# btn_debounce_pulse

==> src/rtl/btn_debounce_pulse.sv <==
// ---------------------------------------------------------------------------
// btn_debounce_pulse
//
// Cleans a bouncing, asynchronous push-button input. The raw level is
// brought into the clk domain through a two-flop synchronizer, then a
// four-state FSM requires DEBOUNCE_CYCLES consecutive synchronized samples
// of the opposite level before it accepts a change. Each accepted change
// updates level_out and emits one single-cycle pulse, so a downstream
// counter advances exactly once per physical press.
//
// Ports:
//   clk            system clock, rising edge
//   reset          synchronous, active-high reset
//   btn_in         raw asynchronous button level, 1 = pressed
//   level_out      debounced button level (registered)
//   press_pulse    one-cycle pulse on an accepted 0->1 change (registered)
//   release_pulse  one-cycle pulse on an accepted 1->0 change (registered)
//
// Parameters:
//   DEBOUNCE_CYCLES  samples of the new level required, >= 2
//   CNT_W            stability counter width, 2**CNT_W > DEBOUNCE_CYCLES
//
// Handshake: none. btn_in is a free-running level, the outputs are
// free-running registered signals with no valid/ready semantics.
// ---------------------------------------------------------------------------
module btn_debounce_pulse #(
  parameter int DEBOUNCE_CYCLES = 16,
  parameter int CNT_W           = 5
) (
  input  logic clk,
  input  logic reset,
  input  logic btn_in,
  output logic level_out,
  output logic press_pulse,
  output logic release_pulse
);

  typedef enum logic [1:0] {
    IDLE     = 2'd0,  // stable low
    CHK_HIGH = 2'd1,  // candidate high, counting
    HIGH     = 2'd2,  // stable high
    CHK_LOW  = 2'd3   // candidate low, counting
  } state_t;

  // The counter sits at DEBOUNCE_CYCLES-1 on the sample that completes the
  // run, so it never needs to hold DEBOUNCE_CYCLES itself.
  localparam logic [CNT_W-1:0] CNT_LAST = CNT_W'(DEBOUNCE_CYCLES - 1);
  localparam logic [CNT_W-1:0] CNT_ONE  = CNT_W'(1);

  state_t           state;
  logic [CNT_W-1:0] cnt;
  logic             s1;
  logic             btn_s;

  // Two-flop synchronizer; only btn_s is seen by the FSM.
  always_ff @(posedge clk) begin
    if (reset) begin
      s1    <= 1'b0;
      btn_s <= 1'b0;
    end else begin
      s1    <= btn_in;
      btn_s <= s1;
    end
  end

  always_ff @(posedge clk) begin
    if (reset) begin
      state         <= IDLE;
      cnt           <= '0;
      level_out     <= 1'b0;
      press_pulse   <= 1'b0;
      release_pulse <= 1'b0;
    end else begin
      // Pulses last exactly one cycle unless re-asserted below.
      press_pulse   <= 1'b0;
      release_pulse <= 1'b0;
      case (state)
        IDLE: begin
          if (btn_s) begin
            state <= CHK_HIGH;
            cnt   <= CNT_ONE;
          end else begin
            cnt <= '0;
          end
        end
        CHK_HIGH: begin
          if (!btn_s) begin
            // Bounce: restart from the stable low state.
            state <= IDLE;
            cnt   <= '0;
          end else if (cnt == CNT_LAST) begin
            state       <= HIGH;
            level_out   <= 1'b1;
            press_pulse <= 1'b1;
            cnt         <= '0;
          end else begin
            cnt <= cnt + 1'b1;
          end
        end
        HIGH: begin
          if (!btn_s) begin
            state <= CHK_LOW;
            cnt   <= CNT_ONE;
          end else begin
            cnt <= '0;
          end
        end
        CHK_LOW: begin
          if (btn_s) begin
            state <= HIGH;
            cnt   <= '0;
          end else if (cnt == CNT_LAST) begin
            state         <= IDLE;
            level_out     <= 1'b0;
            release_pulse <= 1'b1;
            cnt           <= '0;
          end else begin
            cnt <= cnt + 1'b1;
          end
        end
        default: begin
          state <= IDLE;
          cnt   <= '0;
        end
      endcase
    end
  end

endmodule

==> config.mk <==
export PLATFORM = sky130hd
export DESIGN_NAME = btn_debounce_pulse
export DESIGN_NICKNAME = d
export VERILOG_FILES = /design/src/rtl/btn_debounce_pulse.sv
export SDC_FILE = /design/constraint.sdc
export NUM_CORES = 1
export LEC_CHECK = 0
export CORE_AREA = 4 4 41 43
export CTS_CLUSTER_SIZE = 16
export DETAILED_ROUTE_END_ITERATION = 8
export DIE_AREA = 0 0 45 47
export PLACE_DENSITY = 0.64
export SLEW_MARGIN = 20
export SYNTH_ARGS = -nofsm -noshare
export SYNTH_HDL_FRONTEND = slang
export SYNTH_SLANG_ARGS = --single-unit
==> constraint.sdc <==
create_clock -name clk -period 1.95 [get_ports clk]
set_input_delay 0.39 -clock clk [delete_from_list [all_inputs] [get_ports clk]]
set_output_delay 0.39 -clock clk [all_outputs]
set_load 0.05 [all_outputs]
# fib_lookup_engine

### config.mk
export PLATFORM = sky130hd
export DESIGN_NAME = fib_lookup_engine
export DESIGN_NICKNAME = d
export VERILOG_FILES = /design/src/rtl/fib_lookup_engine.sv
export SDC_FILE = /design/constraint.sdc
export NUM_CORES = 1
export LEC_CHECK = 0
export ABC_AREA = 1
export CAP_MARGIN = 0
export CORE_ASPECT_RATIO = 2
export CORE_MARGIN = 2
export CORE_UTILIZATION = 40
export CTS_BUF_LIST = sky130_fd_sc_hd__clkbuf_8 sky130_fd_sc_hd__clkbuf_16
export CTS_CLUSTER_SIZE = 10
export DETAILED_ROUTE_END_ITERATION = 10
export PLACE_DENSITY = 0.95
export SYNTH_ARGS = -nofsm -noshare
export SYNTH_HDL_FRONTEND = slang
export SYNTH_SLANG_ARGS = --single-unit
### constraint.sdc
create_clock -name clk -period 3.8 [get_ports clk]
set_input_delay 0.38 -clock clk [delete_from_list [all_inputs] [get_ports clk]]
set_output_delay 0.38 -clock clk [all_outputs]
set_load 0.01 [all_outputs]
### src/rtl/fib_lookup_engine.sv
// fib_lookup_engine: per-packet destination lookup in a direct-mapped FIB,
// source MAC learning, page refcount update and a background aging sweep.
//
// state  | meaning
// INIT   | clearing the table, one entry per cycle
// IDLE   | waiting for a header record or a pending aging step
// DA_DEC | table data back; decide destinations and offer them downstream
// LEARN  | write the source MAC entry with a fresh age
// REFUP  | offer the page refcount update; ack the header on acceptance
// AGE_WR | decrement one entry's age (no write if already expired)
module fib_lookup_engine #(
  parameter int NUM_PORTS = 4,
  parameter int PORT_W    = 2,
  parameter int FIB_ASZ   = 8,
  parameter int AGE_W     = 2,
  parameter int MAX_AGE   = 3,
  parameter int PG_ASZ    = 8,
  parameter int REF_W     = 3
) (
  input  logic                         clk,
  input  logic                         reset,
  input  logic                         lpp_srdy,
  output logic                         lpp_drdy,
  input  logic [47:0]                  lpp_macda,
  input  logic [47:0]                  lpp_macsa,
  input  logic [PORT_W-1:0]            lpp_srcport,
  input  logic [PG_ASZ-1:0]            lpp_startpg,
  output logic [FIB_ASZ-1:0]           ft_addr,
  output logic                         ft_rd_en,
  output logic                         ft_wr_en,
  output logic [48+PORT_W+AGE_W-1:0]   ft_wdata,
  input  logic [48+PORT_W+AGE_W-1:0]   ft_rdata,
  output logic                         lout_srdy,
  input  logic                         lout_drdy,
  output logic [PG_ASZ-1:0]            lout_start,
  output logic [NUM_PORTS-1:0]         lout_dst_vld,
  output logic                         refup_srdy,
  input  logic                         refup_drdy,
  output logic [PG_ASZ-1:0]            refup_page,
  output logic [REF_W-1:0]             refup_count,
  input  logic                         age_tick,
  output logic                         init_done
);

  localparam int ENT_W = 48 + PORT_W + AGE_W;
  localparam logic [FIB_ASZ-1:0] ADDR_LAST = '1;

  typedef enum logic [2:0] {
    S_INIT,
    S_IDLE,
    S_DA_DEC,
    S_LEARN,
    S_REFUP,
    S_AGE_WR
  } state_t;

  state_t state, state_nxt;

  logic [FIB_ASZ-1:0]   init_ptr;
  logic [FIB_ASZ-1:0]   age_ptr;
  logic                 age_pend;
  logic                 age_again;
  logic [REF_W-1:0]     cnt_q;
  logic [NUM_PORTS-1:0] mask_q;
  logic                 mask_held;

  logic [47:0]          rd_mac;
  logic [PORT_W-1:0]    rd_port;
  logic [AGE_W-1:0]     rd_age;
  logic [NUM_PORTS-1:0] src_oh;
  logic [NUM_PORTS-1:0] flood_mask;
  logic [NUM_PORTS-1:0] dec_mask_raw;
  logic [NUM_PORTS-1:0] dec_mask;
  logic                 da_hit;
  logic                 tick_ok;
  logic                 sweep_last;

  // XOR-fold of the MAC into FIB_ASZ-bit slices; bit i lands in slice bit i mod FIB_ASZ
  function automatic logic [FIB_ASZ-1:0] fib_hash(input logic [47:0] mac);
    logic [FIB_ASZ-1:0] h;
    h = '0;
    for (int i = 0; i < 48; i++) begin
      h[i % FIB_ASZ] = h[i % FIB_ASZ] ^ mac[i];
    end
    return h;
  endfunction

  // port indices beyond NUM_PORTS-1 decode to an empty mask
  function automatic logic [NUM_PORTS-1:0] port_onehot(input logic [PORT_W-1:0] p);
    logic [NUM_PORTS-1:0] oh;
    for (int i = 0; i < NUM_PORTS; i++) begin
      oh[i] = (p == PORT_W'(i));
    end
    return oh;
  endfunction

  function automatic logic [REF_W-1:0] popcount(input logic [NUM_PORTS-1:0] m);
    logic [REF_W-1:0] c;
    c = '0;
    for (int i = 0; i < NUM_PORTS; i++) begin
      c = c + REF_W'(m[i]);
    end
    return c;
  endfunction

  assign rd_mac  = ft_rdata[ENT_W-1 -: 48];
  assign rd_port = ft_rdata[AGE_W +: PORT_W];
  assign rd_age  = ft_rdata[AGE_W-1:0];

  assign src_oh       = port_onehot(lpp_srcport);
  assign flood_mask   = ~src_oh;
  assign da_hit       = (rd_age != '0) && (rd_mac == lpp_macda);
  assign dec_mask_raw = da_hit ? (port_onehot(rd_port) & ~src_oh) : flood_mask;
  // table read data is only guaranteed for one cycle, so a stalled decision replays the capture
  assign dec_mask     = mask_held ? mask_q : dec_mask_raw;

  assign tick_ok    = age_tick && (state != S_INIT);
  assign sweep_last = (state == S_AGE_WR) && (age_ptr == ADDR_LAST);

  assign lout_start  = lpp_startpg;
  assign refup_page  = lpp_startpg;
  assign refup_count = cnt_q;

  // state register
  always_ff @(posedge clk or posedge reset) begin
    if (reset) state <= S_INIT;
    else       state <= state_nxt;
  end

  // next state and all strobes, decoded from the current state
  always_comb begin
    state_nxt    = state;
    lpp_drdy     = 1'b0;
    ft_addr      = '0;
    ft_rd_en     = 1'b0;
    ft_wr_en     = 1'b0;
    ft_wdata     = '0;
    lout_srdy    = 1'b0;
    lout_dst_vld = '0;
    refup_srdy   = 1'b0;
    case (state)
      S_INIT: begin
        ft_wr_en = 1'b1;
        ft_addr  = init_ptr;
        if (init_ptr == ADDR_LAST) state_nxt = S_IDLE;
      end
      S_IDLE: begin
        if (lpp_srdy) begin
          if (lpp_macda[40]) begin
            lout_srdy    = 1'b1;
            lout_dst_vld = flood_mask;
            if (lout_drdy) state_nxt = S_LEARN;
          end else begin
            ft_rd_en  = 1'b1;
            ft_addr   = fib_hash(lpp_macda);
            state_nxt = S_DA_DEC;
          end
        end else if (age_pend) begin
          ft_rd_en  = 1'b1;
          ft_addr   = age_ptr;
          state_nxt = S_AGE_WR;
        end
      end
      S_DA_DEC: begin
        if (dec_mask != '0) begin
          lout_srdy    = 1'b1;
          lout_dst_vld = dec_mask;
          if (lout_drdy) state_nxt = S_LEARN;
        end else begin
          state_nxt = S_LEARN;
        end
      end
      S_LEARN: begin
        ft_wr_en  = 1'b1;
        ft_addr   = fib_hash(lpp_macsa);
        ft_wdata  = {lpp_macsa, lpp_srcport, AGE_W'(MAX_AGE)};
        state_nxt = S_REFUP;
      end
      S_REFUP: begin
        refup_srdy = 1'b1;
        if (refup_drdy) begin
          lpp_drdy  = 1'b1;
          state_nxt = S_IDLE;
        end
      end
      S_AGE_WR: begin
        if (rd_age != '0) begin
          ft_wr_en = 1'b1;
          ft_addr  = age_ptr;
          ft_wdata = {rd_mac, rd_port, rd_age - AGE_W'(1)};
        end
        state_nxt = S_IDLE;
      end
      default: state_nxt = S_INIT;
    endcase
  end

  // init sweep pointer and the sticky init_done flag
  always_ff @(posedge clk or posedge reset) begin
    if (reset) begin
      init_ptr  <= '0;
      init_done <= 1'b0;
    end else if (state == S_INIT) begin
      init_ptr <= init_ptr + FIB_ASZ'(1);
      if (init_ptr == ADDR_LAST) init_done <= 1'b1;
    end
  end

  // aging: pointer walk, pending sweep and one remembered re-request
  always_ff @(posedge clk or posedge reset) begin
    if (reset) begin
      age_ptr   <= '0;
      age_pend  <= 1'b0;
      age_again <= 1'b0;
    end else begin
      if (state == S_AGE_WR) age_ptr <= age_ptr + FIB_ASZ'(1);
      if (sweep_last) begin
        age_pend  <= age_again | tick_ok;
        age_again <= 1'b0;
      end else if (tick_ok) begin
        if (age_pend) age_again <= 1'b1;
        else          age_pend  <= 1'b1;
      end
    end
  end

  // destination count for the refcount update, and the held decision mask
  always_ff @(posedge clk or posedge reset) begin
    if (reset) begin
      cnt_q     <= '0;
      mask_q    <= '0;
      mask_held <= 1'b0;
    end else begin
      if (lout_srdy && lout_drdy)                  cnt_q <= popcount(lout_dst_vld);
      else if (state == S_DA_DEC && dec_mask == '0) cnt_q <= '0;
      if (state == S_DA_DEC && !mask_held) mask_q <= dec_mask_raw;
      mask_held <= (state == S_DA_DEC) && (state_nxt == S_DA_DEC);
    end
  end

endmodule
Figure 1. The metal 1 layer (btn_debounce_pulse).
Cells faint in the background.
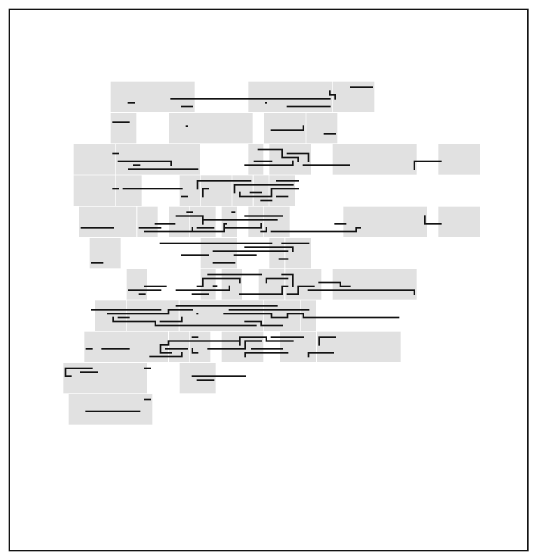
The wires run mostly horizontal. 49 nets have wire on it. The longest straight run is 13.8 um. The layer holds 45% of the routed length.

==> notes.md, btn_debounce_pulse <==
Worst hold path
* startpoint of the most critical hold path: s1$_SDFF_PP0_
* Hold Path Depth: 1

Timing
* Total Neg Setup Slack: 0 ps
* count of endpoints failing hold in the final timing report: 0
* post-layout period usage: 0.931

Logic synthesis
* top cells by count: dfxtp_1 (12), nand2_1 (4), a21oi_1 (3), inv_1 (3), nor2b_1 (3)
* adder-cell area share of the yosys netlist: 0.0275

Floorplanning
* FP Util: 0.350

Route
* Via-to-Cell Ratio: 5.22
* final routed DRC violation total: 0

Finish
* largest cell class by area: flip-flops and latches
* inverter tally of the final layout excluding the clock network: 3
* antenna cell count: 0
* post-route cell area: 549 um^2
* most common cell after layout, fill and taps aside: dfxtp_1

Power
* Comb power frac: 0.079
* power attributed to sequential cells: 258 uW
* power after layout: 489 uW
* VDD IR max: 0.342 mV

Clocking
* clock tree root buffer cell: clkbuf_4
* CTS tree: yes

Run status
* run status: finished clean

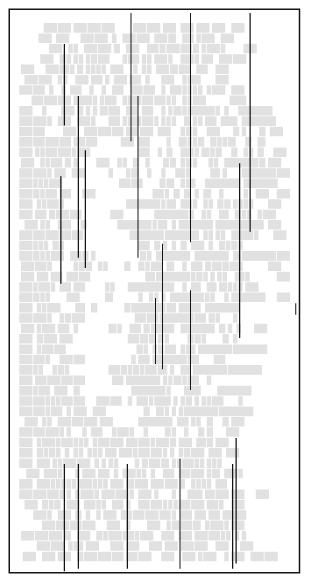
Figure 2: fib_lookup_engine, signal wires on met4.
Cells faint in the background.
The longest straight run is 59.8 um. The layer carries 609 um of wire. The wires run mostly vertical.
routed wire length: 16400 um
vias after detailed routing: 4956

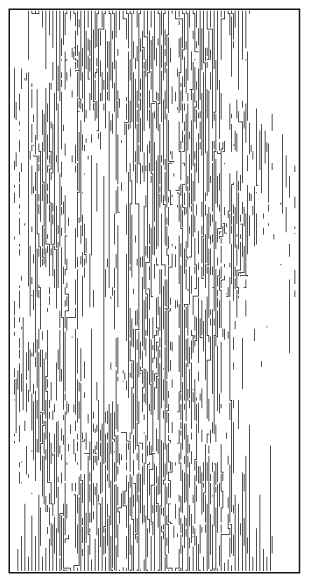
Figure 3: fib_lookup_engine, met2 routing.
The layer carries 9050 um of wire. The longest straight run is 75.5 um.

==> notes.md, fib_lookup_engine <==
Clocking
* total of cells resized after clock tree synthesis: 0
* deepest clock path buffer count: 2
* post-CTS setup-driven buffer insertion count: 0
* CTS tree: yes
* clock latency on the worst-skew pair: 280 ps
* H-tree depth: 2

Logic synthesis
* number of enable-type register cells in the synthesized netlist: 0
* Post-synth mux share: 0
* count of mapped cells out of synthesis: 654
* simple-gate share of the synthesized area: 0.253
* Synth warnings: 0

Finish
* number of flip-flops and latches: 30
* biggest registers after layout: age_ptr x8, init_ptr x8, mask_q x4
* most common cell after layout, fill and taps aside: clkdlybuf4s50_1
* Sequential cell area: 751 um^2
* post-route cell area: 0.00660 mm^2
* layout net count: 1035

Power
* leakage: 0.00299 uW
* share of total power consumed by net switching: 0.298
* switching power: 355 uW

Timing
* post-layout period usage: 0.880
* setup violation total in the final timing report: 0
* worst slew pin tran: 1160 ps
* count of endpoints failing hold in the final timing report: 0
* RSZ-0062 raised after global routing: false

Worst setup path
* worst path buffer plus inverter count: 3
* register-to-register setup slack: 1070 ps
* cell repeated most along the worst path: nand2_1
* CP required: 3420 ps

Floorplanning
* area of the die: 0.0112 mm^2
* Die Ht: 147 um
* ports placed on the boundary: 253

Global routing
* met3 track demand over resource: 0.0368
* most utilized layer in the global route result: met2

Run status
* run status: finished clean

Place
* placer congestion estimate: 0.949
* placed insts: 994

Route
* drt pass-1 iters: 5


==> gallery <==
Local utilization.
(a)
Bar = 10 um. The die is cut into 9 by 9 equal tiles; dark blue is low, red is high, 0 to 100% covered.
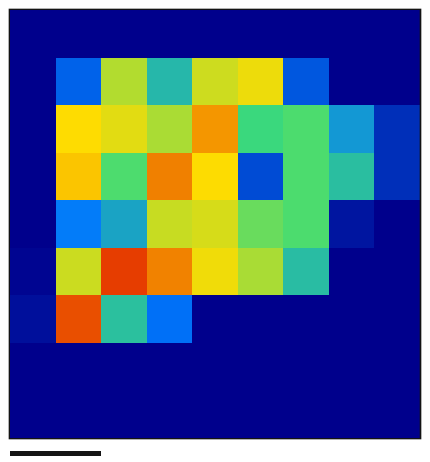
(b)
Bar = 20 um. The die is cut into 8 by 15 equal tiles; dark blue is low, red is high, 0 to 100% covered.
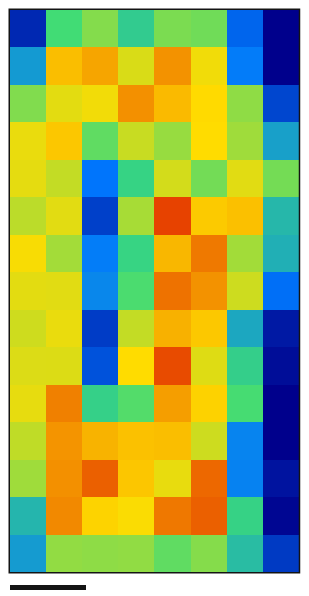
The one with the highest utilization is (b).
The one with the largest die is (b).
(b) is fib_lookup_engine.
(a) is btn_debounce_pulse.


# ramtest_report

Figure 4. Drive-strength map (ramtest_report).
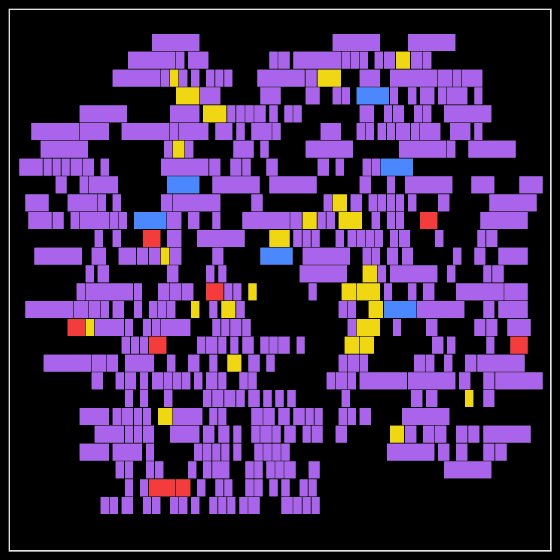

==> src/rtl/ramtest_report_pkg.sv <==
// -----------------------------------------------------------------------------
// ramtest_pkg
// Shared definitions for the SRAM test verdict reporter: result codes, FSM
// state encoding, ROM geometry and message base offsets.
// Build option: RAMTEST_REPORT_BANNER_EN adds the power-on banner text. The
// banner does not fit in 64 bytes next to the four verdicts, so the ROM
// pointer grows to 7 bits when the option is enabled.
// -----------------------------------------------------------------------------
package ramtest_pkg;

    // Verdict codes presented by the RAM test engine
    localparam logic [1:0] RES_FAIL = 2'd0;
    localparam logic [1:0] RES_512K = 2'd1;
    localparam logic [1:0] RES_1M   = 2'd2;
    localparam logic [1:0] RES_2M   = 2'd3;

    // Reporter FSM state encoding
    localparam logic [3:0] ST_IDLE  = 4'd0;
    localparam logic [3:0] ST_FETCH = 4'd1;
    localparam logic [3:0] ST_START = 4'd2;
    localparam logic [3:0] ST_DATA  = 4'd3;
    localparam logic [3:0] ST_STOP  = 4'd4;
    localparam logic [3:0] ST_FIN   = 4'd5;

`ifdef RAMTEST_REPORT_BANNER_EN
    localparam int PTR_W = 32'sd7;
`else
    localparam int PTR_W = 32'sd6;
`endif
    localparam int ROM_DEPTH = 32'sd1 << PTR_W;

    // Start address of each verdict line (each line is NUL-terminated)
    localparam int MSG_BASE [4] = '{32'sd0, 32'sd12, 32'sd25, 32'sd39};
`ifdef RAMTEST_REPORT_BANNER_EN
    localparam int MSG_BANNER = 32'sd53;
`endif

    // ROM pointer value for the first character of a verdict line
    function automatic logic [PTR_W-1:0] msg_base(input logic [1:0] res);
        logic [PTR_W-1:0] base_v;
        case (res)
            RES_FAIL: base_v = PTR_W'(MSG_BASE[0]);
            RES_512K: base_v = PTR_W'(MSG_BASE[1]);
            RES_1M:   base_v = PTR_W'(MSG_BASE[2]);
            RES_2M:   base_v = PTR_W'(MSG_BASE[3]);
            default:  base_v = PTR_W'(MSG_BASE[0]);
        endcase
        return base_v;
    endfunction

    // Text is written first-character-leftmost; this puts address 0 at the LSB
    function automatic logic [8*ROM_DEPTH-1:0] rom_order(input logic [8*ROM_DEPTH-1:0] img);
        logic [8*ROM_DEPTH-1:0] out_v;
        out_v = '0;
        for (int i = 0; i < ROM_DEPTH; i++) begin
            out_v[8*i +: 8] = img[8*(ROM_DEPTH-1-i) +: 8];
        end
        return out_v;
    endfunction

endpackage

==> src/rtl/ramtest_report_msg_rom.sv <==
// -----------------------------------------------------------------------------
// ramtest_msg_rom
// Combinational message ROM holding the NUL-terminated verdict lines.
// Build option: RAMTEST_REPORT_BANNER_EN appends "ZXUNO RAMTEST\r\n".
// Ports:
//   addr  in  PTR_W : character pointer
//   data  out 8     : character at addr (8'h00 marks end of a line)
// -----------------------------------------------------------------------------
module ramtest_msg_rom
    import ramtest_pkg::*;
(
    input  logic [PTR_W-1:0] addr,
    output logic [7:0]       data
);

    localparam logic [7:0] CR  = 8'h0D;
    localparam logic [7:0] LF  = 8'h0A;
    localparam logic [7:0] NUL = 8'h00;

    localparam logic [8*ROM_DEPTH-1:0] IMAGE = rom_order({
        "SRAM FAIL",     CR, LF, NUL,
        "SRAM 512KB",    CR, LF, NUL,
        "SRAM 1024KB",   CR, LF, NUL,
        "SRAM 2048KB",   CR, LF, NUL,
`ifdef RAMTEST_REPORT_BANNER_EN
        "ZXUNO RAMTEST", CR, LF, NUL,
        {59{8'h00}}
`else
        {11{8'h00}}
`endif
    });

    // Character lookup
    always_comb begin
        data = IMAGE[{addr, 3'b000} +: 8];
    end

endmodule

==> src/rtl/ramtest_report.sv <==
// -----------------------------------------------------------------------------
// ramtest_report
// Watches the RAM test engine and, on each completion (falling edge of
// test_in_progress), sends the matching ASCII verdict line over an 8N1 UART.
// Build option: RAMTEST_REPORT_BANNER_EN sends "ZXUNO RAMTEST\r\n" once after
// reset, ahead of any verdict.
// Ports:
//   clk               in  1 : clock, rising edge
//   rst               in  1 : synchronous active-high reset
//   test_in_progress  in  1 : high while the test runs
//   test_result       in  2 : verdict code, valid while test_in_progress low
//   uart_tx           out 1 : serial output, idles high
//   busy              out 1 : high while a message is in flight
//   done              out 1 : one-cycle pulse at the end of each message
// -----------------------------------------------------------------------------
module ramtest_report
    import ramtest_pkg::*;
#(
    parameter int unsigned BAUD_DIV = 243
) (
    input  logic       clk,
    input  logic       rst,
    input  logic       test_in_progress,
    input  logic [1:0] test_result,
    output logic       uart_tx,
    output logic       busy,
    output logic       done
);

    localparam logic [15:0] BAUD_RELOAD = 16'(BAUD_DIV - 32'd1);

    logic [3:0]       state_r;
    logic [3:0]       state_nxt_s;
    logic             tip_q_r;
    logic             pend_r;
    logic [1:0]       res_q_r;
    logic [PTR_W-1:0] ptr_r;
    logic [15:0]      baud_cnt_r;
    logic [2:0]       bit_cnt_r;
    logic [7:0]       shift_r;
    logic             tx_r, busy_r, done_r;
    logic             tx_s, busy_s, done_s;
    logic             event_s, bit_end_s, start_s, pend_clr_s;
    logic [PTR_W-1:0] start_ptr_s;
    logic [7:0]       rom_data_s;

    ramtest_msg_rom u_rom (
        .addr (ptr_r),
        .data (rom_data_s)
    );

    assign event_s   = tip_q_r & ~test_in_progress;
    assign bit_end_s = (baud_cnt_r == 16'd0);

`ifdef RAMTEST_REPORT_BANNER_EN
    logic banner_pend_r;

    // The banner outranks a pending verdict; the verdict stays queued
    assign start_s     = banner_pend_r | pend_r;
    assign start_ptr_s = banner_pend_r ? PTR_W'(MSG_BANNER) : msg_base(res_q_r);
    assign pend_clr_s  = (state_r == ST_IDLE) & ~banner_pend_r;

    // One-shot banner request armed by reset
    always_ff @(posedge clk) begin
        if (rst) begin
            banner_pend_r <= 1'b1;
        end else if (state_r == ST_IDLE) begin
            banner_pend_r <= 1'b0;
        end
    end
`else
    assign start_s     = pend_r;
    assign start_ptr_s = msg_base(res_q_r);
    assign pend_clr_s  = (state_r == ST_IDLE);
`endif

    // Completion edge detect, single pending slot (newest result wins)
    always_ff @(posedge clk) begin
        if (rst) begin
            tip_q_r <= 1'b1;
            pend_r  <= 1'b0;
            res_q_r <= RES_FAIL;
        end else begin
            tip_q_r <= test_in_progress;
            // A new event beats the IDLE consume so it is never lost
            if (event_s) begin
                pend_r  <= 1'b1;
                res_q_r <= test_result;
            end else if (pend_clr_s) begin
                pend_r  <= 1'b0;
            end
        end
    end

    // Pointer, baud counter, bit counter and shifter
    always_ff @(posedge clk) begin
        if (rst) begin
            ptr_r      <= '0;
            baud_cnt_r <= 16'd0;
            bit_cnt_r  <= 3'd0;
            shift_r    <= 8'h00;
        end else begin
            case (state_r)
                ST_IDLE: begin
                    if (start_s) ptr_r <= start_ptr_s;
                    baud_cnt_r <= 16'd0;
                end
                ST_FETCH: begin
                    baud_cnt_r <= BAUD_RELOAD;
                    bit_cnt_r  <= 3'd0;
                    shift_r    <= rom_data_s;
                end
                ST_START: begin
                    baud_cnt_r <= bit_end_s ? BAUD_RELOAD : baud_cnt_r - 16'd1;
                end
                ST_DATA: begin
                    if (bit_end_s) begin
                        baud_cnt_r <= BAUD_RELOAD;
                        bit_cnt_r  <= bit_cnt_r + 3'd1;
                        shift_r    <= {1'b0, shift_r[7:1]};
                    end else begin
                        baud_cnt_r <= baud_cnt_r - 16'd1;
                    end
                end
                ST_STOP: begin
                    if (bit_end_s) begin
                        baud_cnt_r <= BAUD_RELOAD;
                        ptr_r      <= ptr_r + 1'b1;
                    end else begin
                        baud_cnt_r <= baud_cnt_r - 16'd1;
                    end
                end
                default: begin
                    baud_cnt_r <= 16'd0;
                end
            endcase
        end
    end

    // FSM state register
    always_ff @(posedge clk) begin
        if (rst) begin
            state_r <= ST_IDLE;
        end else begin
            state_r <= state_nxt_s;
        end
    end

    // FSM next-state logic
    always_comb begin
        state_nxt_s = state_r;
        case (state_r)
            ST_IDLE:  if (start_s) state_nxt_s = ST_FETCH; else state_nxt_s = ST_IDLE;
            ST_FETCH: if (rom_data_s == 8'h00) state_nxt_s = ST_FIN; else state_nxt_s = ST_START;
            ST_START: if (bit_end_s) state_nxt_s = ST_DATA; else state_nxt_s = ST_START;
            ST_DATA:  if (bit_end_s && (bit_cnt_r == 3'd7)) state_nxt_s = ST_STOP;
                      else state_nxt_s = ST_DATA;
            ST_STOP:  if (bit_end_s) state_nxt_s = ST_FETCH; else state_nxt_s = ST_STOP;
            ST_FIN:   state_nxt_s = ST_IDLE;
            default:  state_nxt_s = ST_IDLE;
        endcase
    end

    // FSM output decode: line level follows the current state (one cycle
    // behind after registering); busy/done follow the next state so they
    // line up with the state itself once registered
    always_comb begin
        tx_s = 1'b1;
        case (state_r)
            ST_START: tx_s = 1'b0;
            ST_DATA:  tx_s = shift_r[0];
            default:  tx_s = 1'b1;
        endcase
        busy_s = (state_nxt_s != ST_IDLE);
        done_s = (state_nxt_s == ST_FIN);
    end

    // Registered outputs
    always_ff @(posedge clk) begin
        if (rst) begin
            tx_r   <= 1'b1;
            busy_r <= 1'b0;
            done_r <= 1'b0;
        end else begin
            tx_r   <= tx_s;
            busy_r <= busy_s;
            done_r <= done_s;
        end
    end

    assign uart_tx = tx_r;
    assign busy    = busy_r;
    assign done    = done_r;

endmodule

==> config.mk <==
export PLATFORM = sky130hd
export DESIGN_NAME = ramtest_report
export DESIGN_NICKNAME = d
export VERILOG_FILES = /design/src/rtl/ramtest_report_pkg.sv /design/src/rtl/ramtest_report_msg_rom.sv /design/src/rtl/ramtest_report.sv
export SDC_FILE = /design/constraint.sdc
export NUM_CORES = 1
export LEC_CHECK = 0
export ABC_AREA = 1
export CORE_MARGIN = 1
export CORE_UTILIZATION = 43
export DETAILED_ROUTE_END_ITERATION = 8
export HOLD_SLACK_MARGIN = 0.12
export SYNTH_ARGS = -nofsm -noshare
export SYNTH_HDL_FRONTEND = slang
export SYNTH_SLANG_ARGS = --single-unit
==> constraint.sdc <==
create_clock -name clk -period 2.8 [get_ports clk]
set_input_delay 0.42 -clock clk [delete_from_list [all_inputs] [get_ports clk]]
set_output_delay 0.42 -clock clk [all_outputs]
set_load 0.005 [all_outputs]
# pulse_stretcher_mc

File: src/rtl/pulse_stretcher_mc.sv
`default_nettype none
// ============================================================================
// Module   : pulse_stretcher_mc
// Purpose  : Multi-channel pulse widener. Each of N_CH independent channels
//            turns a trigger on sig_i[c] into a sig_o[c] pulse lasting
//            width_i cycles. width_i is sampled when the trigger is accepted,
//            and a width of 0 is treated as 1. Edge or level triggering and
//            retrigger or one-shot behaviour are chosen by parameter.
//            Triggers that the channel ignores set a sticky miss flag.
// Ports    : clk      - sole clock, rising edge
//            rst_n    - synchronous active-low reset
//            sig_i    - [N_CH]  trigger inputs
//            width_i  - [CNT_W] pulse length, shared by all channels
//            clr_i    - clears every miss_o bit
//            sig_o    - [N_CH]  stretched pulses
//            busy_o   - [N_CH]  channel not idle
//            miss_o   - [N_CH]  sticky dropped-trigger flags
// Options  : Macro PULSE_HOLDOFF_EN adds a HOLD state. After each pulse the
//            channel stays busy and ignores triggers for HOLDOFF cycles.
//            Without the macro the HOLDOFF parameter is unused.
// Revision : 1.0 - initial release
// ============================================================================
module pulse_stretcher_mc #(
    parameter int N_CH    = 4,
    parameter int CNT_W   = 16,
    parameter int EDGE    = 1,
    parameter int RETRIG  = 0,
    parameter int HOLDOFF = 15
) (
    input  logic             clk,
    input  logic             rst_n,
    input  logic [N_CH-1:0]  sig_i,
    input  logic [CNT_W-1:0] width_i,
    input  logic             clr_i,
    output logic [N_CH-1:0]  sig_o,
    output logic [N_CH-1:0]  busy_o,
    output logic [N_CH-1:0]  miss_o
);

`ifdef PULSE_HOLDOFF_EN
    typedef enum logic [1:0] {
        ST_IDLE   = 2'd0,
        ST_ACTIVE = 2'd1,
        ST_HOLD   = 2'd2
    } state_t;

    // Counter preload for the hold-off phase. It is only used when HOLDOFF > 0.
    localparam logic [CNT_W-1:0] c_hold_load = CNT_W'(HOLDOFF - 1);
`else
    typedef enum logic [1:0] {
        ST_IDLE   = 2'd0,
        ST_ACTIVE = 2'd1
    } state_t;

    logic w_unused_holdoff;
    assign w_unused_holdoff = (HOLDOFF != 0);
`endif

    logic [N_CH-1:0]  w_trig;
    logic [CNT_W-1:0] w_load;

    // Counter load value W-1, with a zero width treated as a width of 1.
    assign w_load = (width_i == '0) ? '0 : (width_i - CNT_W'(1));

    // ------------------------------------------------------------------
    // Trigger qualification
    // ------------------------------------------------------------------
    generate
        if (EDGE != 0) begin : g_edge
            logic [N_CH-1:0] prev_q;
            logic [N_CH-1:0] prev_d;

            // prev resets to 0. An input that is already high when reset is
            // released therefore counts as a rising edge.
            assign prev_d = sig_i;

            always_ff @(posedge clk) begin
                if (!rst_n) begin
                    prev_q <= '0;
                end else begin
                    prev_q <= prev_d;
                end
            end

            assign w_trig = sig_i & ~prev_q;
        end else begin : g_level
            assign w_trig = sig_i;
        end
    endgenerate

    // ------------------------------------------------------------------
    // Per-channel FSM, counter and miss flag
    // ------------------------------------------------------------------
    generate
        for (genvar c = 0; c < N_CH; c++) begin : g_ch
            state_t           state_q;
            state_t           state_d;
            logic [CNT_W-1:0] cnt_q;
            logic [CNT_W-1:0] cnt_d;
            logic             miss_q;
            logic             miss_d;
            logic             w_drop;

            always_comb begin
                state_d = state_q;
                cnt_d   = cnt_q;
                w_drop  = 1'b0;
                case (state_q)
                    ST_IDLE: begin
                        if (w_trig[c]) begin
                            state_d = ST_ACTIVE;
                            cnt_d   = w_load;
                        end else begin
                            cnt_d   = '0;
                        end
                    end
                    ST_ACTIVE: begin
                        if (w_trig[c] && (RETRIG != 0)) begin
                            cnt_d = w_load;
                        end else if (cnt_q == '0) begin
`ifdef PULSE_HOLDOFF_EN
                            if (HOLDOFF == 0) begin
                                state_d = ST_IDLE;
                                cnt_d   = '0;
                            end else begin
                                state_d = ST_HOLD;
                                cnt_d   = c_hold_load;
                            end
`else
                            state_d = ST_IDLE;
                            cnt_d   = '0;
`endif
                        end else begin
                            cnt_d = cnt_q - CNT_W'(1);
                        end
                        // In one-shot mode, a trigger during the pulse
                        // (including its final cycle) is lost.
                        if (w_trig[c] && (RETRIG == 0)) begin
                            w_drop = 1'b1;
                        end
                    end
`ifdef PULSE_HOLDOFF_EN
                    ST_HOLD: begin
                        w_drop = w_trig[c];
                        if (cnt_q == '0) begin
                            state_d = ST_IDLE;
                        end else begin
                            cnt_d = cnt_q - CNT_W'(1);
                        end
                    end
`endif
                    default: begin
                        state_d = ST_IDLE;
                        cnt_d   = '0;
                    end
                endcase
            end

            // If a trigger is dropped in the same cycle as clr_i, the flag
            // is set.
            always_comb begin
                miss_d = miss_q;
                if (w_drop) begin
                    miss_d = 1'b1;
                end else if (clr_i) begin
                    miss_d = 1'b0;
                end
            end

            always_ff @(posedge clk) begin
                if (!rst_n) begin
                    state_q <= ST_IDLE;
                    cnt_q   <= '0;
                    miss_q  <= 1'b0;
                end else begin
                    state_q <= state_d;
                    cnt_q   <= cnt_d;
                    miss_q  <= miss_d;
                end
            end

            assign sig_o[c]  = (state_q == ST_ACTIVE);
            assign busy_o[c] = (state_q != ST_IDLE);
            assign miss_o[c] = miss_q;
        end
    endgenerate

endmodule
`default_nettype wire

File: config.mk
export PLATFORM = sky130hd
export DESIGN_NAME = pulse_stretcher_mc
export DESIGN_NICKNAME = d
export VERILOG_FILES = /design/src/rtl/pulse_stretcher_mc.sv
export SDC_FILE = /design/constraint.sdc
export NUM_CORES = 1
export LEC_CHECK = 0
export CAP_MARGIN = 5
export CELL_PAD_IN_SITES_DETAIL_PLACEMENT = 0
export CELL_PAD_IN_SITES_GLOBAL_PLACEMENT = 1
export CORE_UTILIZATION = 40
export DETAILED_ROUTE_END_ITERATION = 8
export DONT_BUFFER_PORTS = 1
export GPL_TIMING_DRIVEN = 0
export PLACE_DENSITY_LB_ADDON = 0.12
export SLEW_MARGIN = 5
export SYNTH_ARGS = -nofsm -noshare
export SYNTH_HDL_FRONTEND = slang
export SYNTH_SLANG_ARGS = --single-unit
File: constraint.sdc
create_clock -name clk -period 1.9 [get_ports clk]
set_clock_uncertainty 0.1 [all_clocks]
set_input_delay 0.285 -clock clk [delete_from_list [all_inputs] [get_ports clk]]
set_output_delay 0.285 -clock clk [all_outputs]
set_load 0.1 [all_outputs]
# lieat_exu_wbu

--- config.mk ---
export PLATFORM = sky130hd
export DESIGN_NAME = lieat_exu_wbu
export DESIGN_NICKNAME = d
export VERILOG_FILES = /design/src/rtl/lieat_exu_wbu_pkg.sv /design/src/rtl/lieat_exu_wbu_arb.sv /design/src/rtl/lieat_exu_wbu.sv
export SDC_FILE = /design/constraint.sdc
export NUM_CORES = 1
export LEC_CHECK = 0
export CAP_MARGIN = 20
export CELL_PAD_IN_SITES_DETAIL_PLACEMENT = 0
export CELL_PAD_IN_SITES_GLOBAL_PLACEMENT = 1
export CORE_MARGIN = 8
export CORE_UTILIZATION = 25
export CTS_CLUSTER_SIZE = 30
export DETAILED_ROUTE_END_ITERATION = 10
export PLACE_DENSITY = 0.79
export SLEW_MARGIN = 20
export SYNTH_ARGS = -nofsm -noshare
export SYNTH_HDL_FRONTEND = slang
export SYNTH_HIERARCHICAL = 1
export SYNTH_SLANG_ARGS = --single-unit
--- constraint.sdc ---
create_clock -name clock -period 2.1 [get_ports clock]
set_input_delay 0.42 -clock clock [delete_from_list [all_inputs] [get_ports clock]]
set_output_delay 0.42 -clock clock [all_outputs]
set_load 0.05 [all_outputs]
--- src/rtl/lieat_exu_wbu_pkg.sv ---
// Shared widths and state encoding for the writeback stage.
package lieat_exu_wbu_pkg;

    // Default data/pc and register-index widths for this core.
    localparam int XLEN_DEF    = 32;
    localparam int REG_IDX_DEF = 5;

    // Halt state: retire normally until an ebreak retires, then stop for good.
    typedef enum logic {
        ST_RUN  = 1'b0,
        ST_HALT = 1'b1
    } wbu_state_e;

endpackage

--- src/rtl/lieat_exu_wbu_arb.sv ---
// Two-way arbiter between the com and lsu result streams, one-hot grants.
module lieat_exu_wbu_arb #(
    parameter int LSU_PRIO = 0
) (
    input  logic clock,
    input  logic reset,
    input  logic com_req,
    input  logic lsu_req,
    input  logic xfer,
    output logic grant_com,
    output logic grant_lsu
);

    // Set when the last accepted transfer came from lsu; reset value favours lsu first.
    logic last_lsu;

    // Grant selection: fixed lsu priority, or round-robin on contention.
    always_comb begin
        grant_com = 1'b0;
        grant_lsu = 1'b0;
        if (LSU_PRIO != 0) begin
            if (lsu_req) begin
                grant_lsu = 1'b1;
            end else if (com_req) begin
                grant_com = 1'b1;
            end
        end else if (com_req && lsu_req) begin
            if (last_lsu) begin
                grant_com = 1'b1;
            end else begin
                grant_lsu = 1'b1;
            end
        end else begin
            grant_com = com_req;
            grant_lsu = lsu_req;
        end
    end

    // Round-robin pointer moves only when a transfer actually happens.
    always_ff @(posedge clock) begin
        if (reset) begin
            last_lsu <= 1'b0;
        end else if (xfer) begin
            last_lsu <= grant_lsu;
        end
    end

endmodule

--- src/rtl/lieat_exu_wbu.sv ---
// Writeback stage: arbitrates com/lsu results onto the single register-file
// write port, releases scoreboard entries, emits the retire trace and halts
// on ebreak.
module lieat_exu_wbu
    import lieat_exu_wbu_pkg::*;
#(
    parameter int XLEN     = XLEN_DEF,
    parameter int REG_IDX  = REG_IDX_DEF,
    parameter int LSU_PRIO = 0
) (
    input  logic               clock,
    input  logic               reset,
    input  logic               com_wb_valid,
    output logic               com_wb_ready,
    input  logic [XLEN-1:0]    com_wb_pc,
    input  logic               com_wb_wen,
    input  logic [REG_IDX-1:0] com_wb_rd,
    input  logic [XLEN-1:0]    com_wb_data,
    input  logic               com_wb_ebreak,
    input  logic               lsu_wb_valid,
    output logic               lsu_wb_ready,
    input  logic [XLEN-1:0]    lsu_wb_pc,
    input  logic               lsu_wb_wen,
    input  logic [REG_IDX-1:0] lsu_wb_rd,
    input  logic [XLEN-1:0]    lsu_wb_data,
    output logic               rf_wen,
    output logic [REG_IDX-1:0] rf_waddr,
    output logic [XLEN-1:0]    rf_wdata,
    output logic               sb_clr_en,
    output logic [REG_IDX-1:0] sb_clr_idx,
    output logic               commit_valid,
    output logic [XLEN-1:0]    commit_pc,
    output logic               halt
);

    // x0 is hardwired to zero: a write to it is neither performed nor tracked.
    function automatic logic rd_writes(input logic wen, input logic [REG_IDX-1:0] rd);
        return wen & (rd != '0);
    endfunction

    wbu_state_e state, state_nxt;

    logic grant_com, grant_lsu;
    logic com_acc, lsu_acc, xfer;

    logic [XLEN-1:0]    sel_pc;
    logic [XLEN-1:0]    sel_data;
    logic [REG_IDX-1:0] sel_rd;
    logic               sel_wen;

    logic               vld_p1;
    logic               rf_wen_p1;
    logic [REG_IDX-1:0] rf_waddr_p1;
    logic [XLEN-1:0]    rf_wdata_p1;
    logic               sb_clr_en_p1;
    logic [REG_IDX-1:0] sb_clr_idx_p1;
    logic [XLEN-1:0]    commit_pc_p1;

    lieat_exu_wbu_arb #(
        .LSU_PRIO (LSU_PRIO)
    ) u_arb (
        .clock     (clock),
        .reset     (reset),
        .com_req   (com_wb_valid),
        .lsu_req   (lsu_wb_valid),
        .xfer      (xfer),
        .grant_com (grant_com),
        .grant_lsu (grant_lsu)
    );

    assign com_wb_ready = grant_com & ~halt;
    assign lsu_wb_ready = grant_lsu & ~halt;
    assign com_acc      = com_wb_valid & com_wb_ready;
    assign lsu_acc      = lsu_wb_valid & lsu_wb_ready;
    assign xfer         = com_acc | lsu_acc;

    // Grant mux: pick the accepted source's retire fields.
    always_comb begin
        sel_pc   = com_wb_pc;
        sel_data = com_wb_data;
        sel_rd   = com_wb_rd;
        sel_wen  = com_wb_wen;
        if (lsu_acc) begin
            sel_pc   = lsu_wb_pc;
            sel_data = lsu_wb_data;
            sel_rd   = lsu_wb_rd;
            sel_wen  = lsu_wb_wen;
        end
    end

    // ---- stage p1: registered retire outputs; fields hold their last accepted value ----
    // Retire register: pulses for one cycle per accepted instruction, cleared by reset.
    always_ff @(posedge clock) begin
        if (reset) begin
            vld_p1        <= 1'b0;
            rf_wen_p1     <= 1'b0;
            sb_clr_en_p1  <= 1'b0;
            rf_waddr_p1   <= '0;
            rf_wdata_p1   <= '0;
            sb_clr_idx_p1 <= '0;
            commit_pc_p1  <= '0;
        end else begin
            vld_p1       <= xfer;
            rf_wen_p1    <= xfer & rd_writes(sel_wen, sel_rd);
            sb_clr_en_p1 <= xfer & rd_writes(sel_wen, sel_rd);
            if (xfer) begin
                rf_waddr_p1   <= sel_rd;
                rf_wdata_p1   <= sel_data;
                sb_clr_idx_p1 <= sel_rd;
                commit_pc_p1  <= sel_pc;
            end
        end
    end

    assign rf_wen       = rf_wen_p1;
    assign rf_waddr     = rf_waddr_p1;
    assign rf_wdata     = rf_wdata_p1;
    assign sb_clr_en    = sb_clr_en_p1;
    assign sb_clr_idx   = sb_clr_idx_p1;
    assign commit_valid = vld_p1;
    assign commit_pc    = commit_pc_p1;

    // Halt FSM state register.
    always_ff @(posedge clock) begin
        if (reset) begin
            state <= ST_RUN;
        end else begin
            state <= state_nxt;
        end
    end

    // Halt FSM next state: an accepted ebreak stops retirement until reset.
    always_comb begin
        state_nxt = state;
        if (state == ST_RUN && com_acc && com_wb_ebreak) begin
            state_nxt = ST_HALT;
        end
    end

    // Halt FSM output decode.
    always_comb begin
        halt = (state == ST_HALT);
    end

endmodule

# oka_47bit_seq_flat

<file path="config.mk">
export PLATFORM = sky130hd
export DESIGN_NAME = oka_47bit_seq_flat
export DESIGN_NICKNAME = d
export VERILOG_FILES = /design/src/rtl/oka_47bit_seq_if.sv /design/src/rtl/oka_47bit_seq.sv /design/src/flat_wrapper.sv
export SDC_FILE = /design/constraint.sdc
export NUM_CORES = 1
export LEC_CHECK = 0
export ABC_AREA = 1
export CAP_MARGIN = 20
export CORE_AREA = 3 3 230 232
export DETAILED_ROUTE_END_ITERATION = 6
export DIE_AREA = 0 0 233 235
export PLACE_DENSITY = 0.63
export SETUP_SLACK_MARGIN = 0.5
export SLEW_MARGIN = 20
export SYNTH_ARGS = -nofsm -noshare
export SYNTH_HDL_FRONTEND = slang
export SYNTH_SLANG_ARGS = --single-unit
</file>
<file path="constraint.sdc">
create_clock -name clk -period 2.73 [get_ports clk]
set_input_delay 0.546 -clock clk [delete_from_list [all_inputs] [get_ports clk]]
set_output_delay 0.546 -clock clk [all_outputs]
set_load 0.01 [all_outputs]
</file>
<file path="src/rtl/oka_47bit_seq_if.sv">
// rtl/oka_47bit_seq_if.sv - operand/result handshake bundle for the sequential 47-bit GF(2) multiplier
interface oka_47bit_seq_if #(
    parameter int N = 47
) ();
    logic             in_valid;
    logic             in_ready;
    logic [N-1:0]     a;
    logic [N-1:0]     b;
    logic             out_valid;
    logic             out_ready;
    logic [2*N-2:0]   y;
    logic             busy;

    modport master (
        output in_valid, a, b, out_ready,
        input  in_ready, out_valid, y, busy
    );

    modport slave (
        input  in_valid, a, b, out_ready,
        output in_ready, out_valid, y, busy
    );
endinterface

</file>
<file path="src/rtl/oka_47bit_seq.sv">
// rtl/oka_47bit_seq.sv - sequential 47-bit carry-less multiplier sharing one 24-bit OKA core
module OKA_24bit (
    input  logic [23:0] a,
    input  logic [23:0] b,
    output logic [46:0] p
);
    function automatic logic [22:0] clmul12(input logic [11:0] x, input logic [11:0] z);
        logic [22:0] r;
        r = '0;
        for (int i = 0; i < 12; i++) begin
            if (z[i]) r = r ^ ({11'b0, x} << i);
        end
        return r;
    endfunction

    function automatic logic [46:0] spread23(input logic [22:0] v);
        logic [46:0] r;
        r = '0;
        for (int i = 0; i < 23; i++) r[2*i] = v[i];
        return r;
    endfunction

    logic [11:0] a0, a1, b0, b1;
    logic [22:0] q1, q2, q3, qm;

    // even/odd split of the 24-bit operands; a 24-bit width has no odd tail
    always_comb begin
        a0 = '0;
        a1 = '0;
        b0 = '0;
        b1 = '0;
        for (int i = 0; i < 12; i++) begin
            a0[i] = a[2*i];
            a1[i] = a[2*i+1];
            b0[i] = b[2*i];
            b1[i] = b[2*i+1];
        end
    end

    assign q1 = clmul12(a0, b0);
    assign q2 = clmul12(a1, b1);
    assign q3 = clmul12(a0 ^ a1, b0 ^ b1);
    assign qm = q3 ^ q1 ^ q2;
    assign p  = spread23(q1) ^ (spread23(q2) << 2) ^ (spread23(qm) << 1);
endmodule

module oka_47bit_seq #(
    parameter int N = 47,
    parameter int H = (N + 1) / 2
) (
    input  logic                  clk,
    input  logic                  rst,
    oka_47bit_seq_if.slave        bus
);
    localparam int P  = 2*H - 1;
    localparam int W  = 2*N - 1;
    localparam int SW = 2*P + 2;

    typedef enum logic [2:0] {IDLE, M1, M2, M3, OUT} state_t;

    state_t         state;
    logic [N-1:0]   a_q, b_q;
    logic [P-1:0]   p1_q, p2_q;
    logic [W-1:0]   y_q;
    logic           out_valid_q;
    logic           busy_q;

    logic [H-1:0]   a0, a1, b0, b1;
    logic [H-1:0]   core_a, core_b;
    logic [P-1:0]   core_p;
    logic [P-1:0]   mid;
    logic [SW-1:0]  y_full;
    logic           accept;

    function automatic logic [SW-1:0] spread(input logic [P-1:0] v);
        logic [SW-1:0] r;
        r = '0;
        for (int i = 0; i < P; i++) r[2*i] = v[i];
        return r;
    endfunction

    // even/odd split of the latched operands; the odd half has one fewer coefficient
    always_comb begin
        a0 = '0;
        a1 = '0;
        b0 = '0;
        b1 = '0;
        for (int i = 0; i < H; i++) begin
            a0[i] = a_q[2*i];
            b0[i] = b_q[2*i];
        end
        for (int i = 0; i < H - 1; i++) begin
            a1[i] = a_q[2*i+1];
            b1[i] = b_q[2*i+1];
        end
    end

    // state-selected operand mux in front of the single shared core
    always_comb begin
        core_a = a0;
        core_b = b0;
        case (state)
            M2: begin
                core_a = a1;
                core_b = b1;
            end
            M3: begin
                core_a = a0 ^ a1;
                core_b = b0 ^ b1;
            end
            default: begin
                core_a = a0;
                core_b = b0;
            end
        endcase
    end

    OKA_24bit u_core (
        .a (core_a),
        .b (core_b),
        .p (core_p)
    );

    // in M3 the core output is P3 directly, so the middle term needs no register
    assign mid    = core_p ^ p1_q ^ p2_q;
    assign y_full = spread(p1_q) ^ (spread(p2_q) << 2) ^ (spread(mid) << 1);

    assign accept       = bus.in_valid & bus.in_ready;
    assign bus.in_ready = (state == IDLE) | ((state == OUT) & bus.out_ready);
    assign bus.out_valid = out_valid_q;
    assign bus.busy      = busy_q;
    assign bus.y         = y_q;

    // sequencing FSM: three core cycles, then hold the product until taken
    always_ff @(posedge clk) begin
        if (rst) begin
            state       <= IDLE;
            a_q         <= '0;
            b_q         <= '0;
            p1_q        <= '0;
            p2_q        <= '0;
            y_q         <= '0;
            out_valid_q <= 1'b0;
            busy_q      <= 1'b0;
        end else begin
            case (state)
                IDLE: begin
                    if (accept) begin
                        a_q    <= bus.a;
                        b_q    <= bus.b;
                        state  <= M1;
                        busy_q <= 1'b1;
                    end
                end
                M1: begin
                    p1_q  <= core_p;
                    state <= M2;
                end
                M2: begin
                    p2_q  <= core_p;
                    state <= M3;
                end
                M3: begin
                    y_q         <= y_full[W-1:0];
                    out_valid_q <= 1'b1;
                    state       <= OUT;
                end
                OUT: begin
                    if (bus.out_ready) begin
                        out_valid_q <= 1'b0;
                        if (bus.in_valid) begin
                            a_q   <= bus.a;
                            b_q   <= bus.b;
                            state <= M1;
                        end else begin
                            state  <= IDLE;
                            busy_q <= 1'b0;
                        end
                    end
                end
                default: begin
                    state       <= IDLE;
                    out_valid_q <= 1'b0;
                    busy_q      <= 1'b0;
                end
            endcase
        end
    end
endmodule

</file>
<file path="src/flat_wrapper.sv">
// flat-port wrapper written by rule: the top's interface ports become plain ports
module oka_47bit_seq_flat 
#(
    parameter int N = 47,
    parameter int H = (N + 1) / 2
)
  (clk, rst, bus_in_valid, bus_a, bus_b, bus_out_ready, bus_in_ready, bus_out_valid, bus_y, bus_busy);
  oka_47bit_seq_if #(.N(N)) bus_i ();
  input  logic clk;
  input  logic rst;
  input wire logic [$bits(bus_i.in_valid)-1:0] bus_in_valid;
  input wire logic [$bits(bus_i.a)-1:0] bus_a;
  input wire logic [$bits(bus_i.b)-1:0] bus_b;
  input wire logic [$bits(bus_i.out_ready)-1:0] bus_out_ready;
  output wire logic [$bits(bus_i.in_ready)-1:0] bus_in_ready;
  output wire logic [$bits(bus_i.out_valid)-1:0] bus_out_valid;
  output wire logic [$bits(bus_i.y)-1:0] bus_y;
  output wire logic [$bits(bus_i.busy)-1:0] bus_busy;
  assign bus_i.in_valid = bus_in_valid;
  assign bus_i.a = bus_a;
  assign bus_i.b = bus_b;
  assign bus_i.out_ready = bus_out_ready;
  assign bus_in_ready = bus_i.in_ready;
  assign bus_out_valid = bus_i.out_valid;
  assign bus_y = bus_i.y;
  assign bus_busy = bus_i.busy;
  oka_47bit_seq #(.N(N), .H(H)) u_core (.clk(clk), .rst(rst), .bus(bus_i));
endmodule
</file>
Figure 5. The metal 1 layer (pulse_stretcher_mc).
Cells faint in the background.
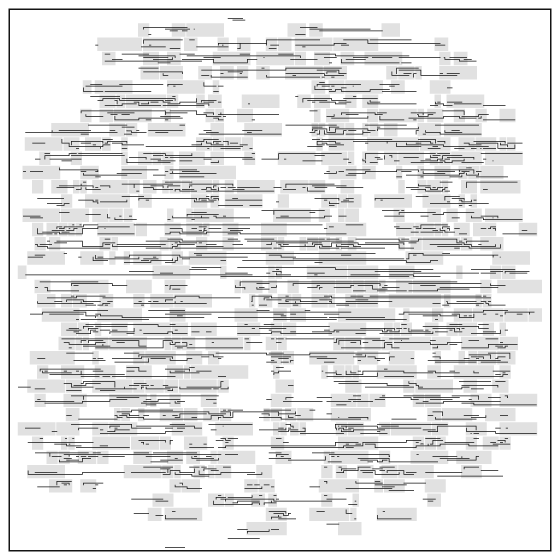
The layer holds 43% of the routed length. 513 nets have wire on it. The wires run mostly horizontal. The layer carries 5270 um of wire.

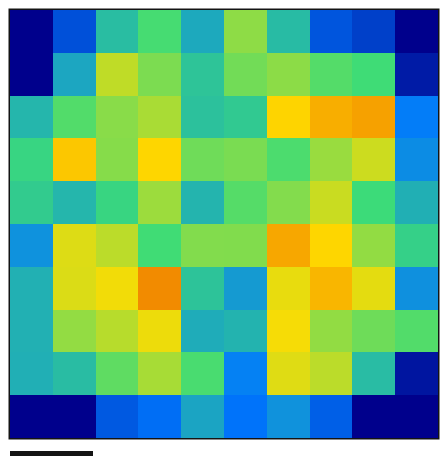
Figure 6: pulse_stretcher_mc, local utilization.
Bar = 20 um. The die is cut into 10 by 10 equal tiles; dark blue is low, red is high, 0 to 100% covered.
7.0% of the tiles are nearly empty. The fullest tile reaches 84%. The mean over all tiles is 48%.

==> notes.md, pulse_stretcher_mc <==
Logic synthesis
* Most used DFF post-synth: dfxtp_1
* top cells by area in the synthesized netlist: dfxtp_1 (37%), o22ai_1 (8.3%), xnor2_1 (7.5%), xor2_1 (3.9%), and2_1 (3.7%)
* count of mapped cells out of synthesis: 464
* mapped cell area: 0.00409 mm^2

Job
* number of warning messages in the logs: 30

Worst setup path
* worst path buffer plus inverter count: 0
* Slowest cell on crit path: or4_4

Run status
* failing checks: setup timing
* run status: finished, violations left

Worst hold path
* hold endpoint: g_ch[2].miss_q$_SDFFE_PN0P_

Finish
* antenna cell count: 0
* Clock buffer cells: 12

Route
* final routed DRC violation total: 0
* tally of nets with antenna violations remaining after routing: 0
* detailed-routed wire length on met3: 798 um

Power
* combinational gate power: 2150 uW
* leakage: 0.00191 uW
* highest-power group: combinational logic

Global routing
* met1 track demand over resource in global routing: 0.291
* number of antenna violations at the first check in global routing: 0

Clocking
* clock tree root buffer cell: clkbuf_8

Timing
* worst-case setup margin in the final layout: -65.5 ps
* setup violation total in the final timing report: 7
* Worst Hold Margin: 18.2 ps

Floorplanning
* Die Ht: 103 um

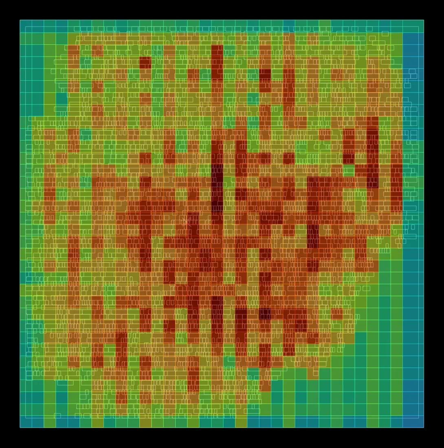
Figure 7: oka_47bit_seq_flat, congestion heat map.
All-Layer GR Usage: 0.281
most utilized layer in the global route result: met2
met3 track demand over resource: 0.0337
met1 track demand over resource in global routing: 0.372
post-layout util: 0.586

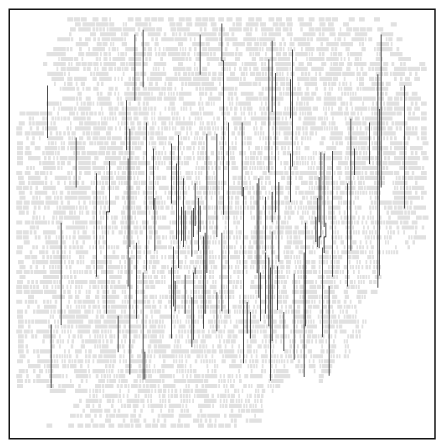
Figure 8: oka_47bit_seq_flat, signal wires on met4.
Cells faint in the background.
70 nets have wire on it. The layer holds 4.9% of the routed length. The wires run mostly vertical. The layer carries 3840 um of wire.
routed wire length: 79000 um
vias after detailed routing: 24200

==> notes.md, oka_47bit_seq_flat <==
Timing
* worst-case setup margin in the final layout: -389 ps
* count of endpoints failing hold in the final timing report: 0
* setup violation total in the final timing report: 124
* worst rel slew slack: 0.463

Power
* combinational gate power: 14100 uW
* clock share of power: 0.197
* power attributed to sequential cells: 5120 uW
* highest-power group: combinational logic
* switching power: 10500 uW
* VDD IR max: 0.394 mV

Clocking
* CTS tree: yes
* total of cells resized after clock tree synthesis: 122

Route
* tally of nets with antenna violations remaining after routing: 0
* final routed DRC violation total: 2

Finish
* Synth-to-Final Area Change: 37.0%
* count of multi-input combinational gates: 2791
* largest cell class by area: logic gates
* Sequential cell area: 0.00571 mm^2
* share of post-route cells with drive strength above 1: 0.190

Run status
* run status: finished, violations left
* failing checks: DRC, setup timing

Logic synthesis
* simple-gate share of the synthesized area: 0.350
* yosys cell count: 3603
* share of the synthesized netlist area taken by xor and xnor gates: 0.153

Floorplanning
* die boundary width: 233 um
* area of the die: 0.0548 mm^2
* number of rows in the core area: 83

Global routing
* via count of the first global-routing pass: 22100

Worst setup path
* number of logic stages on the critical path including buffering: 27
* depth of the worst register-to-register path: 27
* Critical R2R Launch: u_core.state[2]$_SDFFE_PP0P_
* destination of the worst register-to-register timing path: u_core.p2_q[22]$_SDFFE_PP0N_

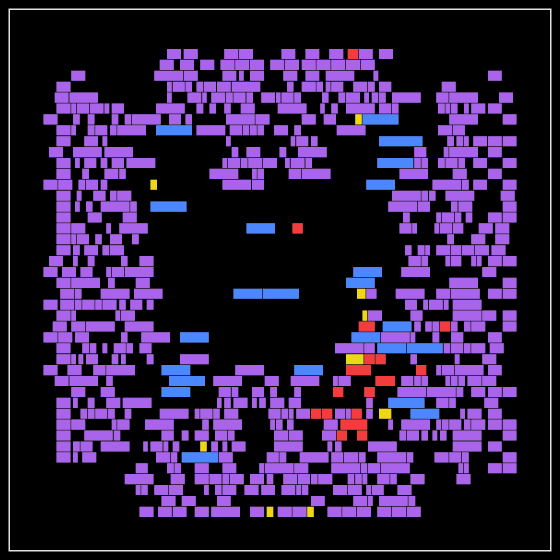
Figure 9: lieat_exu_wbu, drive-strength map.
Key: purple = x1 and smaller [cells 585, share 92%]; yellow = x2 [cells 9, share 1.4%]; blue = x6 and larger [cells 23, share 3.6%]; red = x3 and x4 [cells 17, share 2.7%]

==> notes.md, lieat_exu_wbu <==
Run status
* run status: finished clean

Route
* tally of nets with antenna violations remaining after routing: 0
* DRC marker count from the first detailed-route iteration: 222
* routed length per instance: 18.9 um

Finish
* Final clock-cell share: 0.0444
* sequential share of cell area: 0.234
* share of post-route cells with drive strength above 1: 0.0773
* count of multi-input combinational gates: 296
* layout net count: 775
* Synth-to-Final Area Change: 77.6%

Worst hold path
* worst min-delay path category: reg2reg

Logic synthesis
* top cells by count: dfxtp_1 (73), a21oi_1 (70), nand3_1 (70)
* mean area per synthesized cell: 8.16 um^2
* post-synth area from yosys stat: 0.00352 mm^2
* Yosys top cell by area: dfxtp_1

Global routing
* grt total ovfl: 0

Worst setup path
* data arrival at the endpoint of the critical path: 1600 ps
* Slowest cell on crit path: clkdlybuf4s50_1
* destination of the worst register-to-register timing path: commit_pc[17]$_SDFFE_PP0P_
* CP Launch Type: input pin
* endpoint type of the worst setup path: output pin

Timing
* RSZ-0062 raised after global routing: false

Place
* Port-buffer cells: 224
* Place WS: -47.2 ps

Floorplanning
* die boundary width: 135 um

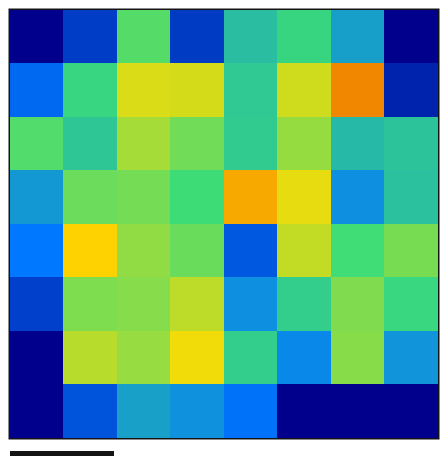
Figure 10: ramtest_report, local utilization.
Bar = 20 um. The die is cut into 8 by 8 equal tiles; dark blue is low, red is high, 0 to 100% covered.
11% of the tiles are nearly empty. The fullest tile reaches 85%. 4.7% of the tiles are over 75% full.

About Figure 4:
Key: purple = x1 and smaller [cells 397, share 91%]; red = x3 and x4 [cells 8, share 1.8%]; yellow = x2 [cells 26, share 5.9%]; blue = x6 and larger [cells 6, share 1.4%]
worst-case setup margin in the final layout: 610 ps
Synth-to-Final Area Change: 7.19%

==> notes.md, ramtest_report <==
Run status
* run status: finished clean

Logic synthesis
* Syn Nets: 452
* Post-synth mux share: 0
* sequential cell area fraction in the yosys report: 0.302

Route
* detailed-routed wire length on met3: 307 um
* Via-to-Cell Ratio: 5.08
* final routed DRC violation total: 0

Place
* cell area after placement: 0.00289 mm^2

Floorplanning
* FP Util: 0.457

Worst hold path
* Hold Path Depth: 1

Worst setup path
* family with the most delay on the worst path: simple AND/OR/NAND/NOR gates
* series of cell instances along the critical path: inv_1 > ha_1 > nand3_1 > nand2_1 > inv_1 > nand2_1 > nand2_1 > nor2_1 > nor2_1 > nand2_1 > nor2_2 > nand3_2 > nand2_1 > nand2_2 > nand3_2
* worst path buffer plus inverter count: 2
* depth of the worst register-to-register path: 15

Finish
* biggest registers after layout: baud_cnt_r x16, shift_r x7, ptr_r x6
* largest cell class by area: logic gates
* max reg flops: 16

Power
* switching power: 620 uW

Clocking
* total of cells resized after clock tree synthesis: 0
* clock tree root buffer cell: clkbuf_8

Global routing
* most utilized layer in the global route result: met2

Timing
* setup violation total in the final timing report: 0
* count of endpoints failing hold in the final timing report: 0


==> gallery <==
Met2 routing.
shot_01.png
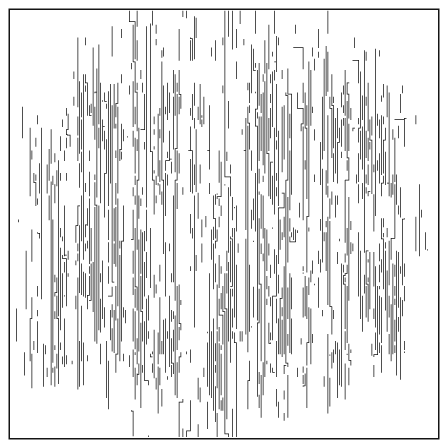
shot_02.png
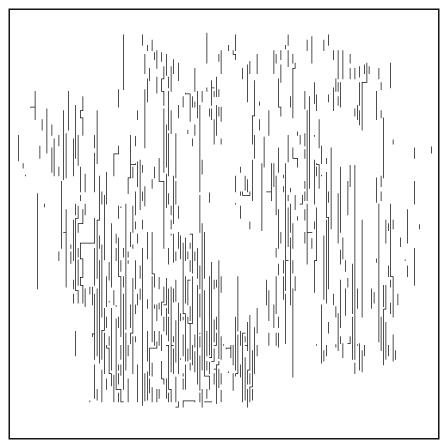
shot_03.png
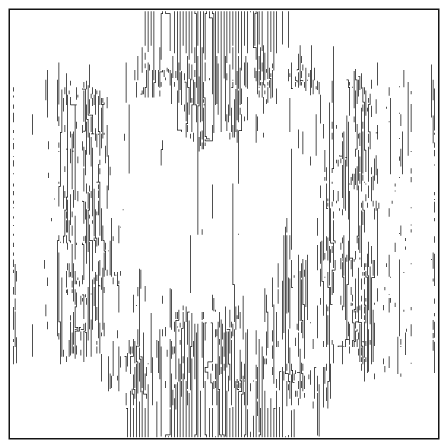
shot_04.png
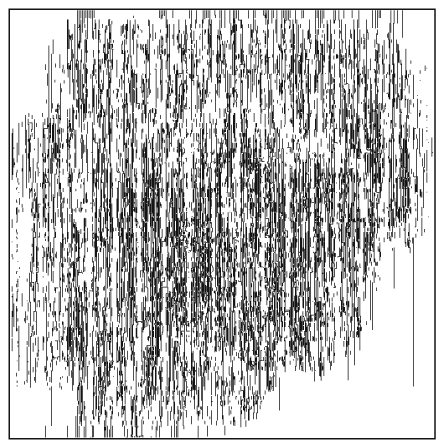
pulse_stretcher_mc is shot_01.png.
ramtest_report is shot_02.png.
oka_47bit_seq_flat is shot_04.png.
lieat_exu_wbu is shot_03.png.

Key to shot_02.png:
The layer holds 42% of the routed length. 328 nets have wire on it. The longest straight run is 37.4 um. The layer carries 2570 um of wire. The wires run mostly vertical.



==> gallery <==
The metal 1 layer.
Cells faint in the background.
image #1
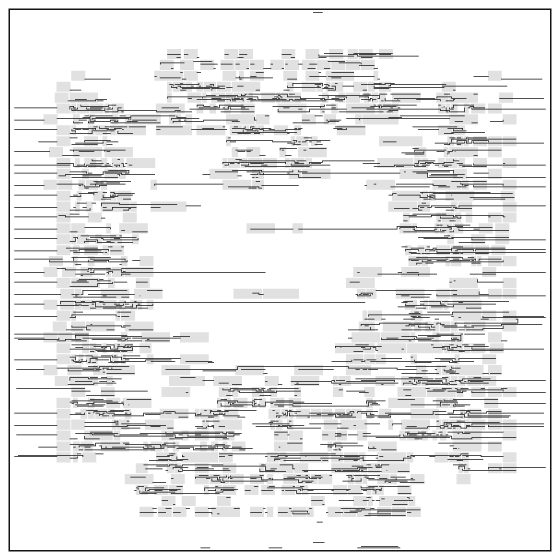
image #2
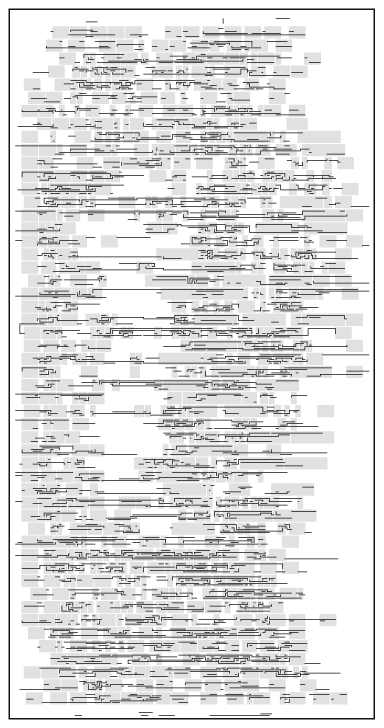
image #3
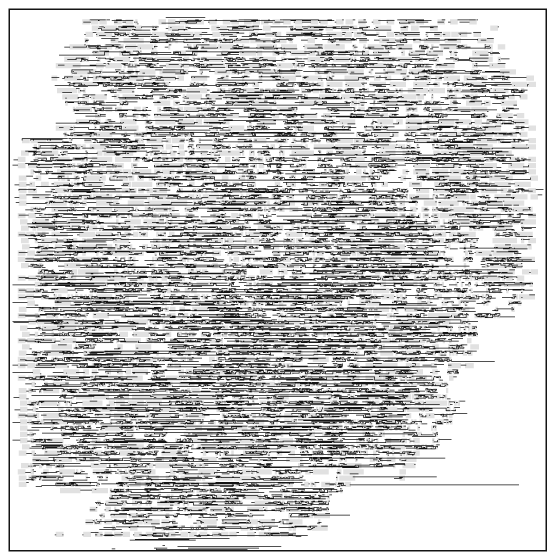
image #4
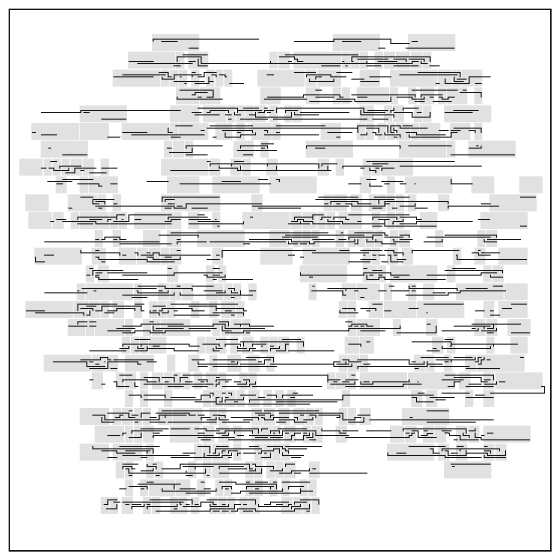
For fib_lookup_engine, see image #2.
For ramtest_report, see image #4.
For lieat_exu_wbu, see image #1.
For oka_47bit_seq_flat, see image #3.

Key to image #3:
The wires run mostly horizontal. The layer carries 33.8 mm of wire. 3910 nets have wire on it. The longest straight run is 77.7 um.


## Gallery

Congestion heat map.
Plate I
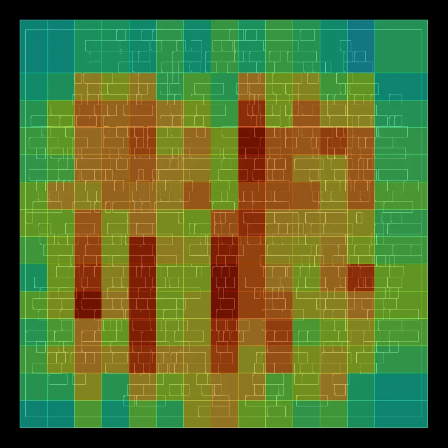
Plate II
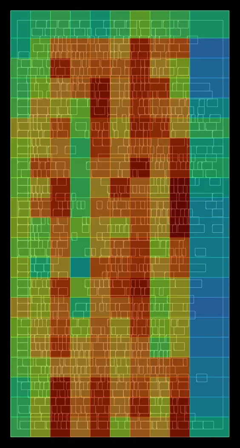
Plate III
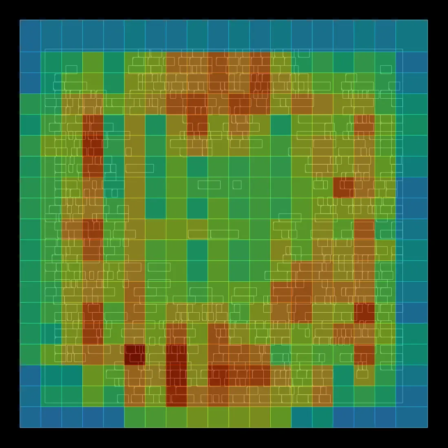
The one with the lowest utilization is Plate III.
Plate II -> fib_lookup_engine
Plate I -> pulse_stretcher_mc
Plate III -> lieat_exu_wbu

Power is estimated from default activity; no workload was simulated.
